==================== design 1
==> src/rtl/mips_pkg.sv <==
// Shared encodings for the multicycle MIPS datapath: ALU codes, opcodes, funct
// values, mux select encodings and the control FSM state type.
package mips_pkg;

  localparam logic [1:0] ALU_AND = 2'b00;
  localparam logic [1:0] ALU_XOR = 2'b01;
  localparam logic [1:0] ALU_ADD = 2'b10;
  localparam logic [1:0] ALU_SUB = 2'b11;

  localparam logic [5:0] OP_RTYPE = 6'h00;
  localparam logic [5:0] OP_J     = 6'h02;
  localparam logic [5:0] OP_BEQ   = 6'h04;
  localparam logic [5:0] OP_BNE   = 6'h05;
  localparam logic [5:0] OP_ADDI  = 6'h08;
  localparam logic [5:0] OP_LW    = 6'h23;
  localparam logic [5:0] OP_SW    = 6'h2B;

  localparam logic [5:0] FN_ADD = 6'h20;
  localparam logic [5:0] FN_SUB = 6'h22;
  localparam logic [5:0] FN_AND = 6'h24;
  localparam logic [5:0] FN_XOR = 6'h26;

  localparam logic [1:0] SRCB_REG     = 2'b00;
  localparam logic [1:0] SRCB_FOUR    = 2'b01;
  localparam logic [1:0] SRCB_IMM     = 2'b10;
  localparam logic [1:0] SRCB_IMM_SH2 = 2'b11;

  localparam logic [1:0] PCSRC_ALU    = 2'b00;
  localparam logic [1:0] PCSRC_ALUOUT = 2'b01;
  localparam logic [1:0] PCSRC_JUMP   = 2'b10;

  // S_BRANCH_NE only becomes reachable when bne support is compiled in.
  typedef enum logic [3:0] {
    S_FETCH     = 4'd0,
    S_DECODE    = 4'd1,
    S_EXEC_R    = 4'd2,
    S_ALU_WB    = 4'd3,
    S_MEM_ADDR  = 4'd4,
    S_MEM_READ  = 4'd5,
    S_MEM_WB    = 4'd6,
    S_MEM_WRITE = 4'd7,
    S_BRANCH    = 4'd8,
    S_BRANCH_NE = 4'd9,
    S_JUMP      = 4'd10,
    S_ADDI_EXEC = 4'd11,
    S_ADDI_WB   = 4'd12,
    S_HALT      = 4'd13
  } state_e;

endpackage

==> src/rtl/mips_mc_control_funct_decode.sv <==
// R-type funct -> ALU operation decoder; shared with single-cycle control.
// Unknown funct values report valid_o=0 and a harmless AND code.
module mips_funct_decode
  import mips_pkg::*;
(
  input  logic [5:0] funct_i,
  output logic [1:0] alu_control_o,
  output logic       valid_o
);

  always_comb begin
    alu_control_o = ALU_AND;
    valid_o       = 1'b1;
    case (funct_i)
      FN_AND:  alu_control_o = ALU_AND;
      FN_XOR:  alu_control_o = ALU_XOR;
      FN_ADD:  alu_control_o = ALU_ADD;
      FN_SUB:  alu_control_o = ALU_SUB;
      default: valid_o       = 1'b0;
    endcase
  end

endmodule

==> src/rtl/mips_mc_control.sv <==
// Multicycle MIPS main control FSM. Optional bne support via MIPS_MC_BNE_EN.
// ILLEGAL_HALT selects HALT (1) or NOP retirement (0) for illegal encodings.
module mips_mc_control
  import mips_pkg::*;
#(
  parameter bit ILLEGAL_HALT = 1'b1
) (
  input  logic       clk,
  input  logic       rst_n,
  input  logic [5:0] opcode,
  input  logic [5:0] funct,
  input  logic       z_flag,
  input  logic       mem_ready,
  output logic [1:0] alu_control,
  output logic       alu_src_a,
  output logic [1:0] alu_src_b,
  output logic [1:0] pc_source,
  output logic       pc_en,
  output logic       iord,
  output logic       mem_read,
  output logic       mem_write,
  output logic       ir_write,
  output logic       reg_dst,
  output logic       mem_to_reg,
  output logic       reg_write,
  output logic       halted
);

  localparam state_e ILLEGAL_NEXT = ILLEGAL_HALT ? S_HALT : S_FETCH;

  state_e state_q, state_d;

  logic [1:0] r_alu;
  logic       r_valid;

  logic [1:0] alu_control_c, alu_src_b_c, pc_source_c;
  logic       alu_src_a_c, pc_en_c, iord_c, mem_read_c, mem_write_c;
  logic       ir_write_c, reg_dst_c, mem_to_reg_c, reg_write_c, halted_c;

  mips_funct_decode u_fdec (
    .funct_i       (funct),
    .alu_control_o (r_alu),
    .valid_o       (r_valid)
  );

  always_ff @(posedge clk or negedge rst_n) begin
    if (!rst_n) state_q <= S_FETCH;
    else        state_q <= state_d;
  end

  always_comb begin
    state_d       = state_q;
    alu_control_c = ALU_AND;
    alu_src_a_c   = 1'b0;
    alu_src_b_c   = SRCB_REG;
    pc_source_c   = PCSRC_ALU;
    pc_en_c       = 1'b0;
    iord_c        = 1'b0;
    mem_read_c    = 1'b0;
    mem_write_c   = 1'b0;
    ir_write_c    = 1'b0;
    reg_dst_c     = 1'b0;
    mem_to_reg_c  = 1'b0;
    reg_write_c   = 1'b0;
    halted_c      = 1'b0;
    case (state_q)
      S_FETCH: begin
        mem_read_c    = 1'b1;
        alu_src_b_c   = SRCB_FOUR;
        alu_control_c = ALU_ADD;
        if (mem_ready) begin
          ir_write_c = 1'b1;
          pc_en_c    = 1'b1;
          state_d    = S_DECODE;
        end
      end
      S_DECODE: begin
        // Branch target is precomputed here so BRANCH only compares.
        alu_src_b_c   = SRCB_IMM_SH2;
        alu_control_c = ALU_ADD;
        case (opcode)
          OP_RTYPE:     state_d = S_EXEC_R;
          OP_LW, OP_SW: state_d = S_MEM_ADDR;
          OP_BEQ:       state_d = S_BRANCH;
`ifdef MIPS_MC_BNE_EN
          OP_BNE:       state_d = S_BRANCH_NE;
`endif
          OP_J:         state_d = S_JUMP;
          OP_ADDI:      state_d = S_ADDI_EXEC;
          default:      state_d = ILLEGAL_NEXT;
        endcase
      end
      S_EXEC_R: begin
        alu_src_a_c   = 1'b1;
        alu_control_c = r_alu;
        state_d       = r_valid ? S_ALU_WB : ILLEGAL_NEXT;
      end
      S_ALU_WB: begin
        reg_write_c = 1'b1;
        reg_dst_c   = 1'b1;
        state_d     = S_FETCH;
      end
      S_MEM_ADDR: begin
        alu_src_a_c   = 1'b1;
        alu_src_b_c   = SRCB_IMM;
        alu_control_c = ALU_ADD;
        state_d       = (opcode == OP_SW) ? S_MEM_WRITE : S_MEM_READ;
      end
      S_MEM_READ: begin
        mem_read_c = 1'b1;
        iord_c     = 1'b1;
        if (mem_ready) state_d = S_MEM_WB;
      end
      S_MEM_WB: begin
        reg_write_c  = 1'b1;
        mem_to_reg_c = 1'b1;
        state_d      = S_FETCH;
      end
      S_MEM_WRITE: begin
        mem_write_c = 1'b1;
        iord_c      = 1'b1;
        if (mem_ready) state_d = S_FETCH;
      end
      S_BRANCH: begin
        alu_src_a_c   = 1'b1;
        alu_control_c = ALU_SUB;
        pc_source_c   = PCSRC_ALUOUT;
        pc_en_c       = z_flag;
        state_d       = S_FETCH;
      end
`ifdef MIPS_MC_BNE_EN
      S_BRANCH_NE: begin
        alu_src_a_c   = 1'b1;
        alu_control_c = ALU_SUB;
        pc_source_c   = PCSRC_ALUOUT;
        pc_en_c       = ~z_flag;
        state_d       = S_FETCH;
      end
`endif
      S_JUMP: begin
        pc_source_c = PCSRC_JUMP;
        pc_en_c     = 1'b1;
        state_d     = S_FETCH;
      end
      S_ADDI_EXEC: begin
        alu_src_a_c   = 1'b1;
        alu_src_b_c   = SRCB_IMM;
        alu_control_c = ALU_ADD;
        state_d       = S_ADDI_WB;
      end
      S_ADDI_WB: begin
        reg_write_c = 1'b1;
        state_d     = S_FETCH;
      end
      S_HALT: halted_c = 1'b1;
      default: state_d = S_FETCH;
    endcase
  end

  // Reset masks every output combinationally so an in-flight write dies at once.
  assign alu_control = rst_n ? alu_control_c : 2'b00;
  assign alu_src_a   = rst_n & alu_src_a_c;
  assign alu_src_b   = rst_n ? alu_src_b_c : 2'b00;
  assign pc_source   = rst_n ? pc_source_c : 2'b00;
  assign pc_en       = rst_n & pc_en_c;
  assign iord        = rst_n & iord_c;
  assign mem_read    = rst_n & mem_read_c;
  assign mem_write   = rst_n & mem_write_c;
  assign ir_write    = rst_n & ir_write_c;
  assign reg_dst     = rst_n & reg_dst_c;
  assign mem_to_reg  = rst_n & mem_to_reg_c;
  assign reg_write   = rst_n & reg_write_c;
  assign halted      = rst_n & halted_c;

endmodule

==> config.mk <==
export PLATFORM = sky130hd
export DESIGN_NAME = mips_mc_control
export DESIGN_NICKNAME = d
export VERILOG_FILES = /design/src/rtl/mips_pkg.sv /design/src/rtl/mips_mc_control_funct_decode.sv /design/src/rtl/mips_mc_control.sv
export SDC_FILE = /design/constraint.sdc
export NUM_CORES = 1
export LEC_CHECK = 0
export ABC_AREA = 1
export ABC_CLOCK_PERIOD_IN_PS = 1400
export CELL_PAD_IN_SITES_DETAIL_PLACEMENT = 0
export CELL_PAD_IN_SITES_GLOBAL_PLACEMENT = 1
export CORE_MARGIN = 3
export CORE_UTILIZATION = 24
export CTS_BUF_LIST = sky130_fd_sc_hd__clkbuf_16
export CTS_CLUSTER_DIAMETER = 50
export DETAILED_ROUTE_END_ITERATION = 7
export GPL_TIMING_DRIVEN = 1
export PLACE_DENSITY_LB_ADDON = 0.1
export SLEW_MARGIN = 25
export SYNTH_ARGS = -nofsm -noshare
export SYNTH_HDL_FRONTEND = slang
export SYNTH_SLANG_ARGS = --single-unit
==> constraint.sdc <==
create_clock -name clk -period 1.4 [get_ports clk]
set_input_delay 0.28 -clock clk [delete_from_list [all_inputs] [get_ports clk]]
set_output_delay 0.28 -clock clk [all_outputs]
set_load 0.02 [all_outputs]
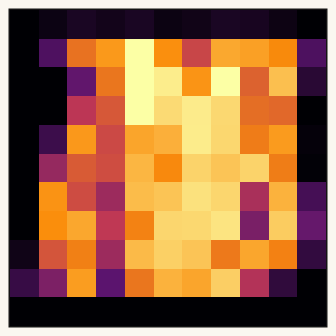
Fig. 1. Cell density map (design 1).
The die is cut into 11 by 11 equal tiles; black is low, pale yellow is high, 0 to 100% covered.
tiles over 75% full: 36%
nearly empty tiles: 22%
emptiest ninth of the die: top left
mean over tiles: 48%
densest ninth of the die: middle
fullest tile: 100%

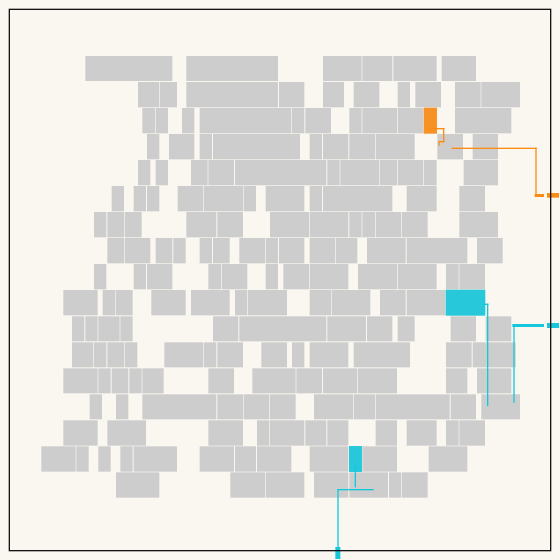
Fig. 2. Wires at chosen ports, followed through buffers (design 1).
legend:
  `reg_dst`:
    colour: orange
    bits: 1
    direction: output
    end_cells: 1
    buffers: 1
    wire: 17.9 µm
  `pc_source`:
    colour: cyan
    bits: 2
    direction: output
    end_cells: 2
    buffers: 2
    wire: 33.9 µm

==> impl_metrics.yaml <==
# physical design summary
run_status:
  outcome: "finished with violations"
  violations: "setup timing"
pwr:
  p_int_mw: 1.47
  combPwrFrac: 0.727
  seqPwrFrac: 0.105
  fin_total_pwr_mw: 2.67
  sw_frac_of_total: 0.450
  clkPwrFrac: 0.168
  power_density_mw_per_mm2: 1700
final_layout:
  seq_share: 0.0668
  num-nonclk-buffers: 70
  fill_cells: 192
  area_growth_syn_to_layout_pct: 158
  buf_share: 0.391
route:
  route.detailed.drc: 0
  dr.first_iter.drc_count: 19
  dr.pass1.iters: 4
clocking:
  cts_buffer_depth: 2
  cts.sinks: 4
  cts_made_buffers: 3
  cts_root_buf: "clkbuf_16"
grt:
  grt_pass1_wl_um: 4080
placed_design:
  place_area_mm2: 0.00125
synthesis:
  fp_nets: 130
  synthesis.instances: 114
  synth.distinct_cells: 19
  yosys_area_um2: 611
  synth.avg_cell_area_um2: 5.36
  yosys_cells: 114
  topCellsByArea: "nand2_1 18%, dfrtp_1 16%, nand3_1 11%"
final_timing:
  setup_viol: 19
  fin_ws_ns: -0.311
worst_setup_path:
  r2r_cells: 8
  cpPeakStageDelay_ns: 0.41
  r2r-start: "state_q[3]"
  cp.depth: 7
floorplan:
  rows: 17
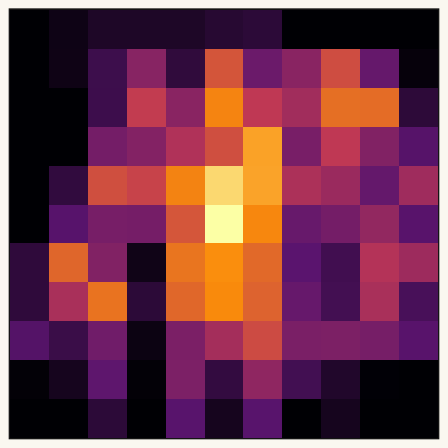
Fig. 3. Routed metal per tile (design 1).
The die is cut into 11 by 11 equal tiles; black is low, pale yellow is high, scaled to the fullest tile. Values are wire area over tile area, all layers added.
mean over tiles: 0.12
densest ninth of the die: middle
fullest tile: 0.42

## synth_stat cells
cell type and number:
nand2_1 30, nor2_1 17, inv_1 14, nand3_1 14
nor2_2 7, inv_2 6, a21oi_1 4, a31oi_1 4
dfrtp_1 4, nand2_2 2, nand4_1 2, nor2_4 2
nor3_1 2, a21oi_2 1, a31oi_2 1, clkbuf_1 1
o21ai_0 1, o21ai_1 1, o31ai_1 1

==================== design 2
`config.mk`:
```
export PLATFORM = sky130hd
export DESIGN_NAME = ddr_cmd_scheduler
export DESIGN_NICKNAME = d
export VERILOG_FILES = /design/src/rtl/ddr_cmd_scheduler.sv
export SDC_FILE = /design/constraint.sdc
export NUM_CORES = 1
export LEC_CHECK = 0
export CELL_PAD_IN_SITES_DETAIL_PLACEMENT = 1
export CELL_PAD_IN_SITES_GLOBAL_PLACEMENT = 1
export CORE_MARGIN = 2
export CORE_UTILIZATION = 33
export DETAILED_ROUTE_END_ITERATION = 6
export PLACE_DENSITY = 0.64
export SYNTH_ARGS = -nofsm -noshare
export SYNTH_HDL_FRONTEND = slang
export SYNTH_SLANG_ARGS = --single-unit
```
`constraint.sdc`:
```
create_clock -name ck_t -period 3.9 [get_ports ck_t]
set_clock_uncertainty 0.15 [all_clocks]
set_input_delay 0.585 -clock ck_t [delete_from_list [all_inputs] [get_ports ck_t]]
set_output_delay 0.585 -clock ck_t [all_outputs]
set_load 0.02 [all_outputs]
```
`src/rtl/ddr_cmd_scheduler.sv`:
```
// Single-rank DDR3 command scheduler: round-robin read/write arbitration, open-page bank table,
// ACT/RD/WR/PRE spacing (tRCD/tRP/tRAS/tCCD). Define DDR_REFRESH_EN to add periodic PRE-all + REF.
module ddr_cmd_scheduler #(
    parameter int TRCD  = 5,
    parameter int TRP   = 5,
    parameter int TRAS  = 15,
    parameter int TCCD  = 4,
    parameter int TRFC  = 44,
    parameter int TREFI = 3120,
    parameter int ROW_W = 14,
    parameter int COL_W = 10
) (
    input  logic             ck_t,
    input  logic             reset_n,
    input  logic             rd_valid,
    output logic             rd_ready,
    input  logic [2:0]       rd_ba,
    input  logic [ROW_W-1:0] rd_row,
    input  logic [COL_W-1:0] rd_col,
    input  logic             wr_valid,
    output logic             wr_ready,
    input  logic [2:0]       wr_ba,
    input  logic [ROW_W-1:0] wr_row,
    input  logic [COL_W-1:0] wr_col,
    output logic             cs_n,
    output logic             ras_n,
    output logic             cas_n,
    output logic             we_n,
    output logic [2:0]       ba,
    output logic [ROW_W-1:0] addr,
    output logic             rd_start,
    output logic             wr_start,
    output logic             busy,
    output logic [3:0]       state_dbg
);

    function automatic int max2(input int a, input int b);
        return (a > b) ? a : b;
    endfunction

    // One counter width for every timing counter, wide enough for the largest interval.
    localparam int T_MAX = max2(max2(max2(TRCD, TRP), max2(TRAS, TCCD)), max2(TRFC, TREFI));
    localparam int CNT_W = $clog2(T_MAX + 1);

    localparam logic [3:0] CMD_NOP = 4'b0111;
    localparam logic [3:0] CMD_ACT = 4'b0011;
    localparam logic [3:0] CMD_RD  = 4'b0101;
    localparam logic [3:0] CMD_WR  = 4'b0100;
    localparam logic [3:0] CMD_PRE = 4'b0010;
    localparam logic [3:0] CMD_REF = 4'b0001;

    localparam logic [ROW_W-1:0] A10_ADDR = ROW_W'(1) << 10;

    typedef enum logic [3:0] {
        S_IDLE, S_ACT, S_WAIT_RCD, S_CAS, S_WAIT_CCD, S_WAIT_RAS, S_PRE, S_WAIT_RP,
        S_RF_WAIT_RAS, S_RF_PRE, S_RF_WAIT_RP, S_RF_REF, S_RF_WAIT_RFC
    } state_t;

    state_t             state, state_nxt;
    logic [CNT_W-1:0]   wait_cnt, wait_nxt;
    logic [CNT_W-1:0]   ccd_cnt;
    logic [CNT_W-1:0]   tras_cnt [8];
    logic [7:0]         bank_open;
    logic [ROW_W-1:0]   bank_row [8];
    logic               prefer_rd;
    logic [2:0]         req_ba;
    logic [ROW_W-1:0]   req_row;
    logic [COL_W-1:0]   req_col;
    logic               req_wr;
    logic [2:0]         ba_q;
    logic [ROW_W-1:0]   addr_q;
    logic [3:0]         cmd;
    logic [2:0]         cmd_ba;
    logic [ROW_W-1:0]   cmd_addr;
    logic [2:0]         sel_ba;
    logic [ROW_W-1:0]   sel_row;
    logic [ROW_W-1:0]   col_addr;
    logic               all_ras_ok;
    logic               refresh_pending;

    // Handshake: a request transfers on a cycle where valid && ready; ready is combinational,
    // only ever high in IDLE (no refresh pending), and only to the granted side.

    assign col_addr  = ROW_W'(req_col);
    assign {cs_n, ras_n, cas_n, we_n} = cmd;
    assign ba        = cmd_ba;
    assign addr      = cmd_addr;
    assign busy      = (state != S_IDLE);
    assign state_dbg = state;

    always_comb begin
        all_ras_ok = 1'b1;
        for (int b = 0; b < 8; b++) begin
            if (tras_cnt[b] > CNT_W'(1)) all_ras_ok = 1'b0;
        end
    end

    always_comb begin
        state_nxt = state;
        wait_nxt  = (wait_cnt != '0) ? wait_cnt - CNT_W'(1) : '0;
        cmd       = CMD_NOP;
        cmd_ba    = ba_q;
        cmd_addr  = addr_q;
        rd_ready  = 1'b0;
        wr_ready  = 1'b0;
        rd_start  = 1'b0;
        wr_start  = 1'b0;
        sel_ba    = rd_ba;
        sel_row   = rd_row;
        case (state)
            S_IDLE: begin
                if (refresh_pending) begin
                    if (bank_open == '0)  state_nxt = S_RF_REF;
                    else if (all_ras_ok)  state_nxt = S_RF_PRE;
                    else                  state_nxt = S_RF_WAIT_RAS;
                end else begin
                    rd_ready = rd_valid && (!wr_valid || prefer_rd);
                    wr_ready = wr_valid && (!rd_valid || !prefer_rd);
                    if (wr_ready) begin
                        sel_ba  = wr_ba;
                        sel_row = wr_row;
                    end
                    // Counters at 1 reach 0 on the next cycle, so PRE can go out immediately.
                    if (rd_ready || wr_ready) begin
                        if (!bank_open[sel_ba])                    state_nxt = S_ACT;
                        else if (bank_row[sel_ba] == sel_row)      state_nxt = S_CAS;
                        else if (tras_cnt[sel_ba] <= CNT_W'(1))    state_nxt = S_PRE;
                        else                                       state_nxt = S_WAIT_RAS;
                    end
                end
            end
            S_ACT: begin
                cmd      = CMD_ACT;
                cmd_ba   = req_ba;
                cmd_addr = req_row;
                if (TRCD > 1) begin
                    state_nxt = S_WAIT_RCD;
                    wait_nxt  = CNT_W'(TRCD - 2);
                end else begin
                    state_nxt = S_CAS;
                end
            end
            S_WAIT_RCD: if (wait_cnt == '0) state_nxt = S_CAS;
            S_CAS: begin
                if (ccd_cnt == '0) begin
                    cmd       = req_wr ? CMD_WR : CMD_RD;
                    cmd_ba    = req_ba;
                    cmd_addr  = col_addr;
                    rd_start  = !req_wr;
                    wr_start  = req_wr;
                    state_nxt = S_WAIT_CCD;
                end
            end
            S_WAIT_CCD: state_nxt = S_IDLE;
            S_WAIT_RAS: if (tras_cnt[req_ba] <= CNT_W'(1)) state_nxt = S_PRE;
            S_PRE: begin
                cmd      = CMD_PRE;
                cmd_ba   = req_ba;
                cmd_addr = '0;
                if (TRP > 1) begin
                    state_nxt = S_WAIT_RP;
                    wait_nxt  = CNT_W'(TRP - 2);
                end else begin
                    state_nxt = S_ACT;
                end
            end
            S_WAIT_RP: if (wait_cnt == '0) state_nxt = S_ACT;
            S_RF_WAIT_RAS: if (all_ras_ok) state_nxt = S_RF_PRE;
            S_RF_PRE: begin
                cmd      = CMD_PRE;
                cmd_addr = A10_ADDR;
                if (TRP > 1) begin
                    state_nxt = S_RF_WAIT_RP;
                    wait_nxt  = CNT_W'(TRP - 2);
                end else begin
                    state_nxt = S_RF_REF;
                end
            end
            S_RF_WAIT_RP: if (wait_cnt == '0) state_nxt = S_RF_REF;
            S_RF_REF: begin
                cmd = CMD_REF;
                if (TRFC > 1) begin
                    state_nxt = S_RF_WAIT_RFC;
                    wait_nxt  = CNT_W'(TRFC - 2);
                end else begin
                    state_nxt = S_IDLE;
                end
            end
            S_RF_WAIT_RFC: if (wait_cnt == '0) state_nxt = S_IDLE;
            default: state_nxt = S_IDLE;
        endcase
    end

    always_ff @(posedge ck_t or negedge reset_n) begin
        if (!reset_n) begin
            state     <= S_IDLE;
            wait_cnt  <= '0;
            ccd_cnt   <= '0;
            prefer_rd <= 1'b1;
            req_ba    <= '0;
            req_row   <= '0;
            req_col   <= '0;
            req_wr    <= 1'b0;
            ba_q      <= '0;
            addr_q    <= '0;
            bank_open <= '0;
            for (int b = 0; b < 8; b++) begin
                bank_row[b] <= '0;
                tras_cnt[b] <= '0;
            end
        end else begin
            state    <= state_nxt;
            wait_cnt <= wait_nxt;
            ba_q     <= cmd_ba;
            addr_q   <= cmd_addr;
            if (rd_ready) begin
                req_ba <= rd_ba; req_row <= rd_row; req_col <= rd_col; req_wr <= 1'b0;
                prefer_rd <= 1'b0;
            end else if (wr_ready) begin
                req_ba <= wr_ba; req_row <= wr_row; req_col <= wr_col; req_wr <= 1'b1;
                prefer_rd <= 1'b1;
            end
            if (cmd == CMD_RD || cmd == CMD_WR) ccd_cnt <= CNT_W'(TCCD - 1);
            else if (ccd_cnt != '0)             ccd_cnt <= ccd_cnt - CNT_W'(1);
            for (int b = 0; b < 8; b++) begin
                if (cmd == CMD_ACT && req_ba == 3'(b)) tras_cnt[b] <= CNT_W'(TRAS - 1);
                else if (tras_cnt[b] != '0)            tras_cnt[b] <= tras_cnt[b] - CNT_W'(1);
            end
            if (cmd == CMD_ACT) begin
                bank_open[req_ba] <= 1'b1;
                bank_row[req_ba]  <= req_row;
            end
            if (state == S_PRE)    bank_open[req_ba] <= 1'b0;
            if (state == S_RF_PRE) bank_open <= '0;
        end
    end

`ifdef DDR_REFRESH_EN
    logic [CNT_W-1:0] refi_cnt;
    logic             rf_done;

    assign rf_done = (state == S_RF_WAIT_RFC && wait_cnt == '0) || (state == S_RF_REF && TRFC <= 1);

    // Timer free-runs; an expiry on the same cycle as a refresh completion keeps the new one.
    always_ff @(posedge ck_t or negedge reset_n) begin
        if (!reset_n) begin
            refi_cnt        <= CNT_W'(TREFI - 1);
            refresh_pending <= 1'b0;
        end else if (refi_cnt == '0) begin
            refi_cnt        <= CNT_W'(TREFI - 1);
            refresh_pending <= 1'b1;
        end else begin
            refi_cnt <= refi_cnt - CNT_W'(1);
            if (rf_done) refresh_pending <= 1'b0;
        end
    end
`else
    assign refresh_pending = 1'b0;
`endif

endmodule

```
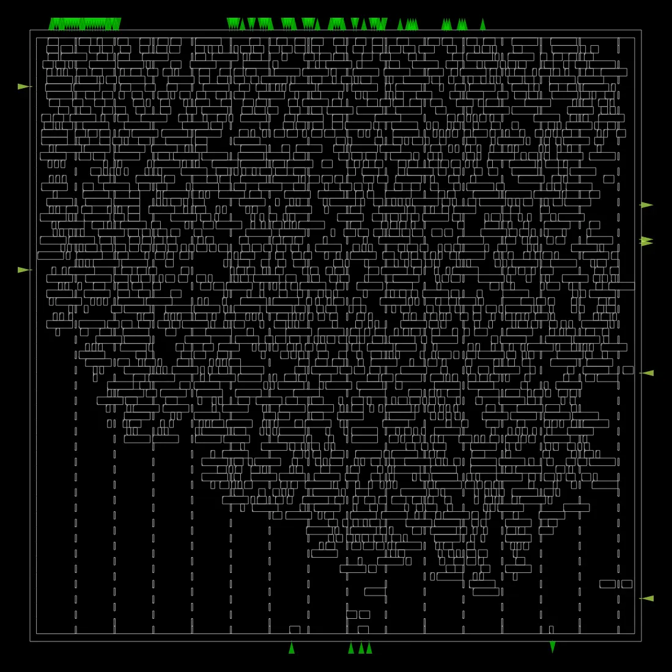
Fig. 4. Placed standard cells (design 2).
flop share of the area: 0.399
CORE AREA: 0.0452 mm²
Rows: 78
registers: 290
Fill cells: 5039

==> impl_metrics.yaml <==
# physical design summary
worst_setup_path:
  crit_fanout: 7
  critical_path.endpoint: "addr[5]"
  crit_top_cell: "or3_4"
run_status:
  violations: "setup timing"
  outcome: "finished with violations"
pwr:
  net-switching-power_mw: 5.59
  power_density_mw_per_mm2: 789
  combPwrFrac: 0.378
clocking:
  cts_made_buffers: 36
synthesis:
  synth.distinct_cells: 77
  yosys_most_used_dff: "dfrtp_1"
  ys_top_logic_family: "simple AND/OR/NAND/NOR gates"
  synthAoiAreaFrac: 0.102
final_timing:
  fin_ws_ns: -0.145
  setup_viol: 14
  rsz0062_at_grt: "true"
  maxSlewHeadroom: 0.398
grt:
  grt_pass1_vias: 12400
route:
  dr.pass1.iters: 5
  top_layer: "met5"
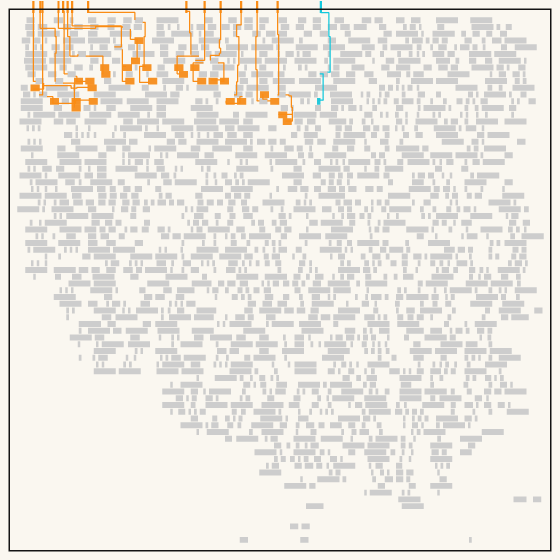
Fig. 5. Wires at chosen ports, followed through buffers (design 2).
legend:
  `rd_ready`:
    colour: cyan
    bits: 1
    direction: output
    end_cells: 1
    buffers: 1
    wire: 43.0 µm
  `wr_row`:
    colour: orange
    bits: 14
    direction: input
    end_cells: 28
    buffers: 14
    wire: 655 µm

## layout make-up
cell class              count  area (µm²)
fillers                  5039       27000
multi-input cells        1103        7350
flip-flops and latches    290        7260
repair buffers            158        1510
clock buffers              52        1060
well taps                 600         751
inverters                  49         184
clock inverters             9        77.6
## power groups by stage
stage          Sequential, mW  Combinational, mW  Clock (mW)
6_report                 5.68               5.43        3.24
5_1_grt                  5.88               6.09        3.49
4_1_cts                  5.67               5.28        3.36
3_5_place_dp             5.71               5.31           0
3_3_place_gp             5.65               5.14           0
2_1_floorplan            5.10               3.97           0

==================== design 3
Fig. 6: design 3, sequential cells coloured by netlist name
Other sequential cells in the stronger grey, the rest of the logic in the fainter grey.
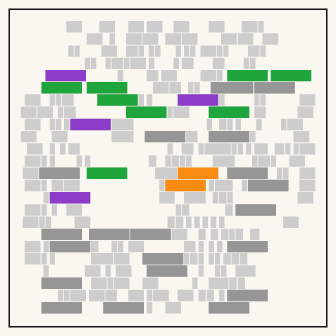
### config.mk
export PLATFORM = sky130hd
export DESIGN_NAME = apb_reg_arbiter
export DESIGN_NICKNAME = d
export VERILOG_FILES = /design/src/rtl/apb_arb_pkg.sv /design/src/rtl/rr_arb2.sv /design/src/rtl/apb_reg_arbiter.sv
export SDC_FILE = /design/constraint.sdc
export NUM_CORES = 1
export LEC_CHECK = 0
export ABC_AREA = 1
export CORE_MARGIN = 2
export CORE_UTILIZATION = 35
export CTS_BUF_LIST = sky130_fd_sc_hd__clkbuf_8
export DETAILED_ROUTE_END_ITERATION = 6
export PLACE_DENSITY = 0.68
export SYNTH_ARGS = -nofsm -noshare
export SYNTH_HDL_FRONTEND = slang
export SYNTH_HIERARCHICAL = 1
export SYNTH_SLANG_ARGS = --single-unit
### constraint.sdc
create_clock -name clk -period 2.3 [get_ports clk]
set_clock_uncertainty 0.15 [all_clocks]
set_input_delay 0.23 -clock clk [delete_from_list [all_inputs] [get_ports clk]]
set_output_delay 0.23 -clock clk [all_outputs]
set_load 0.01 [all_outputs]
### src/rtl/apb_arb_pkg.sv
// Shared types and defaults for the two-requester APB register-bank master.
package apb_arb_pkg;

  typedef enum logic [1:0] {StIdle, StSetup, StAccess} apb_state_e;

  localparam int unsigned DefaultTimeout = 15;

endpackage

### src/rtl/rr_arb2.sv
// Two-way round-robin pick: on a tie the requester that did not win last time is granted.
module rr_arb2 (
  input  logic [1:0] elig_i,
  input  logic       last_i,
  output logic       gnt_idx_o,
  output logic       gnt_vld_o
);

  always_comb begin
    gnt_vld_o = |elig_i;
    gnt_idx_o = 1'b0;
    if (&elig_i) begin
      gnt_idx_o = ~last_i;
    end else if (elig_i[1]) begin
      gnt_idx_o = 1'b1;
    end
  end

endmodule

### src/rtl/apb_reg_arbiter.sv
// APB master sequencing two internal requesters onto the register bank, with
// round-robin arbitration, wait-state support and a bounded-wait abort.
module apb_reg_arbiter
  import apb_arb_pkg::*;
#(
  parameter int unsigned ADDR_W  = 4,
  parameter int unsigned DATA_W  = 8,
  parameter int unsigned TIMEOUT = DefaultTimeout
) (
  input  logic                clk,
  input  logic                rst_n,
  input  logic [1:0]          req_i,
  input  logic [1:0]          wr_i,
  input  logic [2*ADDR_W-1:0] addr_i,
  input  logic [2*DATA_W-1:0] wdata_i,
  output logic [1:0]          done_o,
  output logic                err_o,
  output logic [DATA_W-1:0]   rdata_o,
  output logic                psel_o,
  output logic                penable_o,
  output logic                pwrite_o,
  output logic [ADDR_W-1:0]   paddr_o,
  output logic [DATA_W-1:0]   pwdata_o,
  input  logic                pready_i,
  input  logic [DATA_W-1:0]   prdata_i
);

  localparam int unsigned CntW = $clog2(TIMEOUT + 1);
  localparam logic [CntW-1:0] TimeoutCnt = CntW'(TIMEOUT);
  localparam logic [CntW-1:0] TimeoutM1  = CntW'(TIMEOUT - 1);

  apb_state_e        state_q, state_d;
  logic              last_q, last_d;
  logic              gnt_q, gnt_d;
  logic [CntW-1:0]   wcnt_q, wcnt_d;
  logic [1:0]        done_q, done_d;
  logic              err_q, err_d;
  logic [DATA_W-1:0] rdata_q, rdata_d;
  logic              psel_q, psel_d;
  logic              penable_q, penable_d;
  logic              pwrite_q, pwrite_d;
  logic [ADDR_W-1:0] paddr_q, paddr_d;
  logic [DATA_W-1:0] pwdata_q, pwdata_d;

  logic [1:0] elig;
  logic       arb_idx;
  logic       arb_vld;

  // A requester whose done is high this cycle still shows its old req; mask it.
  assign elig = req_i & ~done_q;

  rr_arb2 u_rr_arb2 (
    .elig_i    (elig),
    .last_i    (last_q),
    .gnt_idx_o (arb_idx),
    .gnt_vld_o (arb_vld)
  );

  always_comb begin
    state_d   = state_q;
    last_d    = last_q;
    gnt_d     = gnt_q;
    wcnt_d    = wcnt_q;
    done_d    = '0;
    err_d     = 1'b0;
    rdata_d   = '0;
    psel_d    = psel_q;
    penable_d = penable_q;
    pwrite_d  = pwrite_q;
    paddr_d   = paddr_q;
    pwdata_d  = pwdata_q;

    unique case (state_q)
      StIdle: begin
        if (arb_vld) begin
          gnt_d    = arb_idx;
          last_d   = arb_idx;
          pwrite_d = wr_i[arb_idx];
          paddr_d  = arb_idx ? addr_i[2*ADDR_W-1:ADDR_W] : addr_i[ADDR_W-1:0];
          pwdata_d = arb_idx ? wdata_i[2*DATA_W-1:DATA_W] : wdata_i[DATA_W-1:0];
          psel_d   = 1'b1;
          state_d  = StSetup;
        end
      end
      StSetup: begin
        penable_d = 1'b1;
        wcnt_d    = '0;
        state_d   = StAccess;
      end
      StAccess: begin
        if (pready_i) begin
          psel_d    = 1'b0;
          penable_d = 1'b0;
          done_d    = gnt_q ? 2'b10 : 2'b01;
          rdata_d   = pwrite_q ? '0 : prdata_i;
          state_d   = StIdle;
        end else begin
          if (wcnt_q != TimeoutCnt) begin
            wcnt_d = wcnt_q + 1'b1;
          end
          // This sample is the TIMEOUT-th consecutive low pready.
          if (wcnt_q >= TimeoutM1) begin
            psel_d    = 1'b0;
            penable_d = 1'b0;
            done_d    = gnt_q ? 2'b10 : 2'b01;
            err_d     = 1'b1;
            state_d   = StIdle;
          end
        end
      end
      default: state_d = StIdle;
    endcase
  end

  always_ff @(posedge clk or negedge rst_n) begin
    if (!rst_n) begin
      state_q   <= StIdle;
      last_q    <= 1'b1;
      gnt_q     <= 1'b0;
      wcnt_q    <= '0;
      done_q    <= '0;
      err_q     <= 1'b0;
      rdata_q   <= '0;
      psel_q    <= 1'b0;
      penable_q <= 1'b0;
      pwrite_q  <= 1'b0;
      paddr_q   <= '0;
      pwdata_q  <= '0;
    end else begin
      state_q   <= state_d;
      last_q    <= last_d;
      gnt_q     <= gnt_d;
      wcnt_q    <= wcnt_d;
      done_q    <= done_d;
      err_q     <= err_d;
      rdata_q   <= rdata_d;
      psel_q    <= psel_d;
      penable_q <= penable_d;
      pwrite_q  <= pwrite_d;
      paddr_q   <= paddr_d;
      pwdata_q  <= pwdata_d;
    end
  end

  assign done_o    = done_q;
  assign err_o     = err_q;
  assign rdata_o   = rdata_q;
  assign psel_o    = psel_q;
  assign penable_o = penable_q;
  assign pwrite_o  = pwrite_q;
  assign paddr_o   = paddr_q;
  assign pwdata_o  = pwdata_q;

endmodule
==> impl_metrics.yaml <==
# physical design summary
clocking:
  cts.sinks: 34
floorplan:
  die_width_um: 70.4
synthesis:
  ys_sh_xor: 0
  async_reset_ff_frac: 1.00
  fp_nets: 224
  yosys_cells: 183
run_status:
  outcome: "finished clean"
grt:
  antenna_found_initial: 0
worst_hold_path:
  hold_class: "in -> async"
final_timing:
  fin_crit_ns: 1.58
  finalSetupTns_ns: 0
worst_setup_path:
  critPathKind: "reg -> out"
pwr:
  combPwrFrac: 0.413
route:
  dr.first_iter.drc_count: 142
final_layout:
  lay_top_cells: "64 x clkdlybuf4s50_1, 55 x nand2_1, 36 x inv_1"
Notes on Fig. 6 above:
legend:
  `paddr_o`:
    colour: purple
    sequential_cells: 4
  `pwdata_o`:
    colour: green
    sequential_cells: 8
  `state_q`:
    colour: orange
    sequential_cells: 2
not coloured: 20

routing by layer:
| metal | global-route usage | up-vias | share of wire |
|---|---|---|---|
| li1 | - | 694 | - |
| met1 | 0.171 | 596 | 0.44 |
| met2 | 0.232 | 34 | 0.49 |
| met3 | 0.0491 | 5 | 0.056 |
| met4 | 0.0513 | 0 | 0.015 |
| met5 | 0 | - | 0 |
cell type report:
type	instances	area [µm²]
timing repair buffer	68	671
clock buffer	6	82.6
sequential	34	852
fill	395	1950
tap	52	65.1
inverter	37	139
clock inverter	2	12.5
multi-input combinational	107	519

==================== design 4
Fig. 7: design 4, routed metal per tile
The die is cut into 22 by 22 equal tiles; black is low, pale yellow is high, scaled to the fullest tile. Values are wire area over tile area, all layers added.
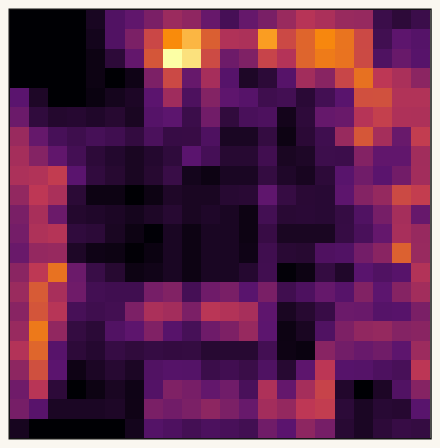
Fig. 8: design 4, cell density map
The die is cut into 11 by 11 equal tiles; black is low, pale yellow is high, 0 to 100% covered.
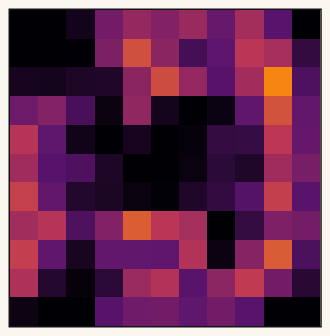
--- src/rtl/multiplexer_16bit_sync_if.sv ---
// Bus bundle for the registered 16:1 word multiplexer.
// out_par is present only when MUX_PARITY_EN is defined.
interface multiplexer_16bit_sync_if #(
  parameter int DATA_W = 16,
  parameter int SEL_W  = 4
);
  logic [DATA_W-1:0] I0;
  logic [DATA_W-1:0] I1;
  logic [DATA_W-1:0] I2;
  logic [DATA_W-1:0] I3;
  logic [DATA_W-1:0] I4;
  logic [DATA_W-1:0] I5;
  logic [DATA_W-1:0] I6;
  logic [DATA_W-1:0] I7;
  logic [DATA_W-1:0] I8;
  logic [DATA_W-1:0] I9;
  logic [DATA_W-1:0] I10;
  logic [DATA_W-1:0] I11;
  logic [DATA_W-1:0] I12;
  logic [DATA_W-1:0] I13;
  logic [DATA_W-1:0] I14;
  logic [DATA_W-1:0] I15;
  logic [SEL_W-1:0]  s;
  logic              in_valid;
  logic [DATA_W-1:0] out;
  logic              out_valid;
`ifdef MUX_PARITY_EN
  logic              out_par;
`endif

  modport master (
    output I0, I1, I2, I3, I4, I5, I6, I7,
    output I8, I9, I10, I11, I12, I13, I14, I15,
    output s, in_valid,
`ifdef MUX_PARITY_EN
    input  out_par,
`endif
    input  out, out_valid
  );

  modport slave (
    input  I0, I1, I2, I3, I4, I5, I6, I7,
    input  I8, I9, I10, I11, I12, I13, I14, I15,
    input  s, in_valid,
`ifdef MUX_PARITY_EN
    output out_par,
`endif
    output out, out_valid
  );
endinterface

--- src/rtl/multiplexer_16bit_sync.sv ---
// Registered 16:1 word multiplexer: selected word is re-timed to clk with 1-cycle latency.
// Optional even-parity output out_par is enabled by defining MUX_PARITY_EN.
module multiplexer_16bit_sync #(
  parameter int DATA_W = 16,
  parameter int SEL_W  = 4
) (
  input  logic                      clk,
  input  logic                      rst_n,
  multiplexer_16bit_sync_if.slave   bus
);

  // XOR-reduction of a data word; 1 when the word holds an odd number of ones.
  function automatic logic parity_f(input logic [DATA_W-1:0] word);
    return ^word;
  endfunction

  logic [DATA_W-1:0] sel_word_s;
  logic [DATA_W-1:0] out_r;
  logic              out_valid_r;
`ifdef MUX_PARITY_EN
  logic              out_par_r;
`endif

  // Select decode: every code maps to a defined input, so no X can reach the register.
  always_comb begin
    sel_word_s = bus.I0;
    case (bus.s)
      4'b0000: sel_word_s = bus.I0;
      4'b0001: sel_word_s = bus.I1;
      4'b0010: sel_word_s = bus.I2;
      4'b0011: sel_word_s = bus.I3;
      4'b0100: sel_word_s = bus.I4;
      4'b0101: sel_word_s = bus.I5;
      4'b0110: sel_word_s = bus.I6;
      4'b0111: sel_word_s = bus.I7;
      4'b1000: sel_word_s = bus.I8;
      4'b1001: sel_word_s = bus.I9;
      4'b1010: sel_word_s = bus.I10;
      4'b1011: sel_word_s = bus.I11;
      4'b1100: sel_word_s = bus.I12;
      4'b1101: sel_word_s = bus.I13;
      4'b1110: sel_word_s = bus.I14;
      4'b1111: sel_word_s = bus.I15;
      default: sel_word_s = bus.I0;
    endcase
  end

  // Capture register: word and valid update on in_valid; word holds otherwise, valid drops.
  always_ff @(posedge clk or negedge rst_n) begin
    if (!rst_n) begin
      out_r       <= {DATA_W{1'b0}};
      out_valid_r <= 1'b0;
    end else if (bus.in_valid) begin
      out_r       <= sel_word_s;
      out_valid_r <= 1'b1;
    end else begin
      out_r       <= out_r;
      out_valid_r <= 1'b0;
    end
  end

`ifdef MUX_PARITY_EN
  // Parity register: loaded alongside out_r so it always describes the word on out.
  always_ff @(posedge clk or negedge rst_n) begin
    if (!rst_n) begin
      out_par_r <= 1'b0;
    end else if (bus.in_valid) begin
      out_par_r <= parity_f(sel_word_s);
    end else begin
      out_par_r <= out_par_r;
    end
  end

  assign bus.out_par   = out_par_r;
`endif

  assign bus.out       = out_r;
  assign bus.out_valid = out_valid_r;

endmodule

--- src/flat_wrapper.sv ---
// flat-port wrapper written by rule: the top's interface ports become plain ports
module multiplexer_16bit_sync_flat 
#(
  parameter int DATA_W = 16,
  parameter int SEL_W  = 4
)
  (clk, rst_n, bus_I0, bus_I1, bus_I2, bus_I3, bus_I4, bus_I5, bus_I6, bus_I7, bus_I8, bus_I9, bus_I10, bus_I11, bus_I12, bus_I13, bus_I14, bus_I15, bus_s, bus_in_valid, bus_out, bus_out_valid);
  multiplexer_16bit_sync_if #(.DATA_W(DATA_W), .SEL_W(SEL_W)) bus_i ();
  input  logic clk;
  input  logic rst_n;
  input wire logic [$bits(bus_i.I0)-1:0] bus_I0;
  input wire logic [$bits(bus_i.I1)-1:0] bus_I1;
  input wire logic [$bits(bus_i.I2)-1:0] bus_I2;
  input wire logic [$bits(bus_i.I3)-1:0] bus_I3;
  input wire logic [$bits(bus_i.I4)-1:0] bus_I4;
  input wire logic [$bits(bus_i.I5)-1:0] bus_I5;
  input wire logic [$bits(bus_i.I6)-1:0] bus_I6;
  input wire logic [$bits(bus_i.I7)-1:0] bus_I7;
  input wire logic [$bits(bus_i.I8)-1:0] bus_I8;
  input wire logic [$bits(bus_i.I9)-1:0] bus_I9;
  input wire logic [$bits(bus_i.I10)-1:0] bus_I10;
  input wire logic [$bits(bus_i.I11)-1:0] bus_I11;
  input wire logic [$bits(bus_i.I12)-1:0] bus_I12;
  input wire logic [$bits(bus_i.I13)-1:0] bus_I13;
  input wire logic [$bits(bus_i.I14)-1:0] bus_I14;
  input wire logic [$bits(bus_i.I15)-1:0] bus_I15;
  input wire logic [$bits(bus_i.s)-1:0] bus_s;
  input wire logic [$bits(bus_i.in_valid)-1:0] bus_in_valid;
  output wire logic [$bits(bus_i.out)-1:0] bus_out;
  output wire logic [$bits(bus_i.out_valid)-1:0] bus_out_valid;
  assign bus_i.I0 = bus_I0;
  assign bus_i.I1 = bus_I1;
  assign bus_i.I2 = bus_I2;
  assign bus_i.I3 = bus_I3;
  assign bus_i.I4 = bus_I4;
  assign bus_i.I5 = bus_I5;
  assign bus_i.I6 = bus_I6;
  assign bus_i.I7 = bus_I7;
  assign bus_i.I8 = bus_I8;
  assign bus_i.I9 = bus_I9;
  assign bus_i.I10 = bus_I10;
  assign bus_i.I11 = bus_I11;
  assign bus_i.I12 = bus_I12;
  assign bus_i.I13 = bus_I13;
  assign bus_i.I14 = bus_I14;
  assign bus_i.I15 = bus_I15;
  assign bus_i.s = bus_s;
  assign bus_i.in_valid = bus_in_valid;
  assign bus_out = bus_i.out;
  assign bus_out_valid = bus_i.out_valid;
  multiplexer_16bit_sync #(.DATA_W(DATA_W), .SEL_W(SEL_W)) u_core (.clk(clk), .rst_n(rst_n), .bus(bus_i));
endmodule
--- config.mk ---
export PLATFORM = sky130hd
export DESIGN_NAME = multiplexer_16bit_sync_flat
export DESIGN_NICKNAME = d
export VERILOG_FILES = /design/src/rtl/multiplexer_16bit_sync_if.sv /design/src/rtl/multiplexer_16bit_sync.sv /design/src/flat_wrapper.sv
export SDC_FILE = /design/constraint.sdc
export NUM_CORES = 1
export LEC_CHECK = 0
export CAP_MARGIN = 10
export CORE_AREA = 4 4 105 107
export DETAILED_ROUTE_END_ITERATION = 10
export DIE_AREA = 0 0 109 111
export DONT_BUFFER_PORTS = 1
export HOLD_SLACK_MARGIN = 0.08
export SLEW_MARGIN = 15
export SYNTH_ARGS = -nofsm -noshare
export SYNTH_HDL_FRONTEND = slang
export SYNTH_SLANG_ARGS = --single-unit
--- constraint.sdc ---
create_clock -name clk -period 1.95 [get_ports clk]
set_clock_uncertainty 0.05 [all_clocks]
set_input_delay 0.4875 -clock clk [delete_from_list [all_inputs] [get_ports clk]]
set_output_delay 0.4875 -clock clk [all_outputs]
set_load 0.02 [all_outputs]
==> impl_metrics.yaml <==
# physical design summary
run_status:
  outcome: "finished clean"
floorplan:
  initCoreUtil: 0.288
  rows: 37
  die_h_um: 111
placed_design:
  pre_cts_ws_ns: 0.0182
  place_area_mm2: 0.00302
worst_setup_path:
  critical_path.endpoint: "u_core.bus.out[0]"
  required_ns: 2.03
  worst-path-buf-inv: 1
  cpPeakStageDelay_ns: 0.39
  r2r-start: "u_core.bus.out[13]"
  cp.arrival_ns: 1.84
  cp-startpoint: "bus_s[1]"
pwr:
  fin_total_pwr_mw: 1.29
  combPwrFrac: 0.381
  net-switching-power_uw: 506
  clk-power_uw: 279
  power_density_mw_per_mm2: 418
  sw_frac_of_total: 0.393
  vdd_ir_drop_max_mv: 0.222
  p_leak_nw: 1.14
final_layout:
  dominant_cells: "multi-input combinational cells"
  comb.multi_input.count: 315
  sh_comb_area: 0.684
  buf_share: 0.0577
  instances_no_fill: 532
  num-nonclk-inverters: 40
  clock_buffers: 3
  fin_area_mm2: 0.00308
  drive_gt1_frac: 0.0985
  num-nonclk-buffers: 20
  postLayoutCoreUtil: 0.304
worst_hold_path:
  hold_depth: 0
  hold_class: "in -> reg"
route:
  route.detailed.drc: 0
  num_vias: 3392
  finalWirelength_um: 14000
final_timing:
  fin_crit_ns: 1.75
  tightest_slew_ns: 0.920
  finalSetupTns_ns: 0
  fin_ws_ns: 0.197
  setup_viol: 0
synthesis:
  synthesis.instances: 416
  top_area_cell: "dfrtp_1"
grt:
  grt_pass1_vias: 3421
clocking:
  cts.sinks: 17
  cts_setup_buffers: 0
job:
  max_cap_violations: 0
## Picture notes: Fig. 7
mean over tiles: 0.19
densest ninth of the die: top right
tiles over half the peak: 8.3%
nearly empty tiles: 6.2%

## Picture notes: Fig. 8
emptiest ninth of the die: middle
fullest tile: 73%
mean over tiles: 24%

==> timing repair <==
| action | 4_1_cts | 5_1_grt |
|---|---|---|
| setup endpoints to repair | 0 | 0 |
| hold buffers | 1 | 0 |
| endpoints found under the hold margin | 17 | 0 |
==> per-layer routing <==
| metal | vias to the layer above | global-route usage | routed length, µm |
|---|---|---|---|
| met1 | 1585 | 0.253 | 5320 |
| met4 | 0 | 0.0354 | 170 |
| met2 | 227 | 0.380 | 7150 |
| li1 | 1560 | - | - |
| met5 | - | 0 | 0 |
| met3 | 20 | 0.0530 | 1350 |

==================== design 5
Fig. 9: design 5, routed metal per tile
The die is cut into 17 by 17 equal tiles; black is low, pale yellow is high, scaled to the fullest tile. Values are wire area over tile area, all layers added.
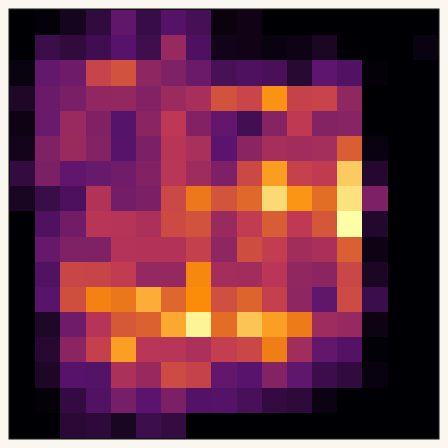
Fig. 10: design 5, M3 wires
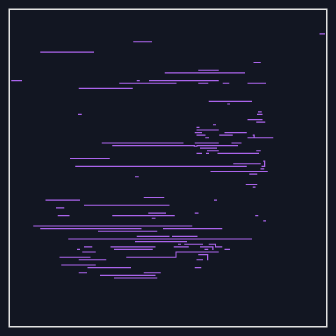
$ cat src/rtl/rr_onehot_arbiter_pkg.sv
// Shared types, defaults and the round-robin pick function for rr_onehot_arbiter.
// Optional feature macro used by the slice: RR_ARB_TIMEOUT_EN.
package rr_arb_pkg;

    typedef enum logic {
        IDLE  = 1'b0,
        GRANT = 1'b1
    } arb_state_e;

    localparam int unsigned RR_NUM_REQ_DEF = 16;
    localparam int unsigned RR_TIMEOUT_DEF = 255;
    // Upper bound on requesters supported by rr_pick.
    localparam int unsigned RR_MAX_REQ     = 64;
    localparam int unsigned RR_MAX_W       = 6;

    // First set bit of req scanning ptr, ptr+1, ..., n-1, 0, ..., ptr-1.
    function automatic logic [RR_MAX_W-1:0] rr_pick(input logic [RR_MAX_REQ-1:0] req,
                                                    input int unsigned ptr,
                                                    input int unsigned n);
        logic [RR_MAX_W-1:0] win;
        logic                found;
        int unsigned         k;
        win   = '0;
        found = 1'b0;
        for (int unsigned i = 0; i < RR_MAX_REQ; i++) begin
            if (i < n && !found) begin
                k = ptr + i;
                if (k >= n) k = k - n;
                if (req[k[RR_MAX_W-1:0]]) begin
                    win   = k[RR_MAX_W-1:0];
                    found = 1'b1;
                end
            end
        end
        return win;
    endfunction

endpackage

$ cat src/rtl/rr_onehot_arbiter_if.sv
// Request/grant bundle between requester agents (master) and the arbiter (slave).
// Optional feature macro affecting timeout_o: RR_ARB_TIMEOUT_EN.
interface rr_onehot_arbiter_if
    import rr_arb_pkg::*;
#(
    parameter int unsigned NUM_REQ = RR_NUM_REQ_DEF,
    parameter int unsigned IDX_W   = $clog2(NUM_REQ)
);
    logic [NUM_REQ-1:0] req_i;
    logic               done_i;
    logic [NUM_REQ-1:0] gnt_o;
    logic [IDX_W-1:0]   gnt_idx_o;
    logic               gnt_valid_o;
    logic               timeout_o;

    modport master (
        output req_i, done_i,
        input  gnt_o, gnt_idx_o, gnt_valid_o, timeout_o
    );

    modport slave (
        input  req_i, done_i,
        output gnt_o, gnt_idx_o, gnt_valid_o, timeout_o
    );
endinterface

$ cat src/rtl/rr_onehot_arbiter_bin_to_onehot.sv
// Combinational binary-to-one-hot decoder driving the resource select lines.
// Output is all zero while en is low.
module bin_to_onehot
    import rr_arb_pkg::*;
#(
    parameter int unsigned BIN_W     = 4,
    parameter int unsigned ONE_HOT_W = 16
) (
    input  logic [BIN_W-1:0]     bin,
    input  logic                 en,
    output logic [ONE_HOT_W-1:0] onehot
);
    always_comb begin
        onehot = '0;
        for (int unsigned i = 0; i < ONE_HOT_W; i++) begin
            if (en && bin == BIN_W'(i)) onehot[i] = 1'b1;
        end
    end
endmodule

$ cat src/rtl/rr_onehot_arbiter.sv
// Round-robin arbiter holding each grant until done; one-hot select via bin_to_onehot.
// Define RR_ARB_TIMEOUT_EN to force release after TIMEOUT_CYC grant cycles.
module rr_onehot_arbiter
    import rr_arb_pkg::*;
#(
    parameter int unsigned NUM_REQ     = RR_NUM_REQ_DEF,
    parameter int unsigned IDX_W       = $clog2(NUM_REQ),
    parameter int unsigned TIMEOUT_CYC = RR_TIMEOUT_DEF
) (
    input logic          clk,
    input logic          reset,
    rr_onehot_arbiter_if.slave bus
);
    if (NUM_REQ < 2 || NUM_REQ > RR_MAX_REQ || TIMEOUT_CYC < 1) begin : g_param_check
        $error("rr_onehot_arbiter: unsupported NUM_REQ or TIMEOUT_CYC");
    end

    arb_state_e       state_q, state_d;
    logic [IDX_W-1:0] idx_q, idx_d;
    logic [IDX_W-1:0] ptr_q, ptr_d;
    logic             gnt_valid;

`ifdef RR_ARB_TIMEOUT_EN
    localparam int unsigned CNT_W = $clog2(TIMEOUT_CYC + 1);
    logic [CNT_W-1:0] cnt_q, cnt_d;
    logic             timeout_q, timeout_d;
    logic             expire;
`endif

    always_ff @(posedge clk) begin
        if (reset) begin
            state_q   <= IDLE;
            idx_q     <= '0;
            ptr_q     <= '0;
`ifdef RR_ARB_TIMEOUT_EN
            cnt_q     <= '0;
            timeout_q <= 1'b0;
`endif
        end else begin
            state_q   <= state_d;
            idx_q     <= idx_d;
            ptr_q     <= ptr_d;
`ifdef RR_ARB_TIMEOUT_EN
            cnt_q     <= cnt_d;
            timeout_q <= timeout_d;
`endif
        end
    end

    always_comb begin
        state_d = state_q;
        idx_d   = idx_q;
        ptr_d   = ptr_q;
`ifdef RR_ARB_TIMEOUT_EN
        cnt_d     = cnt_q;
        timeout_d = 1'b0;
        // cnt_q counts completed GRANT cycles, so expiry fires in cycle TIMEOUT_CYC.
        expire    = (cnt_q == CNT_W'(TIMEOUT_CYC - 1));
`endif
        case (state_q)
            IDLE: begin
                if (|bus.req_i) begin
                    state_d = GRANT;
                    idx_d   = IDX_W'(rr_pick(RR_MAX_REQ'(bus.req_i), 32'(ptr_q), NUM_REQ));
`ifdef RR_ARB_TIMEOUT_EN
                    cnt_d   = '0;
`endif
                end
            end
            GRANT: begin
`ifdef RR_ARB_TIMEOUT_EN
                if (bus.done_i || expire) begin
                    timeout_d = !bus.done_i;
`else
                if (bus.done_i) begin
`endif
                    state_d = IDLE;
                    idx_d   = '0;
                    ptr_d   = (idx_q == IDX_W'(NUM_REQ - 1)) ? '0 : idx_q + 1'b1;
                end
`ifdef RR_ARB_TIMEOUT_EN
                else begin
                    cnt_d = cnt_q + 1'b1;
                end
`endif
            end
            default: begin
                state_d = IDLE;
                idx_d   = '0;
            end
        endcase
    end

    always_comb begin
        gnt_valid       = (state_q == GRANT);
        bus.gnt_valid_o = gnt_valid;
        bus.gnt_idx_o   = idx_q;
`ifdef RR_ARB_TIMEOUT_EN
        bus.timeout_o   = timeout_q;
`else
        bus.timeout_o   = 1'b0;
`endif
    end

    bin_to_onehot #(
        .BIN_W     (IDX_W),
        .ONE_HOT_W (NUM_REQ)
    ) u_dec (
        .bin    (idx_q),
        .en     (gnt_valid),
        .onehot (bus.gnt_o)
    );
endmodule

$ cat src/flat_wrapper.sv
// flat-port wrapper written by rule: the top's interface ports become plain ports
module rr_onehot_arbiter_flat import rr_arb_pkg::*;
#(
    parameter int unsigned NUM_REQ     = RR_NUM_REQ_DEF,
    parameter int unsigned IDX_W       = $clog2(NUM_REQ),
    parameter int unsigned TIMEOUT_CYC = RR_TIMEOUT_DEF
)
  (clk, reset, bus_req_i, bus_done_i, bus_gnt_o, bus_gnt_idx_o, bus_gnt_valid_o, bus_timeout_o);
  rr_onehot_arbiter_if #(.NUM_REQ(NUM_REQ), .IDX_W(IDX_W)) bus_i ();
  input logic clk;
  input logic reset;
  input wire logic [$bits(bus_i.req_i)-1:0] bus_req_i;
  input wire logic [$bits(bus_i.done_i)-1:0] bus_done_i;
  output wire logic [$bits(bus_i.gnt_o)-1:0] bus_gnt_o;
  output wire logic [$bits(bus_i.gnt_idx_o)-1:0] bus_gnt_idx_o;
  output wire logic [$bits(bus_i.gnt_valid_o)-1:0] bus_gnt_valid_o;
  output wire logic [$bits(bus_i.timeout_o)-1:0] bus_timeout_o;
  assign bus_i.req_i = bus_req_i;
  assign bus_i.done_i = bus_done_i;
  assign bus_gnt_o = bus_i.gnt_o;
  assign bus_gnt_idx_o = bus_i.gnt_idx_o;
  assign bus_gnt_valid_o = bus_i.gnt_valid_o;
  assign bus_timeout_o = bus_i.timeout_o;
  rr_onehot_arbiter #(.NUM_REQ(NUM_REQ), .IDX_W(IDX_W), .TIMEOUT_CYC(TIMEOUT_CYC)) u_core (.clk(clk), .reset(reset), .bus(bus_i));
endmodule
$ cat config.mk
export PLATFORM = sky130hd
export DESIGN_NAME = rr_onehot_arbiter_flat
export DESIGN_NICKNAME = d
export VERILOG_FILES = /design/src/rtl/rr_onehot_arbiter_pkg.sv /design/src/rtl/rr_onehot_arbiter_if.sv /design/src/rtl/rr_onehot_arbiter_bin_to_onehot.sv /design/src/rtl/rr_onehot_arbiter.sv /design/src/flat_wrapper.sv
export SDC_FILE = /design/constraint.sdc
export NUM_CORES = 1
export LEC_CHECK = 0
export CAP_MARGIN = 20
export CORE_MARGIN = 1
export CORE_UTILIZATION = 45
export CTS_BUF_LIST = sky130_fd_sc_hd__clkbuf_4 sky130_fd_sc_hd__clkbuf_8
export DETAILED_ROUTE_END_ITERATION = 10
export PLACE_DENSITY = 0.74
export SLEW_MARGIN = 30
export SYNTH_ARGS = -nofsm -noshare
export SYNTH_HDL_FRONTEND = slang
export SYNTH_HIERARCHICAL = 1
export SYNTH_SLANG_ARGS = --single-unit
$ cat constraint.sdc
create_clock -name clk -period 5.4 [get_ports clk]
set_input_delay 0.54 -clock clk [delete_from_list [all_inputs] [get_ports clk]]
set_output_delay 0.54 -clock clk [all_outputs]
set_load 0.005 [all_outputs]
==> impl_metrics.yaml <==
# physical design summary
clocking:
  clkSlewWorstSetupHoldPaths_ns: 0.05
  cts_root_buf: "clkbuf_8"
  cts_resized: 0
  insertion_delay_ns: 0.24
  cts_buffer_depth: 2
  holdBufCountCts: 0
route:
  finalWirelength_um: 9320
  dr.pass1.iters: 5
  num_vias: 3125
  top_layer: "met4"
  final_antenna_net_count: 0
  via_per_inst: 6.87
floorplan:
  rows: 29
  die_h_um: 82.8
  io_pins: 41
  initCoreUtil: 0.465
  die_width_um: 82.8
  tapCellCount: 77
final_layout:
  buf_share: 0.128
  flop-count: 9
  clk_share: 0.0144
  final_common_cell: "nor2_1"
  fill_cells: 587
  num-nonclk-buffers: 45
  comb_area_mm2: 0.00259
worst_setup_path:
  critical_path.endpoint: "u_core/bus.gnt_idx_o[1]"
  crit_fanout: 18
  r2r-end: "u_core/bus.gnt_idx_o[1]"
  worst-path-buf-inv: 2
  r2r_cells: 11
  regToRegSetupSlack_ns: 1.37
  cp-startpoint: "u_core/ptr_q[1]"
  cp_cell_sequence: "inv_1, ha_1, buf_4, mux2i_1, mux2i_1, a32oi_1, a31oi_1, or4b_2, a32oi_1, a2111oi_2, o41ai_2"
  start_kind: "register"
  cp.arrival_ns: 4.17
final_timing:
  hold_viol: 0
  fin_ws_ns: 1.37
  drv_slew: 0
  fmax_ghz: 0.248
synthesis:
  yosysMostFrequentCell: "nor2_1"
  ys_sh_simple: 0.237
  synthAoiAreaFrac: 0.192
  netlist_area_mm2: 0.00294
  top_area_cell: "mux4_2"
  adder_share: 0.0554
  mux_area_frac: 0.359
  async_reset_ff_frac: 0
  ys_top_logic_family: "multiplexers"
  synth.distinct_cells: 72
  yosys_most_used_dff: "dfxtp_1"
  synthesis.instances: 346
grt:
  grt-ovfl-total: 0
  met2_usage: 0.441
  grt_use_met1: 0.394
  use_met3: 0.0462
  grt_busiest_layer: "met2"
  grt_max_degree: 25
pwr:
  power_density_mw_per_mm2: 189
  seqPwrFrac: 0.140
  vdd_ir_drop_max_mv: 0.115
  p_int_uw: 329
run_status:
  outcome: "finished clean"
worst_hold_path:
  min_to: "u_core/bus.gnt_valid_o"
  hold_class: "reg -> reg"
placed_design:
  place_area_mm2: 0.00335
  place_congestion: 0.952
  pre_cts_ws_ns: 1.45
About Fig. 9:
nearly empty tiles: 24%
tiles over half the peak: 22%
fullest tile: 0.78
mean over tiles: 0.23
densest ninth of the die: middle

About Fig. 10:
longest straight run: 47.8 µm
main direction: horizontal
share of all routed wire: 7.5%

flip-flops by register name, summed over array words and instances, names as in the netlist:
name	flops
u_core/bus.gnt_idx_o	4
u_core/bus.gnt_valid_o	1
u_core/ptr_q	4
power by group through the flow:
stage	Combinational, mW	Sequential [mW]	Clock, mW
CTS	0.455	0.0892	0.0886
global route	0.502	0.0913	0.0936
finish	0.466	0.0898	0.0866
detailed placement	0.452	0.0904	0
floorplan	0.337	0.0860	0
global placement	0.452	0.0895	0

==================== design 6
===== config.mk =====
export PLATFORM = sky130hd
export DESIGN_NAME = dds_cmd_parser
export DESIGN_NICKNAME = d
export VERILOG_FILES = /design/src/rtl/dds_cmd_pkg.sv /design/src/rtl/dds_cmd_parser.sv
export SDC_FILE = /design/constraint.sdc
export NUM_CORES = 1
export LEC_CHECK = 0
export ABC_AREA = 1
export CORE_MARGIN = 5
export CORE_UTILIZATION = 51
export CTS_BUF_LIST = sky130_fd_sc_hd__clkbuf_8 sky130_fd_sc_hd__clkbuf_16
export CTS_CLUSTER_SIZE = 24
export DETAILED_ROUTE_END_ITERATION = 12
export PLACE_DENSITY = 0.76
export SKIP_CTS_REPAIR_TIMING = 1
export SYNTH_ARGS = -nofsm -noshare
export SYNTH_HDL_FRONTEND = slang
export SYNTH_SLANG_ARGS = --single-unit

===== constraint.sdc =====
create_clock -name clk -period 1.85 [get_ports clk]
set_clock_uncertainty 0.15 [all_clocks]
set_input_delay 0.37 -clock clk [delete_from_list [all_inputs] [get_ports clk]]
set_output_delay 0.37 -clock clk [all_outputs]
set_load 0.01 [all_outputs]

===== src/rtl/dds_cmd_pkg.sv =====
// Shared constants, command table and FSM state type for the DDS command parser.
package dds_cmd_pkg;

   localparam logic [7:0] HDR_BYTE  = 8'h55;
   localparam logic [7:0] CMD_FWORD = 8'h01;
   localparam logic [7:0] CMD_PWORD = 8'h02;
   localparam logic [7:0] CMD_EN    = 8'h03;

   localparam logic [2:0] LEN_FWORD = 3'd4;
   localparam logic [2:0] LEN_PWORD = 3'd2;
   localparam logic [2:0] LEN_EN    = 3'd1;

   typedef enum logic [1:0] {
      ST_IDLE,
      ST_CMD,
      ST_PAYLOAD,
      ST_CHK
   } state_t;

   function automatic logic cmd_valid(input logic [7:0] cmd);
      return (cmd == CMD_FWORD) || (cmd == CMD_PWORD) || (cmd == CMD_EN);
   endfunction

   function automatic logic [2:0] payload_len(input logic [7:0] cmd);
      case (cmd)
         CMD_FWORD: return LEN_FWORD;
         CMD_PWORD: return LEN_PWORD;
         CMD_EN:    return LEN_EN;
         default:   return 3'd0;
      endcase
   endfunction

endpackage


===== src/rtl/dds_cmd_parser.sv =====
// Framed byte-command parser driving the DDS fword/pword/en registers.
// Frame: 0x55, cmd, payload (MSB first), checksum = (cmd + payload) mod 256.
module dds_cmd_parser
   import dds_cmd_pkg::*;
#(
   parameter int unsigned TIMEOUT_CYCLES = 10000,
   parameter int unsigned CNT_W          = 14
) (
   input  logic        clk,
   input  logic        rst,
   input  logic [7:0]  rx_data,
   input  logic        rx_done,
   output logic [31:0] fword,
   output logic [11:0] pword,
   output logic        en,
   output logic        cmd_ok,
   output logic        cmd_err
);

   localparam logic [CNT_W-1:0] TMO_LAST = CNT_W'(TIMEOUT_CYCLES - 1);

   state_t            state_q, state_nx;
   logic [7:0]        cmd_q;
   logic [2:0]        cnt_q;
   logic [7:0]        sum_q;
   logic [31:0]       stage_q;
   logic [CNT_W-1:0]  tmo_q;

   logic timeout;
   logic ld_cmd;
   logic shift_en;
   logic accept;
   logic err_nx;

   // A byte arriving on the expiry cycle takes priority over the abort.
   assign timeout = (state_q != ST_IDLE) && !rx_done && (tmo_q == TMO_LAST);

   always_ff @(posedge clk or negedge rst) begin
      if (!rst) state_q <= ST_IDLE;
      else      state_q <= state_nx;
   end

   always_comb begin
      state_nx = state_q;
      ld_cmd   = 1'b0;
      shift_en = 1'b0;
      accept   = 1'b0;
      err_nx   = 1'b0;
      if (timeout) begin
         state_nx = ST_IDLE;
         err_nx   = 1'b1;
      end else if (rx_done) begin
         case (state_q)
            ST_IDLE: begin
               if (rx_data == HDR_BYTE) state_nx = ST_CMD;
            end
            ST_CMD: begin
               if (cmd_valid(rx_data)) begin
                  ld_cmd   = 1'b1;
                  state_nx = ST_PAYLOAD;
               end else begin
                  err_nx   = 1'b1;
                  state_nx = ST_IDLE;
               end
            end
            ST_PAYLOAD: begin
               shift_en = 1'b1;
               if (cnt_q == 3'd1) state_nx = ST_CHK;
            end
            ST_CHK: begin
               state_nx = ST_IDLE;
               if (rx_data == sum_q) accept = 1'b1;
               else                  err_nx = 1'b1;
            end
            default: state_nx = ST_IDLE;
         endcase
      end
   end

   always_ff @(posedge clk or negedge rst) begin
      if (!rst) begin
         cmd_q   <= '0;
         cnt_q   <= '0;
         sum_q   <= '0;
         stage_q <= '0;
         tmo_q   <= '0;
         fword   <= '0;
         pword   <= '0;
         en      <= 1'b0;
         cmd_ok  <= 1'b0;
         cmd_err <= 1'b0;
      end else begin
         cmd_ok  <= accept;
         cmd_err <= err_nx;

         if ((state_q == ST_IDLE) || rx_done) tmo_q <= '0;
         else                                 tmo_q <= tmo_q + 1'b1;

         if (timeout) begin
            cnt_q   <= '0;
            sum_q   <= '0;
            stage_q <= '0;
         end else if (ld_cmd) begin
            cmd_q   <= rx_data;
            cnt_q   <= payload_len(rx_data);
            sum_q   <= rx_data;
            stage_q <= '0;
         end else if (shift_en) begin
            stage_q <= {stage_q[23:0], rx_data};
            sum_q   <= sum_q + rx_data;
            cnt_q   <= cnt_q - 3'd1;
         end

         // Staging is right-aligned, so pword/en take the low bits directly.
         if (accept) begin
            case (cmd_q)
               CMD_FWORD: fword <= stage_q;
               CMD_PWORD: pword <= stage_q[11:0];
               CMD_EN:    en    <= stage_q[0];
               default:   ;
            endcase
         end
      end
   end

endmodule


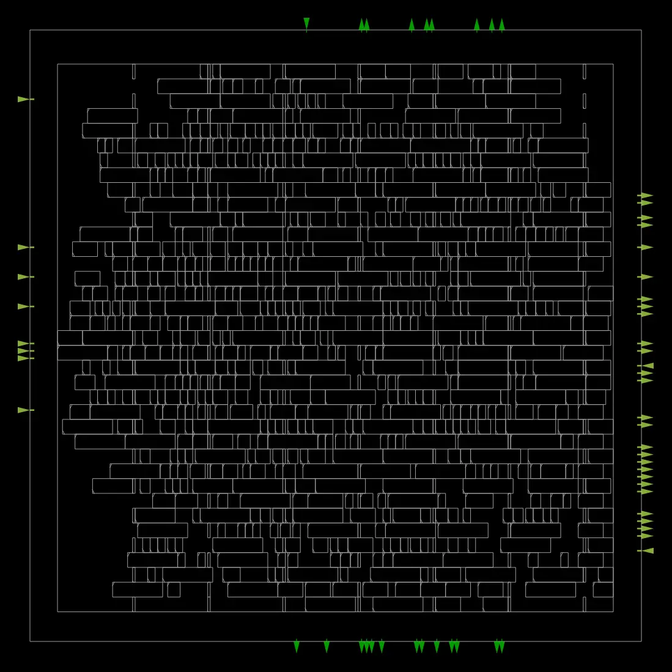
Fig. 11. Placed standard cells (design 6).
num tapcells: 136
Non-Filler Instances: 894
registers: 114
flop share of the area: 0.383
Rows: 37

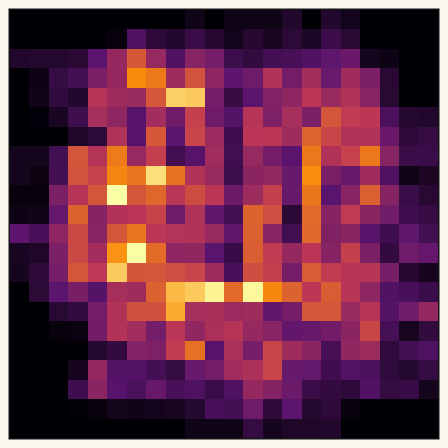
Fig. 12. Routed metal per tile (design 6).
The die is cut into 22 by 22 equal tiles; black is low, pale yellow is high, scaled to the fullest tile. Values are wire area over tile area, all layers added.
mean over tiles: 0.17
nearly empty tiles: 15%
densest ninth of the die: middle
tiles over half the peak: 17%

==> impl_metrics.yaml <==
# physical design summary
run_status:
  outcome: "finished with violations"
  violations: "setup timing"
synthesis:
  synth_top_area_share: 0.534
  synthesis.instances: 622
  yosysMostFrequentCell: "nand2_1"
  yosys_cells: 622
  top_area_cell: "dfrtp_1"
  ys_warn_count: 0
  async_reset_ff_frac: 1.00
final_timing:
  hold_viol: 0
  fin_crit_sh: 1.10
  fin_ws_ns: -0.191
  setup_viol: 45
  tightest_slew_ns: 0.473
worst_setup_path:
  critPathKind: "reg -> reg"
  cp_cell_sequence: "ha_4, nor2_2, nand2_1, nor3_2, nand2_1, inv_2, nand3_4, clkbuf_16, nand2_1, o21ai_1"
  required_ns: 2.09
  cpPeakStageDelay_ns: 0.42
  cp-startpoint: "sum_q[1]"
  cp.depth: 10
  path_delay_family: "simple AND/OR/NAND/NOR gates"
  regToRegSetupSlack_ns: -0.19
  r2r-start: "sum_q[1]"
  crit_fanout: 8
floorplan:
  initCoreUtil: 0.520
  dieArea_mm2: 0.0126
  io_pins: 58
clocking:
  clkSlewWorstSetupHoldPaths_ns: 0.05
  htreeDepth: 4
  insertion_delay_ns: 0.52
  cts_root_buf: "clkbuf_8"
pwr:
  vdd_ir_drop_max_mv: 0.567
final_layout:
  sh_comb_area: 0.290
  largest_registers: "fword (32), stage_q (32), tmo_q (14)"
  buf_share: 0.188
  drive_gt1_frac: 0.208
  num-nonclk-buffers: 126
placed_design:
  place_area_mm2: 0.00645
route:
  wl_met2_um: 6780
  num_vias: 4678
  dr.pass1.iters: 5
  final_antenna_net_count: 0
grt:
  met2_usage: 0.333
  grt_pass1_wl_um: 20800
  grt_pass1_vias: 4520
job:
  warnings: 28
worst_hold_path:
  worstHoldStart: "rx_data[5]"
  hold_class: "in -> reg"
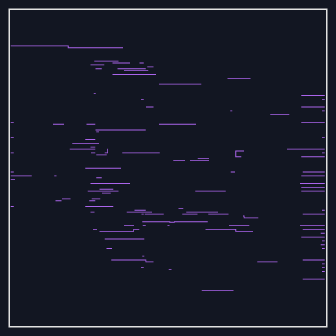
Fig. 13. M3 wires (design 6).
share of all routed wire: 4.7%
main direction: horizontal
longest straight run: 20.2 µm

## power by group
group	internal, mW	switching [mW]
Sequential	2.96	0.408
Combinational	1.00	1.20
Clock	1.90	1.10
## cell families after synthesis
group / share of synthesized area
AND/OR/NAND/NOR: 0.263
flip-flops: 0.534
buffers and inverters: 0.0890
AND-OR/OR-AND: 0.0801
adder cells (fa/ha/maj): 0.0272
XOR/XNOR: 0.00656
## worst min-delay path, stage by stage
cell and delay, ns:
dlymetal6s2s_1 0.18, buf_4 0.15, nand2_1 0.05, nand2_1 0.05

==================== design 7
### src/rtl/multicore_run_controller_pkg.sv
// Shared types and limits for the multicore run controller.
// Latency: n/a; backpressure: n/a.
package multicore_ctrl_pkg;

    localparam int MAX_CORES = 32;

    typedef enum logic [1:0] {
        IDLE   = 2'd0,
        LAUNCH = 2'd1,
        RUN    = 2'd2,
        DONE   = 2'd3
    } run_state_t;

    typedef enum logic {
        BROADCAST = 1'b0,
        STAGGER   = 1'b1
    } launch_mode_t;

endpackage

### src/rtl/multicore_run_controller_if.sv
// Board/core-array signal bundle for the run controller; slave is the controller's view.
// Latency: n/a; backpressure: none, start is an edge request gated by processor_ready.
interface multicore_run_controller_if #(
    parameter int CORE_COUNT = 4,
    parameter int CYCLE_W    = 32
);
    logic                  startN;
    logic                  mode_stagger;
    logic [CORE_COUNT-1:0] core_enable;
    logic [CORE_COUNT-1:0] core_done;
    logic [CORE_COUNT-1:0] core_start;
    logic                  processor_ready;
    logic                  processDone;
    logic                  timed_out;
    logic [CORE_COUNT-1:0] done_mask;
    logic [CYCLE_W-1:0]    cycle_count;

    modport master (
        output startN, mode_stagger, core_enable, core_done,
        input  core_start, processor_ready, processDone, timed_out, done_mask, cycle_count
    );

    modport slave (
        input  startN, mode_stagger, core_enable, core_done,
        output core_start, processor_ready, processDone, timed_out, done_mask, cycle_count
    );
endinterface

### src/rtl/multicore_run_controller_done_collector.sv
// Sticky per-core completion mask with a combinational all-done look-ahead on the next mask.
// Latency: mask updates one cycle after capture; all_done is same-cycle; backpressure: none.
module done_collector #(
    parameter int CORE_COUNT = 4
) (
    input  logic                  clk,
    input  logic                  rst,
    input  logic                  clear,
    input  logic                  capture,
    input  logic [CORE_COUNT-1:0] active_mask,
    input  logic [CORE_COUNT-1:0] core_done,
    output logic [CORE_COUNT-1:0] done_mask,
    output logic                  all_done
);
    logic [CORE_COUNT-1:0] mask_next;

    always_comb begin
        mask_next = done_mask;
        if (capture) begin
            mask_next = done_mask | (core_done & active_mask);
        end
    end

    // Looking at the next mask lets the FSM finish on the edge that samples the last done.
    assign all_done = ((mask_next & active_mask) == active_mask);

    always_ff @(posedge clk or posedge rst) begin
        if (rst) begin
            done_mask <= '0;
        end else if (clear) begin
            done_mask <= '0;
        end else begin
            done_mask <= mask_next;
        end
    end
endmodule

### src/rtl/multicore_run_controller.sv
// Launches enabled cores (broadcast or staggered) on a startN falling edge and reports system done.
// Latency: core_start one cycle after the edge; backpressure: edges outside IDLE/DONE are dropped.
module multicore_run_controller
    import multicore_ctrl_pkg::*;
#(
    parameter int CORE_COUNT = 4,
    parameter int CYCLE_W    = 32,
    parameter int TIMEOUT    = 0
) (
    input logic                        clk,
    input logic                        rst,
    multicore_run_controller_if.slave  bus
);
    localparam int                  IDX_W    = (CORE_COUNT > 1) ? $clog2(CORE_COUNT) : 1;
    localparam logic [IDX_W-1:0]    LAST_IDX = IDX_W'(CORE_COUNT - 1);
    localparam logic [CYCLE_W-1:0]  TO_LAST  = CYCLE_W'((TIMEOUT > 0) ? (TIMEOUT - 1) : 0);

    if (CORE_COUNT < 1 || CORE_COUNT > MAX_CORES) begin : g_cfg_check
        $error("CORE_COUNT out of range");
    end

    run_state_t            state;
    launch_mode_t          mode;
    logic [CORE_COUNT-1:0] active_mask;
    logic [IDX_W-1:0]      idx;
    logic                  startN_q;
    logic [CORE_COUNT-1:0] core_start_r;
    logic                  ready_r;
    logic                  done_r;
    logic                  timed_out_r;
    logic [CYCLE_W-1:0]    cycle_cnt;

    logic start_edge;
    logic accept;
    logic in_run;
    logic check_done;
    logic all_done;
    logic timeout_hit;

    assign start_edge  = startN_q & ~bus.startN;
    assign accept      = start_edge && ((state == IDLE) || (state == DONE)) && (|bus.core_enable);
    assign in_run      = (state == LAUNCH) || (state == RUN);
    // A staggered launch is still handing out starts, so completion is only judged once in RUN.
    assign check_done  = (state == RUN) || ((state == LAUNCH) && (mode == BROADCAST));
    assign timeout_hit = (TIMEOUT != 0) && in_run && (cycle_cnt == TO_LAST);

    done_collector #(
        .CORE_COUNT (CORE_COUNT)
    ) u_done_collector (
        .clk         (clk),
        .rst         (rst),
        .clear       (accept),
        .capture     (in_run),
        .active_mask (active_mask),
        .core_done   (bus.core_done),
        .done_mask   (bus.done_mask),
        .all_done    (all_done)
    );

    always_ff @(posedge clk or posedge rst) begin
        if (rst) begin
            state        <= IDLE;
            mode         <= BROADCAST;
            active_mask  <= '0;
            idx          <= '0;
            startN_q     <= 1'b1;
            core_start_r <= '0;
            ready_r      <= 1'b1;
            done_r       <= 1'b0;
            timed_out_r  <= 1'b0;
            cycle_cnt    <= '0;
        end else begin
            startN_q     <= bus.startN;
            core_start_r <= '0;
            if (in_run && (cycle_cnt != '1)) begin
                cycle_cnt <= cycle_cnt + 1'b1;
            end

            unique case (state)
                IDLE, DONE: begin
                    if (accept) begin
                        active_mask <= bus.core_enable;
                        mode        <= bus.mode_stagger ? STAGGER : BROADCAST;
                        idx         <= '0;
                        cycle_cnt   <= '0;
                        done_r      <= 1'b0;
                        timed_out_r <= 1'b0;
                        ready_r     <= 1'b0;
                        state       <= LAUNCH;
                        core_start_r <= bus.mode_stagger ? (bus.core_enable & CORE_COUNT'(1))
                                                         : bus.core_enable;
                    end
                end
                LAUNCH: begin
                    if (check_done && all_done) begin
                        state   <= DONE;
                        done_r  <= 1'b1;
                        ready_r <= 1'b1;
                    end else if (timeout_hit) begin
                        state       <= DONE;
                        done_r      <= 1'b1;
                        ready_r     <= 1'b1;
                        timed_out_r <= 1'b1;
                    end else if ((mode == BROADCAST) || (idx == LAST_IDX)) begin
                        state <= RUN;
                    end else begin
                        // Disabled indices still burn their slot so core i always starts at k+1+i.
                        idx          <= idx + 1'b1;
                        core_start_r <= active_mask & (CORE_COUNT'(1) << (idx + 1'b1));
                    end
                end
                RUN: begin
                    if (all_done) begin
                        state   <= DONE;
                        done_r  <= 1'b1;
                        ready_r <= 1'b1;
                    end else if (timeout_hit) begin
                        state       <= DONE;
                        done_r      <= 1'b1;
                        ready_r     <= 1'b1;
                        timed_out_r <= 1'b1;
                    end
                end
                default: state <= IDLE;
            endcase
        end
    end

    assign bus.core_start      = core_start_r;
    assign bus.processor_ready = ready_r;
    assign bus.processDone     = done_r;
    assign bus.timed_out       = timed_out_r;
    assign bus.cycle_count     = cycle_cnt;
endmodule
### src/flat_wrapper.sv
// flat-port wrapper written by rule: the top's interface ports become plain ports
module multicore_run_controller_flat import multicore_ctrl_pkg::*;
#(
    parameter int CORE_COUNT = 4,
    parameter int CYCLE_W    = 32,
    parameter int TIMEOUT    = 0
)
  (clk, rst, bus_startN, bus_mode_stagger, bus_core_enable, bus_core_done, bus_core_start, bus_processor_ready, bus_processDone, bus_timed_out, bus_done_mask, bus_cycle_count);
  multicore_run_controller_if #(.CORE_COUNT(CORE_COUNT), .CYCLE_W(CYCLE_W)) bus_i ();
  input logic clk;
  input logic rst;
  input wire logic [$bits(bus_i.startN)-1:0] bus_startN;
  input wire logic [$bits(bus_i.mode_stagger)-1:0] bus_mode_stagger;
  input wire logic [$bits(bus_i.core_enable)-1:0] bus_core_enable;
  input wire logic [$bits(bus_i.core_done)-1:0] bus_core_done;
  output wire logic [$bits(bus_i.core_start)-1:0] bus_core_start;
  output wire logic [$bits(bus_i.processor_ready)-1:0] bus_processor_ready;
  output wire logic [$bits(bus_i.processDone)-1:0] bus_processDone;
  output wire logic [$bits(bus_i.timed_out)-1:0] bus_timed_out;
  output wire logic [$bits(bus_i.done_mask)-1:0] bus_done_mask;
  output wire logic [$bits(bus_i.cycle_count)-1:0] bus_cycle_count;
  assign bus_i.startN = bus_startN;
  assign bus_i.mode_stagger = bus_mode_stagger;
  assign bus_i.core_enable = bus_core_enable;
  assign bus_i.core_done = bus_core_done;
  assign bus_core_start = bus_i.core_start;
  assign bus_processor_ready = bus_i.processor_ready;
  assign bus_processDone = bus_i.processDone;
  assign bus_timed_out = bus_i.timed_out;
  assign bus_done_mask = bus_i.done_mask;
  assign bus_cycle_count = bus_i.cycle_count;
  multicore_run_controller #(.CORE_COUNT(CORE_COUNT), .CYCLE_W(CYCLE_W), .TIMEOUT(TIMEOUT)) u_core (.clk(clk), .rst(rst), .bus(bus_i));
endmodule
### config.mk
export PLATFORM = sky130hd
export DESIGN_NAME = multicore_run_controller_flat
export DESIGN_NICKNAME = d
export VERILOG_FILES = /design/src/rtl/multicore_run_controller_pkg.sv /design/src/rtl/multicore_run_controller_if.sv /design/src/rtl/multicore_run_controller_done_collector.sv /design/src/rtl/multicore_run_controller.sv /design/src/flat_wrapper.sv
export SDC_FILE = /design/constraint.sdc
export NUM_CORES = 1
export LEC_CHECK = 0
export CAP_MARGIN = 20
export CORE_ASPECT_RATIO = 1.1
export CORE_MARGIN = 1
export CORE_UTILIZATION = 56
export DETAILED_ROUTE_END_ITERATION = 7
export PLACE_DENSITY = 0.85
export SETUP_SLACK_MARGIN = 0.1
export SLEW_MARGIN = 0
export SYNTH_ARGS = -nofsm -noshare
export SYNTH_HDL_FRONTEND = slang
export SYNTH_SLANG_ARGS = --single-unit
### constraint.sdc
create_clock -name clk -period 7.1 [get_ports clk]
set_input_delay 1.065 -clock clk [delete_from_list [all_inputs] [get_ports clk]]
set_output_delay 1.065 -clock clk [all_outputs]
set_load 0.1 [all_outputs]
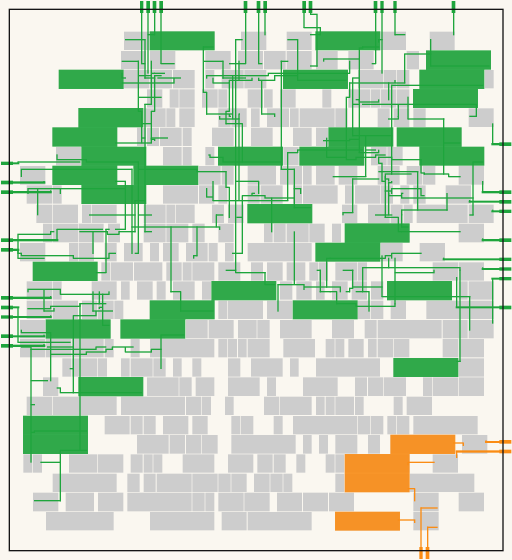
Fig. 14. Wires at chosen ports, followed through buffers (design 7).
legend:
  `bus_cycle_count`:
    colour: green
    bits: 32
    direction: output
    end_cells: 32
    buffers: 32
    wire: 1380 µm
  `bus_core_start`:
    colour: orange
    bits: 4
    direction: output
    end_cells: 4
    buffers: 4
    wire: 32.5 µm

==> impl_metrics.yaml <==
# physical design summary
route:
  route.detailed.wl_per_inst_um: 15.3
  finalWirelength_um: 6260
  num_vias: 2413
  via_per_inst: 5.89
  dr.pass1.iters: 4
final_timing:
  fin_ws_ns: 4.00
  hold_viol: 0
  finalSetupTns_ns: 0
  fin_skew_ns: 0.00948
  setup_viol: 0
  holdWs_ns: 0.514
final_layout:
  fin_area_mm2: 0.00349
  flop-count: 52
  num-nonclk-buffers: 55
  comb_area_mm2: 0.00141
  nets: 374
  postLayoutCoreUtil: 0.735
  comb.multi_input.count: 224
  sh_comb_area: 0.403
grt:
  grt_max_degree: 53
  track_usage: 0.249
synthesis:
  ys_top_logic_family: "simple AND/OR/NAND/NOR gates"
  async_reset_ff_frac: 1.00
  adder_share: 0.0399
  ys_sh_simple: 0.238
  mux_area_frac: 0.0399
  ys_ff: 52
  yosys_most_used_dff: "dfrtp_1"
pwr:
  vdd_ir_drop_max_mv: 0.405
  sw_frac_of_total: 0.495
  comb_power_uw: 614
  p_int_uw: 612
  fin_total_pwr_mw: 1.21
worst_setup_path:
  regToRegSetupSlack_ns: 4.19
  r2r-start: "u_core.state[0]"
clocking:
  insertion_delay_ns: 0.31
  clkSlewWorstSetupHoldPaths_ns: 0.09
  cts_buffer_depth: 2
  cts_made_buffers: 5
  holdBufCountCts: 0
  cts_resized: 0
floorplan:
  rows: 26
run_status:
  outcome: "finished clean"
job:
  max_cap_violations: 0
worst_hold_path:
  hold_class: "reg -> reg"
placed_design:
  hpwl_um: 4430
how the worst max path moves through the flow:
stage | start | to | slack, ns | cells after the start
floorplan | u_core.bus.cycle_count[1] | u_core.bus.cycle_count[30] | 4.16 | 7
global placement | bus_core_enable[2] | u_core.idx[1] | 3.76 | 7
detailed placement | bus_core_enable[2] | u_core.idx[1] | 3.67 | 7
CTS | bus_core_enable[2] | u_core.idx[1] | 4.02 | 7
global route | bus_core_enable[2] | u_core.idx[1] | 3.90 | 7
finish | u_core.bus.cycle_count[16] | bus_cycle_count[16] | 4.00 | 1

==================== design 8
Fig. 15: design 8, placed standard cells
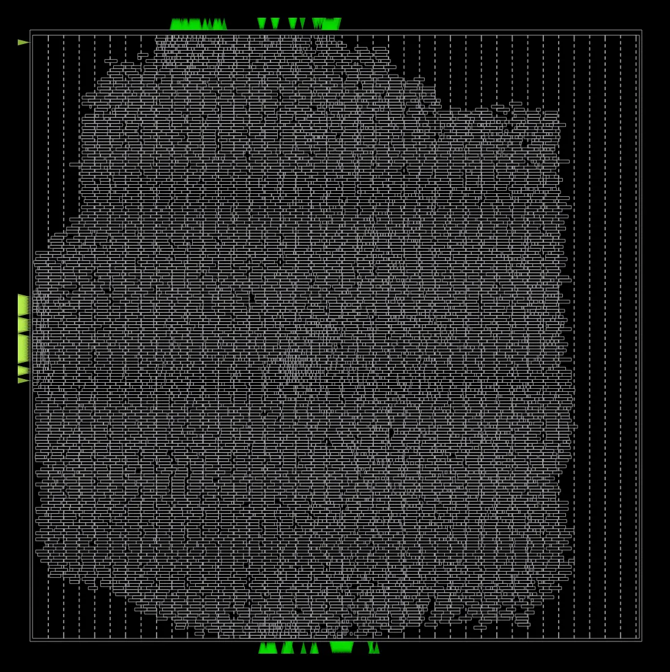
Fig. 16: design 8, M3 wires
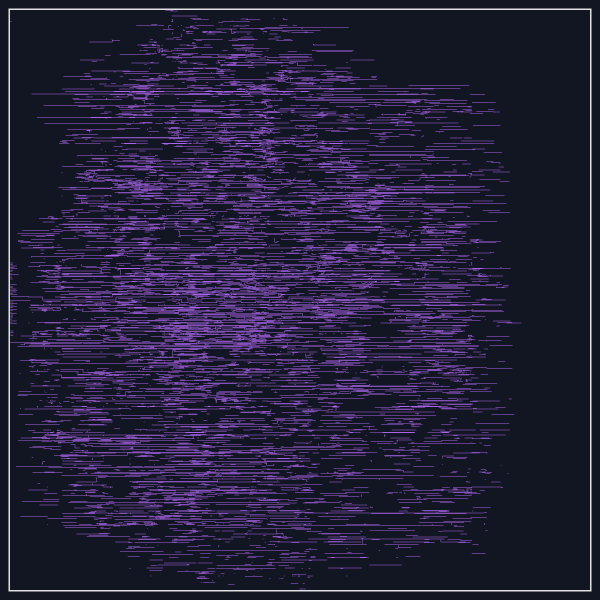
`src/rtl/dmem_pkg.sv`:
```
// Shared constants and types for the MIPS data-memory responder.
// Array geometry, FSM state encoding and the write-buffer entry layout.
package dmem_pkg;

    localparam int DEPTH  = 128;
    localparam int ADDR_W = 7;
    localparam int DATA_W = 32;

    typedef enum logic {
        CLEAR,
        SERVE
    } state_e;

    typedef struct packed {
        logic              valid;
        logic [ADDR_W-1:0] addr;
        logic [DATA_W-1:0] data;
    } wbuf_t;

endpackage

```
`src/rtl/dmem_if.sv`:
```
// Core-side CEN/WEN/OEN/A data bus plus the preload valid/ready port.
// master = core/testbench side, slave = the responder.
interface dmem_if;
    import dmem_pkg::*;

    logic              CEN;
    logic              WEN;
    logic              OEN;
    logic [ADDR_W-1:0] A;
    logic [DATA_W-1:0] D;
    logic [DATA_W-1:0] Q;
    logic              busy;
    logic              init_valid;
    logic              init_ready;
    logic [ADDR_W-1:0] init_addr;
    logic [DATA_W-1:0] init_data;

    modport master (
        output CEN, WEN, OEN, A, D, init_valid, init_addr, init_data,
        input  Q, busy, init_ready
    );

    modport slave (
        input  CEN, WEN, OEN, A, D, init_valid, init_addr, init_data,
        output Q, busy, init_ready
    );

endinterface

```
`src/rtl/dmem_wbuf.sv`:
```
// One-entry posted write buffer with read-after-write forwarding.
// Latency: loads at the edge, commits at the following edge; forwarding is combinational.
// Backpressure: none; a load always wins, a valid entry always drains next edge.
module dmem_wbuf
    import dmem_pkg::*;
(
    input  logic              clk,
    input  logic              rst_n,
    input  logic              ld,
    input  logic [ADDR_W-1:0] ld_addr,
    input  logic [DATA_W-1:0] ld_data,
    input  logic [ADDR_W-1:0] rd_addr,
    output logic              fwd_hit,
    output logic [DATA_W-1:0] fwd_data,
    output wbuf_t             commit
);

    wbuf_t wb_q;

    // The entry is handed to the array every cycle it is valid, so it only lives one cycle
    // unless a fresh write replaces it at the same edge.
    always_ff @(posedge clk or negedge rst_n) begin
        if (!rst_n) begin
            wb_q <= '0;
        end else if (ld) begin
            wb_q <= '{valid: 1'b1, addr: ld_addr, data: ld_data};
        end else begin
            wb_q.valid <= 1'b0;
        end
    end

    assign commit   = wb_q;
    assign fwd_hit  = wb_q.valid && (wb_q.addr == rd_addr);
    assign fwd_data = wb_q.data;

endmodule

```
`src/rtl/dmem_responder.sv`:
```
// Data-memory responder: 128x32 array, combinational reads, posted writes, post-reset clear.
// Latency: reads 0 cycles; writes visible via forwarding immediately, in the array one edge later.
// Backpressure: init_ready low while clearing or while the core owns the bus this cycle.
module dmem_responder
    import dmem_pkg::*;
#(
    parameter int CNT_W = 16
) (
    input  logic             clk,
    input  logic             rst_n,
    dmem_if.slave            bus,
    output logic [CNT_W-1:0] rd_count,
    output logic [CNT_W-1:0] wr_count
);

    state_e            state_q, state_d;
    logic [ADDR_W-1:0] clr_ptr_q, clr_ptr_d;
    logic [DATA_W-1:0] mem [DEPTH];

    logic              serve;
    logic              rd_en;
    logic              core_wr;
    logic              init_xfer;
    logic              ld;
    logic [ADDR_W-1:0] ld_addr;
    logic [DATA_W-1:0] ld_data;
    logic              fwd_hit;
    logic [DATA_W-1:0] fwd_data;
    wbuf_t             commit;

    assign serve          = (state_q == SERVE);
    assign rd_en          = serve && !bus.CEN && bus.WEN && !bus.OEN;
    assign core_wr        = serve && !bus.CEN && !bus.WEN;
    assign bus.init_ready = serve && bus.CEN;
    assign init_xfer      = bus.init_valid && bus.init_ready;
    assign bus.busy       = !serve;

    // init_ready already excludes core cycles, so the two load sources never collide.
    assign ld      = core_wr || init_xfer;
    assign ld_addr = core_wr ? bus.A : bus.init_addr;
    assign ld_data = core_wr ? bus.D : bus.init_data;

    always_ff @(posedge clk or negedge rst_n) begin
        if (!rst_n) begin
            state_q   <= CLEAR;
            clr_ptr_q <= '0;
        end else begin
            state_q   <= state_d;
            clr_ptr_q <= clr_ptr_d;
        end
    end

    always_comb begin
        state_d   = state_q;
        clr_ptr_d = clr_ptr_q;
        case (state_q)
            CLEAR: begin
                clr_ptr_d = clr_ptr_q + 1'b1;
                if (clr_ptr_q == ADDR_W'(DEPTH - 1)) begin
                    state_d = SERVE;
                end
            end
            SERVE:   state_d = SERVE;
            default: state_d = CLEAR;
        endcase
    end

    // The buffer is never loaded while clearing, so the clear walk owns the write port then.
    always_ff @(posedge clk) begin
        if (!serve) begin
            mem[clr_ptr_q] <= '0;
        end else if (commit.valid) begin
            mem[commit.addr] <= commit.data;
        end
    end

    dmem_wbuf u_wbuf (
        .clk      (clk),
        .rst_n    (rst_n),
        .ld       (ld),
        .ld_addr  (ld_addr),
        .ld_data  (ld_data),
        .rd_addr  (bus.A),
        .fwd_hit  (fwd_hit),
        .fwd_data (fwd_data),
        .commit   (commit)
    );

    assign bus.Q = rd_en ? (fwd_hit ? fwd_data : mem[bus.A]) : '0;

    always_ff @(posedge clk or negedge rst_n) begin
        if (!rst_n) begin
            rd_count <= '0;
            wr_count <= '0;
        end else begin
            if (rd_en && (rd_count != '1)) begin
                rd_count <= rd_count + 1'b1;
            end
            if (core_wr && (wr_count != '1)) begin
                wr_count <= wr_count + 1'b1;
            end
        end
    end

endmodule

```
`src/flat_wrapper.sv`:
```
// flat-port wrapper written by rule: the top's interface ports become plain ports
module dmem_responder_flat import dmem_pkg::*;
#(
    parameter int CNT_W = 16
)
  (clk, rst_n, rd_count, wr_count, bus_CEN, bus_WEN, bus_OEN, bus_A, bus_D, bus_init_valid, bus_init_addr, bus_init_data, bus_Q, bus_busy, bus_init_ready);
  dmem_if bus_i ();
  input  logic clk;
  input  logic rst_n;
  output logic [CNT_W-1:0] rd_count;
  output logic [CNT_W-1:0] wr_count;
  input wire logic [$bits(bus_i.CEN)-1:0] bus_CEN;
  input wire logic [$bits(bus_i.WEN)-1:0] bus_WEN;
  input wire logic [$bits(bus_i.OEN)-1:0] bus_OEN;
  input wire logic [$bits(bus_i.A)-1:0] bus_A;
  input wire logic [$bits(bus_i.D)-1:0] bus_D;
  input wire logic [$bits(bus_i.init_valid)-1:0] bus_init_valid;
  input wire logic [$bits(bus_i.init_addr)-1:0] bus_init_addr;
  input wire logic [$bits(bus_i.init_data)-1:0] bus_init_data;
  output wire logic [$bits(bus_i.Q)-1:0] bus_Q;
  output wire logic [$bits(bus_i.busy)-1:0] bus_busy;
  output wire logic [$bits(bus_i.init_ready)-1:0] bus_init_ready;
  assign bus_i.CEN = bus_CEN;
  assign bus_i.WEN = bus_WEN;
  assign bus_i.OEN = bus_OEN;
  assign bus_i.A = bus_A;
  assign bus_i.D = bus_D;
  assign bus_i.init_valid = bus_init_valid;
  assign bus_i.init_addr = bus_init_addr;
  assign bus_i.init_data = bus_init_data;
  assign bus_Q = bus_i.Q;
  assign bus_busy = bus_i.busy;
  assign bus_init_ready = bus_i.init_ready;
  dmem_responder #(.CNT_W(CNT_W)) u_core (.clk(clk), .rst_n(rst_n), .bus(bus_i), .rd_count(rd_count), .wr_count(wr_count));
endmodule
```
`config.mk`:
```
export PLATFORM = sky130hd
export DESIGN_NAME = dmem_responder_flat
export DESIGN_NICKNAME = d
export VERILOG_FILES = /design/src/rtl/dmem_pkg.sv /design/src/rtl/dmem_if.sv /design/src/rtl/dmem_wbuf.sv /design/src/rtl/dmem_responder.sv /design/src/flat_wrapper.sv
export SDC_FILE = /design/constraint.sdc
export NUM_CORES = 2
export LEC_CHECK = 0
export CAP_MARGIN = 40
export CORE_MARGIN = 2
export CORE_UTILIZATION = 55
export DETAILED_ROUTE_END_ITERATION = 10
export GPL_TIMING_DRIVEN = 1
export PLACE_DENSITY = 0.77
export SLEW_MARGIN = 30
export SYNTH_ARGS = -nofsm -noshare
export SYNTH_HDL_FRONTEND = slang
export SYNTH_SLANG_ARGS = --single-unit
```
`constraint.sdc`:
```
create_clock -name clk -period 3.7 [get_ports clk]
set_input_delay 0.925 -clock clk [delete_from_list [all_inputs] [get_ports clk]]
set_output_delay 0.925 -clock clk [all_outputs]
set_load 0.01 [all_outputs]
```
==> impl_metrics.yaml <==
# physical design summary
run_status:
  outcome: "finished with violations"
  violations: "setup timing"
final_timing:
  fin_skew_ns: 0.0701
  holdWs_ns: 0.0722
  maxSlewHeadroom: 0.394
  finalSetupTns_ns: -21.93
  setup_viol: 48
  hold_viol: 0
  fmax_ghz: 0.224
  fin_ws_ns: -0.756
floorplan:
  tapCellCount: 3900
  io_pins: 150
grt:
  track_usage: 0.332
  grt_pass1_wl_um: 693000
worst_setup_path:
  r2r-end: "u_core.mem[83][24]"
  cpPeakStageDelay_ns: 0.45
  start_kind: "input port"
  cp_slowest_cell: "a211oi_1"
pwr:
  clk-power_mw: 39.5
  vdd_ir_drop_max_mv: 0.419
  seqPwrFrac: 0.543
  power_density_mw_per_mm2: 483
synthesis:
  async_reset_ff_frac: 0.0192
  synth.avg_cell_area_um2: 21.7
  topCellsByArea: "edfxtp_1 76%, mux4_2 12%, mux2i_1 4.1%"
  ys_sh_simple: 0.0140
  ys_ff: 4176
  ys_sh_xor: 0.00233
  netlist_area_mm2: 0.162
  synth-edff-count: 4096
  mux_area_frac: 0.162
final_layout:
  nets: 8677
  comb.multi_input.count: 2830
  instances_no_fill: 12800
  num-nonclk-inverters: 7
  fill_cells: 16600
  final_common_cell: "edfxtp_1"
  seq_area_mm2: 0.125
placed_design:
  place_area_mm2: 0.176
  dp_cells: 11900
  hpwl_um: 266000
  portBuffers: 149
  place_congestion: 0.977
clocking:
  cts_setup_buffers: 183
  insertion_delay_ns: 0.95
  cts.sinks: 4176
  cts_made_buffers: 392
  htreeDepth: 5
route:
  num_vias: 90900
  wl_met2_um: 238000
  finalWirelength_um: 511000
## Picture notes: Fig. 15
Rows: 198
CORE AREA: 0.292 mm²

## Picture notes: Fig. 16
main direction: horizontal
share of all routed wire: 14%
nets with wire on the layer: 2291

## through the flow
stage | total power, mW | worst slack, ns
finish | 94.3 | -0.756
global route | 95.8 | -0.699
CTS | 93.7 | -0.673
floorplan | 53.6 | -0.00692
detailed placement | 54.8 | -2.05
global placement | 54.8 | -2.33
## critical path, delay by kind of cell
family	cells	cell delay [ns]
buf+inv	6	1.40
mux	1	0.17
compound gates	3	0.91
## routing by layer
| layer | up-vias | track usage |
|---|---|---|
| li1 | 33700 | - |
| met1 | 46300 | 0.413 |
| met2 | 9091 | 0.512 |
| met3 | 1736 | 0.104 |
| met4 | 26 | 0.205 |
| met5 | - | 0 |

==================== design 9
**src/rtl/pc_next_unit.sv**
```systemverilog
// pc_next_unit: program counter with redirect priority, stall, fetch handshake and fetch counter.
// Optional macro PC_MISALIGN_TRAP_EN sends misaligned redirect targets to TRAP_VEC.
`default_nettype none

module pc_next_unit #(
    parameter int                 XLEN      = 32,
    parameter int                 INC       = 4,
    parameter logic [XLEN-1:0]    RESET_VEC = 32'h0000_0000,
    parameter logic [XLEN-1:0]    TRAP_VEC  = 32'h0000_0100,
    parameter int                 CNT_W     = 16
) (
    input  logic              clk,
    input  logic              rst_n,
    input  logic              stall_i,
    input  logic              branch_taken_i,
    input  logic [XLEN-1:0]   branch_target_i,
    input  logic              jump_en_i,
    input  logic [XLEN-1:0]   jump_target_i,
    input  logic              imem_req_ready_i,
    output logic              imem_req_valid_o,
    output logic [XLEN-1:0]   pc_out_o,
    output logic [XLEN-1:0]   pc_plus_inc_o,
    output logic [CNT_W-1:0]  fetch_cnt_o,
    output logic              misalign_trap_o
);

    typedef enum logic [1:0] {
        S_BOOT  = 2'd0,
        S_FETCH = 2'd1,
        S_HOLD  = 2'd2
    } state_t;

    state_t             state_q, state_d;
    logic [XLEN-1:0]    pc_q, pc_d;
    logic [CNT_W-1:0]   cnt_q, cnt_d;
    logic               valid;
    logic               accept;
    logic               redirect;
    logic [XLEN-1:0]    raw_target;
    logic [XLEN-1:0]    target;
    logic [XLEN-1:0]    pc_seq;

    always_comb begin
        state_d = state_q;
        valid   = 1'b0;
        case (state_q)
            S_BOOT:  state_d = S_FETCH;
            S_FETCH: begin
                valid = 1'b1;
                if (stall_i) state_d = S_HOLD;
            end
            S_HOLD:  if (!stall_i) state_d = S_FETCH;
            default: state_d = S_BOOT;
        endcase
    end

    assign accept     = valid & imem_req_ready_i & ~stall_i;
    // Redirects are honoured in FETCH and HOLD regardless of stall or accept.
    assign redirect   = (jump_en_i | branch_taken_i) & (state_q != S_BOOT);
    assign raw_target = jump_en_i ? jump_target_i : branch_target_i;
    assign pc_seq     = pc_q + XLEN'(INC);

`ifdef PC_MISALIGN_TRAP_EN
    logic misalign;
    logic trap_q;

    assign misalign = (INC == 4) && (raw_target[1:0] != 2'b00);
    assign target   = misalign ? TRAP_VEC : {raw_target[XLEN-1:1], 1'b0};

    always_ff @(posedge clk or negedge rst_n) begin
        if (!rst_n) trap_q <= 1'b0;
        else        trap_q <= redirect & misalign;
    end

    assign misalign_trap_o = trap_q;
`else
    localparam logic [XLEN-1:0] ALIGN_MASK = ~(XLEN'(INC - 1));

    assign target          = raw_target & ALIGN_MASK;
    assign misalign_trap_o = 1'b0;
`endif

    always_comb begin
        pc_d  = pc_q;
        cnt_d = cnt_q;
        if (redirect)    pc_d = target;
        else if (accept) pc_d = pc_seq;
        if (accept)      cnt_d = cnt_q + CNT_W'(1);
    end

    always_ff @(posedge clk or negedge rst_n) begin
        if (!rst_n) begin
            state_q <= S_BOOT;
            pc_q    <= RESET_VEC;
            cnt_q   <= '0;
        end else begin
            state_q <= state_d;
            pc_q    <= pc_d;
            cnt_q   <= cnt_d;
        end
    end

    assign imem_req_valid_o = valid;
    assign pc_out_o         = pc_q;
    assign pc_plus_inc_o    = pc_seq;
    assign fetch_cnt_o      = cnt_q;

endmodule

`default_nettype wire
```
**config.mk**
```make
export PLATFORM = sky130hd
export DESIGN_NAME = pc_next_unit
export DESIGN_NICKNAME = d
export VERILOG_FILES = /design/src/rtl/pc_next_unit.sv
export SDC_FILE = /design/constraint.sdc
export NUM_CORES = 1
export LEC_CHECK = 0
export ABC_AREA = 1
export CORE_MARGIN = 5
export CORE_UTILIZATION = 40
export DETAILED_ROUTE_END_ITERATION = 6
export HOLD_SLACK_MARGIN = 0.06
export PLACE_DENSITY = 0.78
export SLEW_MARGIN = 20
export SYNTH_ARGS = -nofsm -noshare
export SYNTH_HDL_FRONTEND = slang
export SYNTH_SLANG_ARGS = --single-unit
export TNS_END_PERCENT = 50
```
**constraint.sdc**
```tcl
create_clock -name clk -period 1.5 [get_ports clk]
set_input_delay 0.15 -clock clk [delete_from_list [all_inputs] [get_ports clk]]
set_output_delay 0.15 -clock clk [all_outputs]
set_load 0.005 [all_outputs]
```
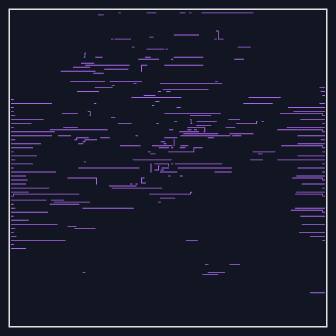
Fig. 17. M3 wires (design 9).
longest straight run: 22.1 µm
main direction: horizontal
share of all routed wire: 7.8%
wire length on this layer: 1210 µm

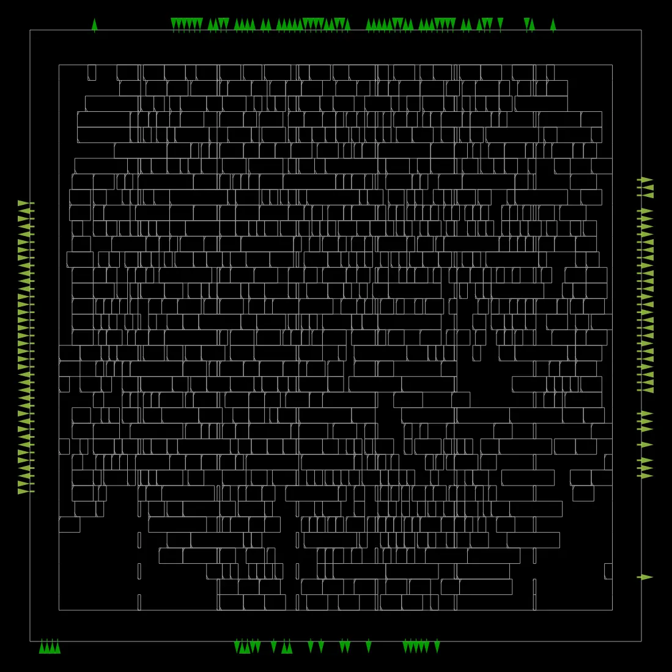
Fig. 18. Placed standard cells (design 9).
flop share of the area: 0.182
Rows: 35

[state kept, by name, summed over array words and instances (netlist names)]
signal and count:
fetch_cnt_o 16, pc_out_o 30, state_q 2
[cells in the final DEF, fill, tap and decap left out, drive strengths merged, types with 13 or more instances in the layout]
| cell | instances |
|---|---|
| nand2 | 220 |
| buf | 148 |
| clkdlybuf4s50 | 84 |
| inv | 76 |
| nor2 | 63 |
| dfrtp | 48 |
| o21ai | 36 |
| nand3 | 29 |
| xor2 | 24 |
| or2 | 20 |
| dlymetal6s2s | 15 |
| o22ai | 13 |
==> impl_metrics.yaml <==
# physical design summary
run_status:
  violations: "setup timing"
  outcome: "finished with violations"
final_layout:
  clock_buffers: 7
  sh_comb_area: 0.369
final_timing:
  fin_crit_ns: 1.99
  holdWs_ns: 0.342
  setup_viol: 53
  fin_crit_sh: 1.33
  fin_ws_ns: -0.489
  hold_viol: 0
synthesis:
  topCellsByArea: "dfrtp_1 32%, nand2_1 21%, inv_1 7.0%"
  ys_top_logic_family: "simple AND/OR/NAND/NOR gates"
  ys_sh_simple: 0.408
  top_area_cell: "dfrtp_1"
worst_setup_path:
  cp_cell_sequence: "buf_4, buf_6, nand2_4, nor2_4, nand2_4, nor2_4, buf_6, nand3_2, and2_1, buf_2"
  critPathKind: "reg -> out"
  critical_path.endpoint: "pc_plus_inc_o[21]"
  cp_slowest_cell: "dfrtp_1"
  r2r-start: "pc_out_o[2]"
  start_kind: "register"
  endpoint_kind: "primary output"
  cp-startpoint: "pc_out_o[2]"
grt:
  grt-ovfl-total: 0
  antenna_found_initial: 0
  grt_pass1_wl_um: 22400
  met2_usage: 0.415
clocking:
  insertion_delay_ns: 0.31
  cts_resized: 167
  cts_setup_buffers: 29
  holdBufCountCts: 1
pwr:
  top_power_group: "combinational cells"
  p_seq_mw: 2.27
  clk-power_mw: 1.05
placed_design:
  pre_cts_ws_ns: -0.477
  dp_cells: 884
route:
  route.detailed.wl_per_inst_um: 16.5
  dr_wl_met3_um: 1210
floorplan:
  dieArea_mm2: 0.0114
  die_width_um: 107
  initCoreUtil: 0.407
  die_h_um: 107
job:
  warnings: 32

==================== design 10
File: src/rtl/cell_sweep_ctrl.sv
// Exhaustive truth-table sweeper for a combinational cell: drives every input vector,
// samples and scores the cell output. Optional build macro: SWEEP_STOP_ON_ERR_EN.
module cell_sweep_ctrl #(
  parameter int                  N_IN   = 3,
  parameter int                  SETTLE = 10,
  parameter int                  GAP    = 5,
  parameter logic [2**N_IN-1:0]  EXP_TT = 8'b0000_0111
) (
  input  logic                clk,
  input  logic                rst,
  input  logic                start,
  input  logic                abort,
  input  logic                dut_out,
  output logic [N_IN-1:0]     vec_out,
  output logic                sample_valid,
  output logic [N_IN-1:0]     sample_idx,
  output logic                sample_bit,
  output logic                busy,
  output logic                done,
  output logic                pass,
  output logic [N_IN:0]       err_cnt,
  output logic [2**N_IN-1:0]  obs_tt
);

  localparam int NVEC    = 2**N_IN;
  localparam int CNT_MAX = (SETTLE > GAP) ? SETTLE : GAP;
  localparam int CW      = (CNT_MAX > 1) ? $clog2(CNT_MAX) : 1;

  localparam logic [CW-1:0]   SETTLE_LAST = CW'(SETTLE - 1);
  localparam logic [CW-1:0]   GAP_LAST    = CW'((GAP > 0) ? GAP - 1 : 0);
  localparam logic [CW-1:0]   CNT_ONE     = CW'(1);
  localparam logic [N_IN-1:0] IDX_ONE     = N_IN'(1);
  localparam logic [N_IN-1:0] IDX_LAST    = N_IN'(NVEC - 1);
  localparam logic [N_IN:0]   ERR_ONE     = (N_IN + 1)'(1);
  localparam logic [N_IN:0]   ERR_MAX     = (N_IN + 1)'(NVEC);

`ifdef SWEEP_STOP_ON_ERR_EN
  localparam bit STOP_ON_ERR = 1'b1;
`else
  localparam bit STOP_ON_ERR = 1'b0;
`endif

  typedef enum logic [1:0] {S_IDLE, S_DRIVE, S_GAP, S_DONE} state_t;

  state_t           state_reg, state_next;
  logic [CW-1:0]    cnt_reg, cnt_next;
  logic [N_IN-1:0]  idx_reg, idx_next;
  logic [N_IN-1:0]  vec_reg, vec_next;
  logic [NVEC-1:0]  obs_reg, obs_next;
  logic [N_IN:0]    err_reg, err_next;
  logic             sv_reg, sv_next;
  logic [N_IN-1:0]  sidx_reg, sidx_next;
  logic             sbit_reg, sbit_next;
  logic             mismatch;

  // Case-inequality so an X/Z from the cell is scored as a mismatch.
  assign mismatch = (dut_out !== EXP_TT[idx_reg]);

  always_ff @(posedge clk or posedge rst) begin
    if (rst) begin
      state_reg <= S_IDLE;
      cnt_reg   <= '0;
      idx_reg   <= '0;
      vec_reg   <= '0;
      obs_reg   <= '0;
      err_reg   <= '0;
      sv_reg    <= 1'b0;
      sidx_reg  <= '0;
      sbit_reg  <= 1'b0;
    end else begin
      state_reg <= state_next;
      cnt_reg   <= cnt_next;
      idx_reg   <= idx_next;
      vec_reg   <= vec_next;
      obs_reg   <= obs_next;
      err_reg   <= err_next;
      sv_reg    <= sv_next;
      sidx_reg  <= sidx_next;
      sbit_reg  <= sbit_next;
    end
  end

  always_comb begin
    state_next = state_reg;
    cnt_next   = cnt_reg;
    idx_next   = idx_reg;
    vec_next   = vec_reg;
    obs_next   = obs_reg;
    err_next   = err_reg;
    sv_next    = 1'b0;
    sidx_next  = sidx_reg;
    sbit_next  = sbit_reg;
    case (state_reg)
      S_IDLE, S_DONE: begin
        // abort has priority; a start in the same cycle is dropped
        if (abort) begin
          state_next = S_IDLE;
        end else if (start) begin
          state_next = S_DRIVE;
          cnt_next   = '0;
          idx_next   = '0;
          vec_next   = '0;
          obs_next   = '0;
          err_next   = '0;
        end
      end
      S_DRIVE: begin
        if (abort) begin
          state_next = S_IDLE;
          cnt_next   = '0;
          idx_next   = '0;
          vec_next   = '0;
        end else if (cnt_reg == SETTLE_LAST) begin
          sv_next           = 1'b1;
          sidx_next         = idx_reg;
          sbit_next         = dut_out;
          obs_next[idx_reg] = dut_out;
          if (mismatch && (err_reg != ERR_MAX))
            err_next = err_reg + ERR_ONE;
          cnt_next = '0;
          if ((idx_reg == IDX_LAST) || (STOP_ON_ERR && mismatch)) begin
            state_next = S_DONE;
          end else if (GAP == 0) begin
            idx_next = idx_reg + IDX_ONE;
            vec_next = idx_reg + IDX_ONE;
          end else begin
            state_next = S_GAP;
          end
        end else begin
          cnt_next = cnt_reg + CNT_ONE;
        end
      end
      S_GAP: begin
        if (abort) begin
          state_next = S_IDLE;
          cnt_next   = '0;
          idx_next   = '0;
          vec_next   = '0;
        end else if (cnt_reg == GAP_LAST) begin
          state_next = S_DRIVE;
          cnt_next   = '0;
          idx_next   = idx_reg + IDX_ONE;
          vec_next   = idx_reg + IDX_ONE;
        end else begin
          cnt_next = cnt_reg + CNT_ONE;
        end
      end
      default: state_next = S_IDLE;
    endcase
  end

  assign vec_out      = vec_reg;
  assign sample_valid = sv_reg;
  assign sample_idx   = sidx_reg;
  assign sample_bit   = sbit_reg;
  assign busy         = (state_reg == S_DRIVE) || (state_reg == S_GAP);
  assign done         = (state_reg == S_DONE);
  assign pass         = done && (err_reg == '0);
  assign err_cnt      = err_reg;
  assign obs_tt       = obs_reg;

endmodule

File: config.mk
export PLATFORM = sky130hd
export DESIGN_NAME = cell_sweep_ctrl
export DESIGN_NICKNAME = d
export VERILOG_FILES = /design/src/rtl/cell_sweep_ctrl.sv
export SDC_FILE = /design/constraint.sdc
export NUM_CORES = 1
export LEC_CHECK = 0
export ABC_CLOCK_PERIOD_IN_PS = 1700
export CORE_AREA = 2 2 69 58
export CTS_CLUSTER_SIZE = 28
export DETAILED_ROUTE_END_ITERATION = 6
export DIE_AREA = 0 0 71 60
export HOLD_SLACK_MARGIN = 0.03
export PLACE_DENSITY = 0.73
export SETUP_SLACK_MARGIN = 0.2
export SLEW_MARGIN = 25
export SYNTH_ARGS = -nofsm -noshare
export SYNTH_HDL_FRONTEND = slang
export SYNTH_SLANG_ARGS = --single-unit
File: constraint.sdc
create_clock -name clk -period 1.7 [get_ports clk]
set_input_delay 0.17 -clock clk [delete_from_list [all_inputs] [get_ports clk]]
set_output_delay 0.17 -clock clk [all_outputs]
set_load 0.01 [all_outputs]
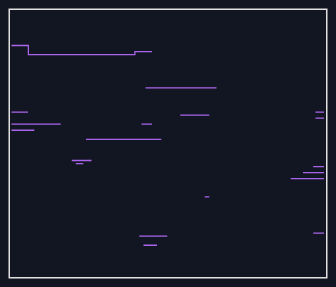
Fig. 19. M3 wires (design 10).
nets with wire on the layer: 17
main direction: horizontal
share of all routed wire: 3.3%

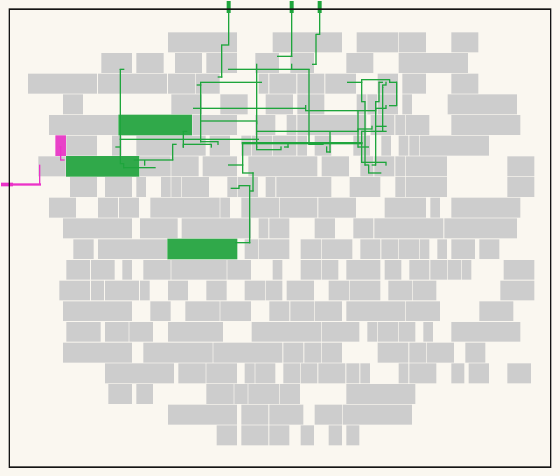
Fig. 20. Wires at chosen ports, followed through buffers (design 10).
legend:
  `vec_out`:
    colour: green
    bits: 3
    direction: output
    end_cells: 3
    buffers: 6
    wire: 290 µm
  `rst`:
    colour: magenta
    bits: 1
    direction: input
    end_cells: 1
    buffers: 1
    wire: 8.30 µm

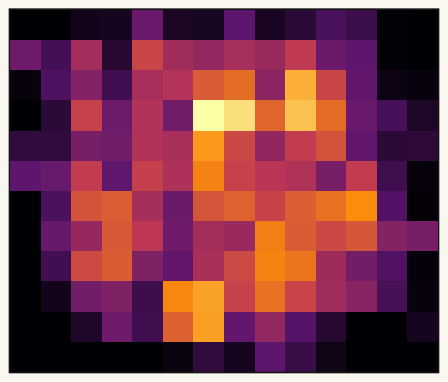
Fig. 21. Routed metal per tile (design 10).
The die is cut into 14 by 12 equal tiles; black is low, pale yellow is high, scaled to the fullest tile. Values are wire area over tile area, all layers added.
emptiest ninth of the die: bottom left
tiles over half the peak: 27%
densest ninth of the die: middle
mean over tiles: 0.14
nearly empty tiles: 16%
fullest tile: 0.44

==> impl_metrics.yaml <==
# physical design summary
run_status:
  outcome: "finished with violations"
  violations: "setup timing"
route:
  dr.first_iter.drc_count: 62
synthesis:
  ys_warn_count: 0
  yosys-top-cells-count: "26 x dfrtp_1, 19 x nand2_1, 13 x inv_1"
  synth_top_area_share: 0.398
  synthesis.instances: 157
  topCellsByArea: "dfrtp_1 40%, ha_1 8.4%, nand2_1 4.4%"
  top_area_cell: "dfrtp_1"
  yosys_most_used_dff: "dfrtp_1"
  netlist_area_mm2: 0.00163
final_layout:
  instances_no_fill: 257
  fill_cells: 276
  area_growth_syn_to_layout_pct: 45.6
  antenna_cells: 0
worst_setup_path:
  required_ns: 1.86
  r2r-start: "state_reg[0]"
pwr:
  sw_frac_of_total: 0.379
  clk-power_uw: 406
  vdd_ir_drop_max_mv: 0.894
  combPwrFrac: 0.589
final_timing:
  fin_ws_ns: -0.0379
  setup_viol: 9
[repair_timing]
| item | in CTS | in global routing |
|---|---|---|
| gates resized | 24 | 17 |
| pin swaps | 2 | 1 |
| endpoints found under the setup margin | 32 | 31 |
| buffers inserted | 3 | 1 |
[cell type report]
type | count | area share
Inverter | 13 | 0.0216
Timing Repair Buffer | 60 | 0.225
Sequential cell | 26 | 0.275
Tap cell | 44 | 0.0231
Clock buffer | 4 | 0.0231
Multi-Input combinational cell | 110 | 0.432

==================== design 11
Fig. 22: design 11, placed standard cells
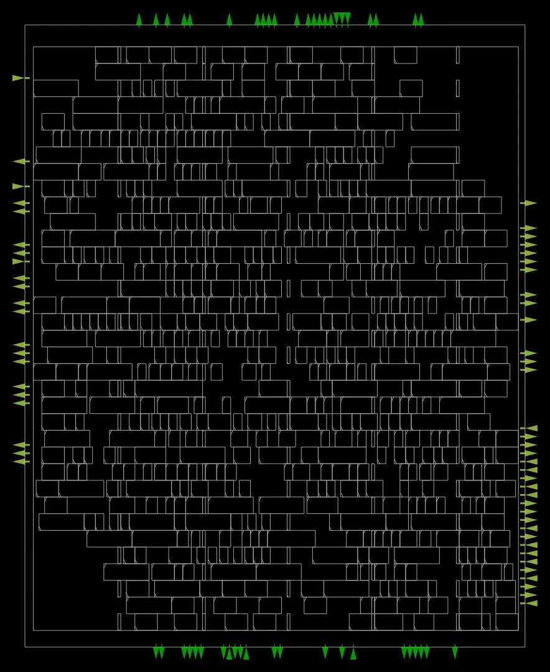
Fig. 23: design 11, M3 wires
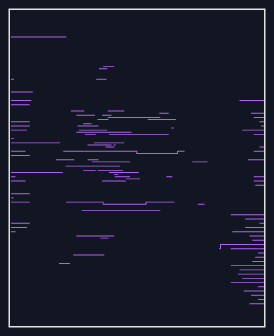
===== src/rtl/reg_ctrl.sv =====
// ---------------------------------------------------------------------------
// reg_ctrl
//
// Byte-stream command front end for the gate-time register file. Host bytes
// arrive on a valid/ready rx link. A CMD_WR opcode is followed by 8 payload
// bytes that are assembled (byte 0 in bits 7:0) into one 64-bit word and
// strobed into the register file. A CMD_RD opcode freezes the register-file
// snapshot and streams byte addresses 0..RD_BYTES-1 back on the tx link.
//
// Ports:
//   clk_i          system clock
//   rst_i          synchronous reset, active-high
//   rx_data_i      host command/payload byte
//   rx_valid_i     rx byte valid
//   rx_ready_o     block can accept an rx byte (IDLE / WR_DATA only)
//   tx_data_o      readout byte to host (8'h00 while tx_valid_o is low)
//   tx_valid_o     tx byte valid
//   tx_ready_i     host accepts tx byte
//   reg_wr_en_o    one-cycle write strobe to register file
//   reg_wr_data_o  assembled write word
//   reg_rd_en_o    high while the register-file snapshot is frozen
//   reg_rd_addr_o  register-file byte address being read out
//   reg_rd_data_i  register-file byte at reg_rd_addr_o (same-cycle)
//   busy_o         high whenever the FSM is not in IDLE
// ---------------------------------------------------------------------------
module reg_ctrl #(
  parameter logic [7:0] CMD_WR   = 8'h2A,
  parameter logic [7:0] CMD_RD   = 8'h3A,
  parameter int         RD_BYTES = 16
) (
  input  logic        clk_i,
  input  logic        rst_i,
  input  logic [7:0]  rx_data_i,
  input  logic        rx_valid_i,
  output logic        rx_ready_o,
  output logic [7:0]  tx_data_o,
  output logic        tx_valid_o,
  input  logic        tx_ready_i,
  output logic        reg_wr_en_o,
  output logic [63:0] reg_wr_data_o,
  output logic        reg_rd_en_o,
  output logic [3:0]  reg_rd_addr_o,
  input  logic [7:0]  reg_rd_data_i,
  output logic        busy_o
);

  typedef enum logic [2:0] {
    IDLE,
    WR_DATA,
    WR_COMMIT,
    RD_SNAP,
    RD_SEND
  } state_e;

  localparam logic [3:0] LAST_ADDR = 4'(RD_BYTES - 1);

  state_e      state_q, state_d;
  logic [2:0]  wrCnt_q, wrCnt_d;
  logic [63:0] wrData_q, wrData_d;
  logic [3:0]  rdAddr_q, rdAddr_d;

  logic rxHs;
  logic txHs;

  // State and datapath registers; reset discards any partial write and
  // aborts a readout in progress.
  always_ff @(posedge clk_i) begin
    if (rst_i) begin
      state_q  <= IDLE;
      wrCnt_q  <= 3'd0;
      wrData_q <= 64'd0;
      rdAddr_q <= 4'd0;
    end else begin
      state_q  <= state_d;
      wrCnt_q  <= wrCnt_d;
      wrData_q <= wrData_d;
      rdAddr_q <= rdAddr_d;
    end
  end

  // rx_ready is forced low during reset so no byte is consumed by a
  // handshake the FSM is about to forget.
  assign rx_ready_o = ~rst_i & ((state_q == IDLE) | (state_q == WR_DATA));
  assign rxHs       = rx_valid_i & rx_ready_o;
  assign txHs       = tx_valid_o & tx_ready_i;

  // Next-state logic. Payload bytes land in the lane chosen by wrCnt; the
  // other lanes keep their previous contents until overwritten.
  always_comb begin
    state_d  = state_q;
    wrCnt_d  = wrCnt_q;
    wrData_d = wrData_q;
    rdAddr_d = rdAddr_q;

    unique case (state_q)
      IDLE: begin
        if (rxHs) begin
          if (rx_data_i == CMD_WR) begin
            wrCnt_d = 3'd0;
            state_d = WR_DATA;
          end else if (rx_data_i == CMD_RD) begin
            state_d = RD_SNAP;
          end
        end
      end

      WR_DATA: begin
        if (rxHs) begin
          wrData_d[{wrCnt_q, 3'b000} +: 8] = rx_data_i;
          wrCnt_d = wrCnt_q + 3'd1;
          if (wrCnt_q == 3'd7) begin
            state_d = WR_COMMIT;
          end
        end
      end

      WR_COMMIT: begin
        state_d = IDLE;
      end

      // reg_rd_en is still low here so the register file refreshes its
      // readback copy with the most recent write before the freeze.
      RD_SNAP: begin
        rdAddr_d = 4'd0;
        state_d  = RD_SEND;
      end

      RD_SEND: begin
        if (txHs) begin
          if (rdAddr_q == LAST_ADDR) begin
            rdAddr_d = 4'd0;
            state_d  = IDLE;
          end else begin
            rdAddr_d = rdAddr_q + 4'd1;
          end
        end
      end

      default: begin
        state_d = IDLE;
      end
    endcase
  end

  assign reg_wr_en_o   = (state_q == WR_COMMIT);
  assign reg_wr_data_o = wrData_q;
  assign reg_rd_en_o   = (state_q == RD_SEND);
  assign reg_rd_addr_o = rdAddr_q;
  assign tx_valid_o    = (state_q == RD_SEND);
  assign tx_data_o     = tx_valid_o ? reg_rd_data_i : 8'h00;
  assign busy_o        = (state_q != IDLE);

endmodule


===== config.mk =====
export PLATFORM = sky130hd
export DESIGN_NAME = reg_ctrl
export DESIGN_NICKNAME = d
export VERILOG_FILES = /design/src/rtl/reg_ctrl.sv
export SDC_FILE = /design/constraint.sdc
export NUM_CORES = 1
export LEC_CHECK = 0
export ABC_AREA = 1
export ABC_CLOCK_PERIOD_IN_PS = 2000
export CORE_ASPECT_RATIO = 1.25
export CORE_UTILIZATION = 43
export DETAILED_ROUTE_END_ITERATION = 10
export PLACE_DENSITY_LB_ADDON = 0.3
export SYNTH_ARGS = -nofsm -noshare
export SYNTH_HDL_FRONTEND = slang
export SYNTH_SLANG_ARGS = --single-unit

===== constraint.sdc =====
create_clock -name clk_i -period 2 [get_ports clk_i]
set_input_delay 0.2 -clock clk_i [delete_from_list [all_inputs] [get_ports clk_i]]
set_output_delay 0.2 -clock clk_i [all_outputs]
set_load 0.03 [all_outputs]

==> impl_metrics.yaml <==
# physical design summary
run_status:
  outcome: "finished clean"
pwr:
  p_seq_mw: 1.47
  power_density_mw_per_mm2: 570
  comb_power_uw: 140
  sw_frac_of_total: 0.229
  vdd_ir_drop_max_mv: 0.393
  p_int_mw: 2.13
  net-switching-power_uw: 634
grt:
  antenna_found_initial: 0
  grt_pass1_vias: 3329
  grt_pass1_wl_um: 15600
  grt_max_degree: 36
synthesis:
  synth_top_area_share: 0.435
  ys_top_logic_family: "simple AND/OR/NAND/NOR gates"
  yosys-top-cells-count: "130 x nor2_1, 96 x nand2_1, 74 x dfxtp_1"
  fp_nets: 533
  ys_sh_simple: 0.367
  async_reset_ff_frac: 0
  yosysMostFrequentCell: "nor2_1"
  yosys_cells: 506
  yosys_most_used_dff: "dfxtp_1"
  synth_seq_share: 0.435
  synth.avg_cell_area_um2: 6.73
  top_area_cell: "dfxtp_1"
route:
  wl_met1_um: 4130
  via_per_inst: 5.04
  route.detailed.drc: 0
  route.detailed.wl_per_inst_um: 13.3
  finalWirelength_um: 9620
worst_setup_path:
  regToRegSetupSlack_ns: 0.14
  endpoint_kind: "primary output"
  critPathKind: "reg -> out"
  worst-path-buf-inv: 2
  start_kind: "register"
  cp.depth: 3
  r2r-start: "wrCnt_q[0]"
  critical_path.endpoint: "busy_o"
  cp.arrival_ns: 1.68
  cp-startpoint: "state_q[2]"
  r2r-end: "reg_wr_data_o[29]"
final_timing:
  tightest_slew_ns: 0.452
  fin_ws_ns: 0.120
  fin_skew_ns: 0.00744
  setup_viol: 0
  maxSlewHeadroom: 0.698
job:
  warnings: 29
  max_cap_violations: 0
placed_design:
  dp_cells: 703
  place_area_mm2: 0.00463
clocking:
  clkSlewWorstSetupHoldPaths_ns: 0.08
  insertion_delay_ns: 0.35
  cts.sinks: 74
  cts_made_buffers: 9
  cts_buffer_depth: 2
final_layout:
  postLayoutCoreUtil: 0.645
  fin_area_mm2: 0.00485
  antenna_cells: 0
  area_growth_syn_to_layout_pct: 42.6
worst_hold_path:
  hold_class: "reg -> reg"
  min_to: "reg_wr_data_o[58]"
  hold_depth: 2
floorplan:
  die_h_um: 101
  dieArea_mm2: 0.00828
  die_width_um: 81.6
  rows: 35
## Picture notes: Fig. 22
Non-Filler Instances: 721
Fill cells: 674
registers: 74

## Picture notes: Fig. 23
longest straight run: 24.8 µm
wire length on this layer: 649 µm
share of all routed wire: 6.8%

layout make-up:
class / count / area [µm²]
well taps: 92 / 115
inverters: 44 / 165
repair buffers: 131 / 1220
flip-flops and latches: 74 / 1480
fillers: 674 / 2680
clock inverters: 5 / 55.1
clock buffers: 10 / 138
multi-input cells: 365 / 1680
repair_timing:
action,4_1_cts,5_1_grt
resized,10,6
cloned,0,0
setup buffers,0,3
endpoints found under the setup margin,10,25
pin swaps,0,0
hold endpoints to repair,0,0
hold buffers,0,0
flip-flops by register name, summed over array words and instances, names as in the netlist:
signal,count
state_q,3
reg_wr_data_o,64
reg_rd_addr_o,4
wrCnt_q,3


==> layout pictures side by side <==
Wires at chosen ports, followed through buffers.
image #1
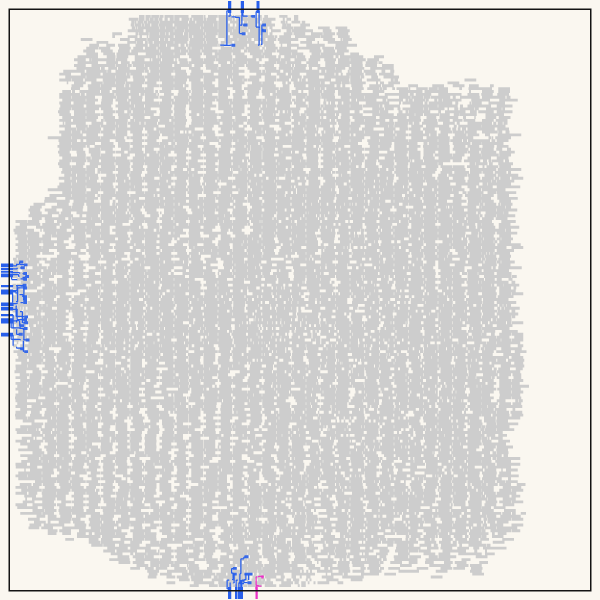
image #2
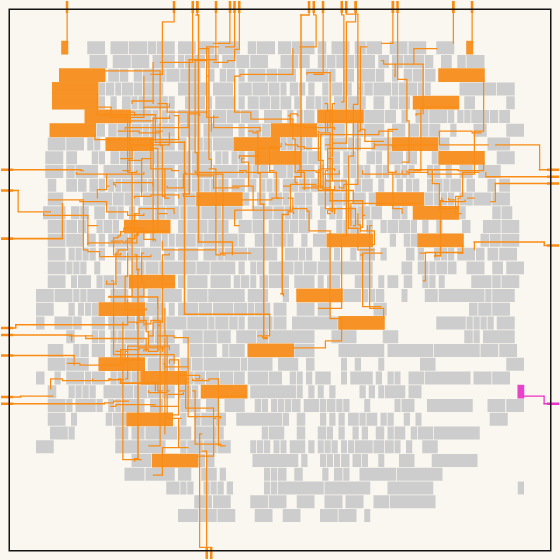
image #3
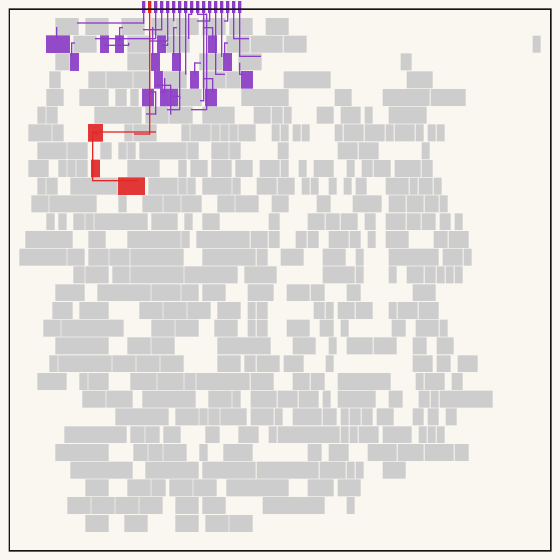
image #4
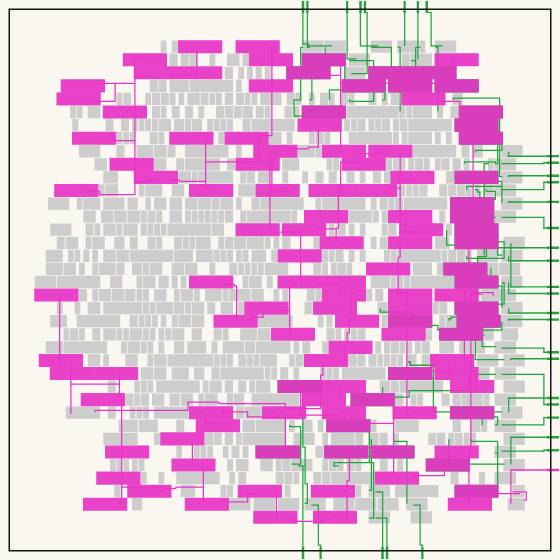
image #5
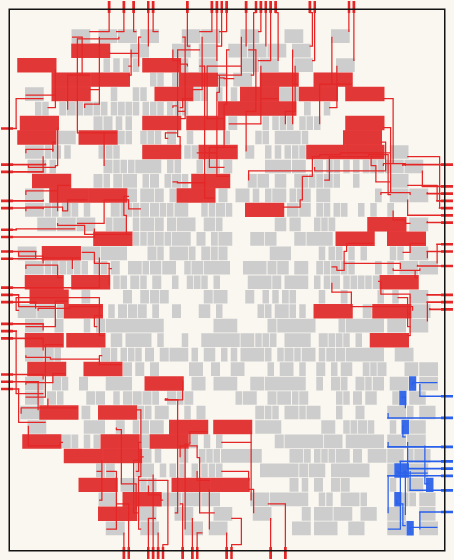
image #6
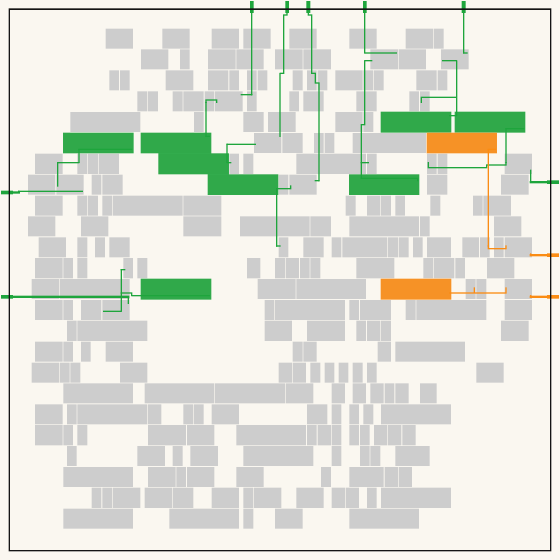
Design 8 is image #1.
Design 11 is image #5.
Design 9 is image #2.
Design 3 is image #6.
Design 5 is image #3.
Design 6 is image #4.
- fewest cells: image #6
- most cells: image #1


==> layout pictures side by side <==
M3 wires.
picture 1
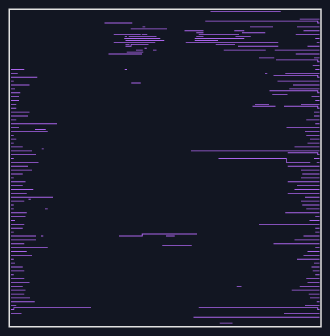
picture 2
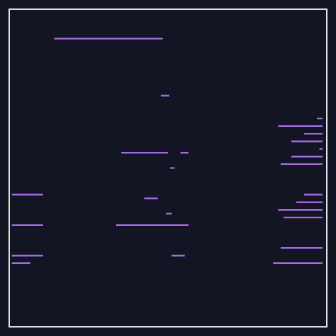
picture 3
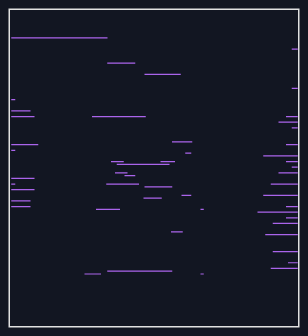
picture 4
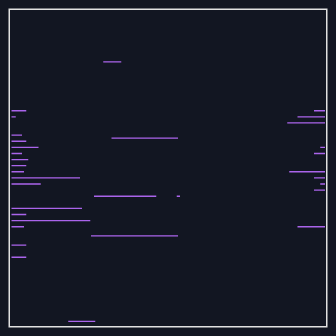
picture 5
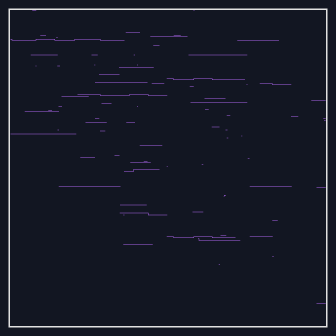
Picture 3 comes from design 7.
Picture 2 comes from design 1.
Picture 5 comes from design 2.
Picture 1 comes from design 4.
Picture 4 comes from design 3.

Key to picture 2:
nets with wire on the layer: 21
main direction: horizontal

Power figures rest on the tool's default switching activity, not on a simulated workload.
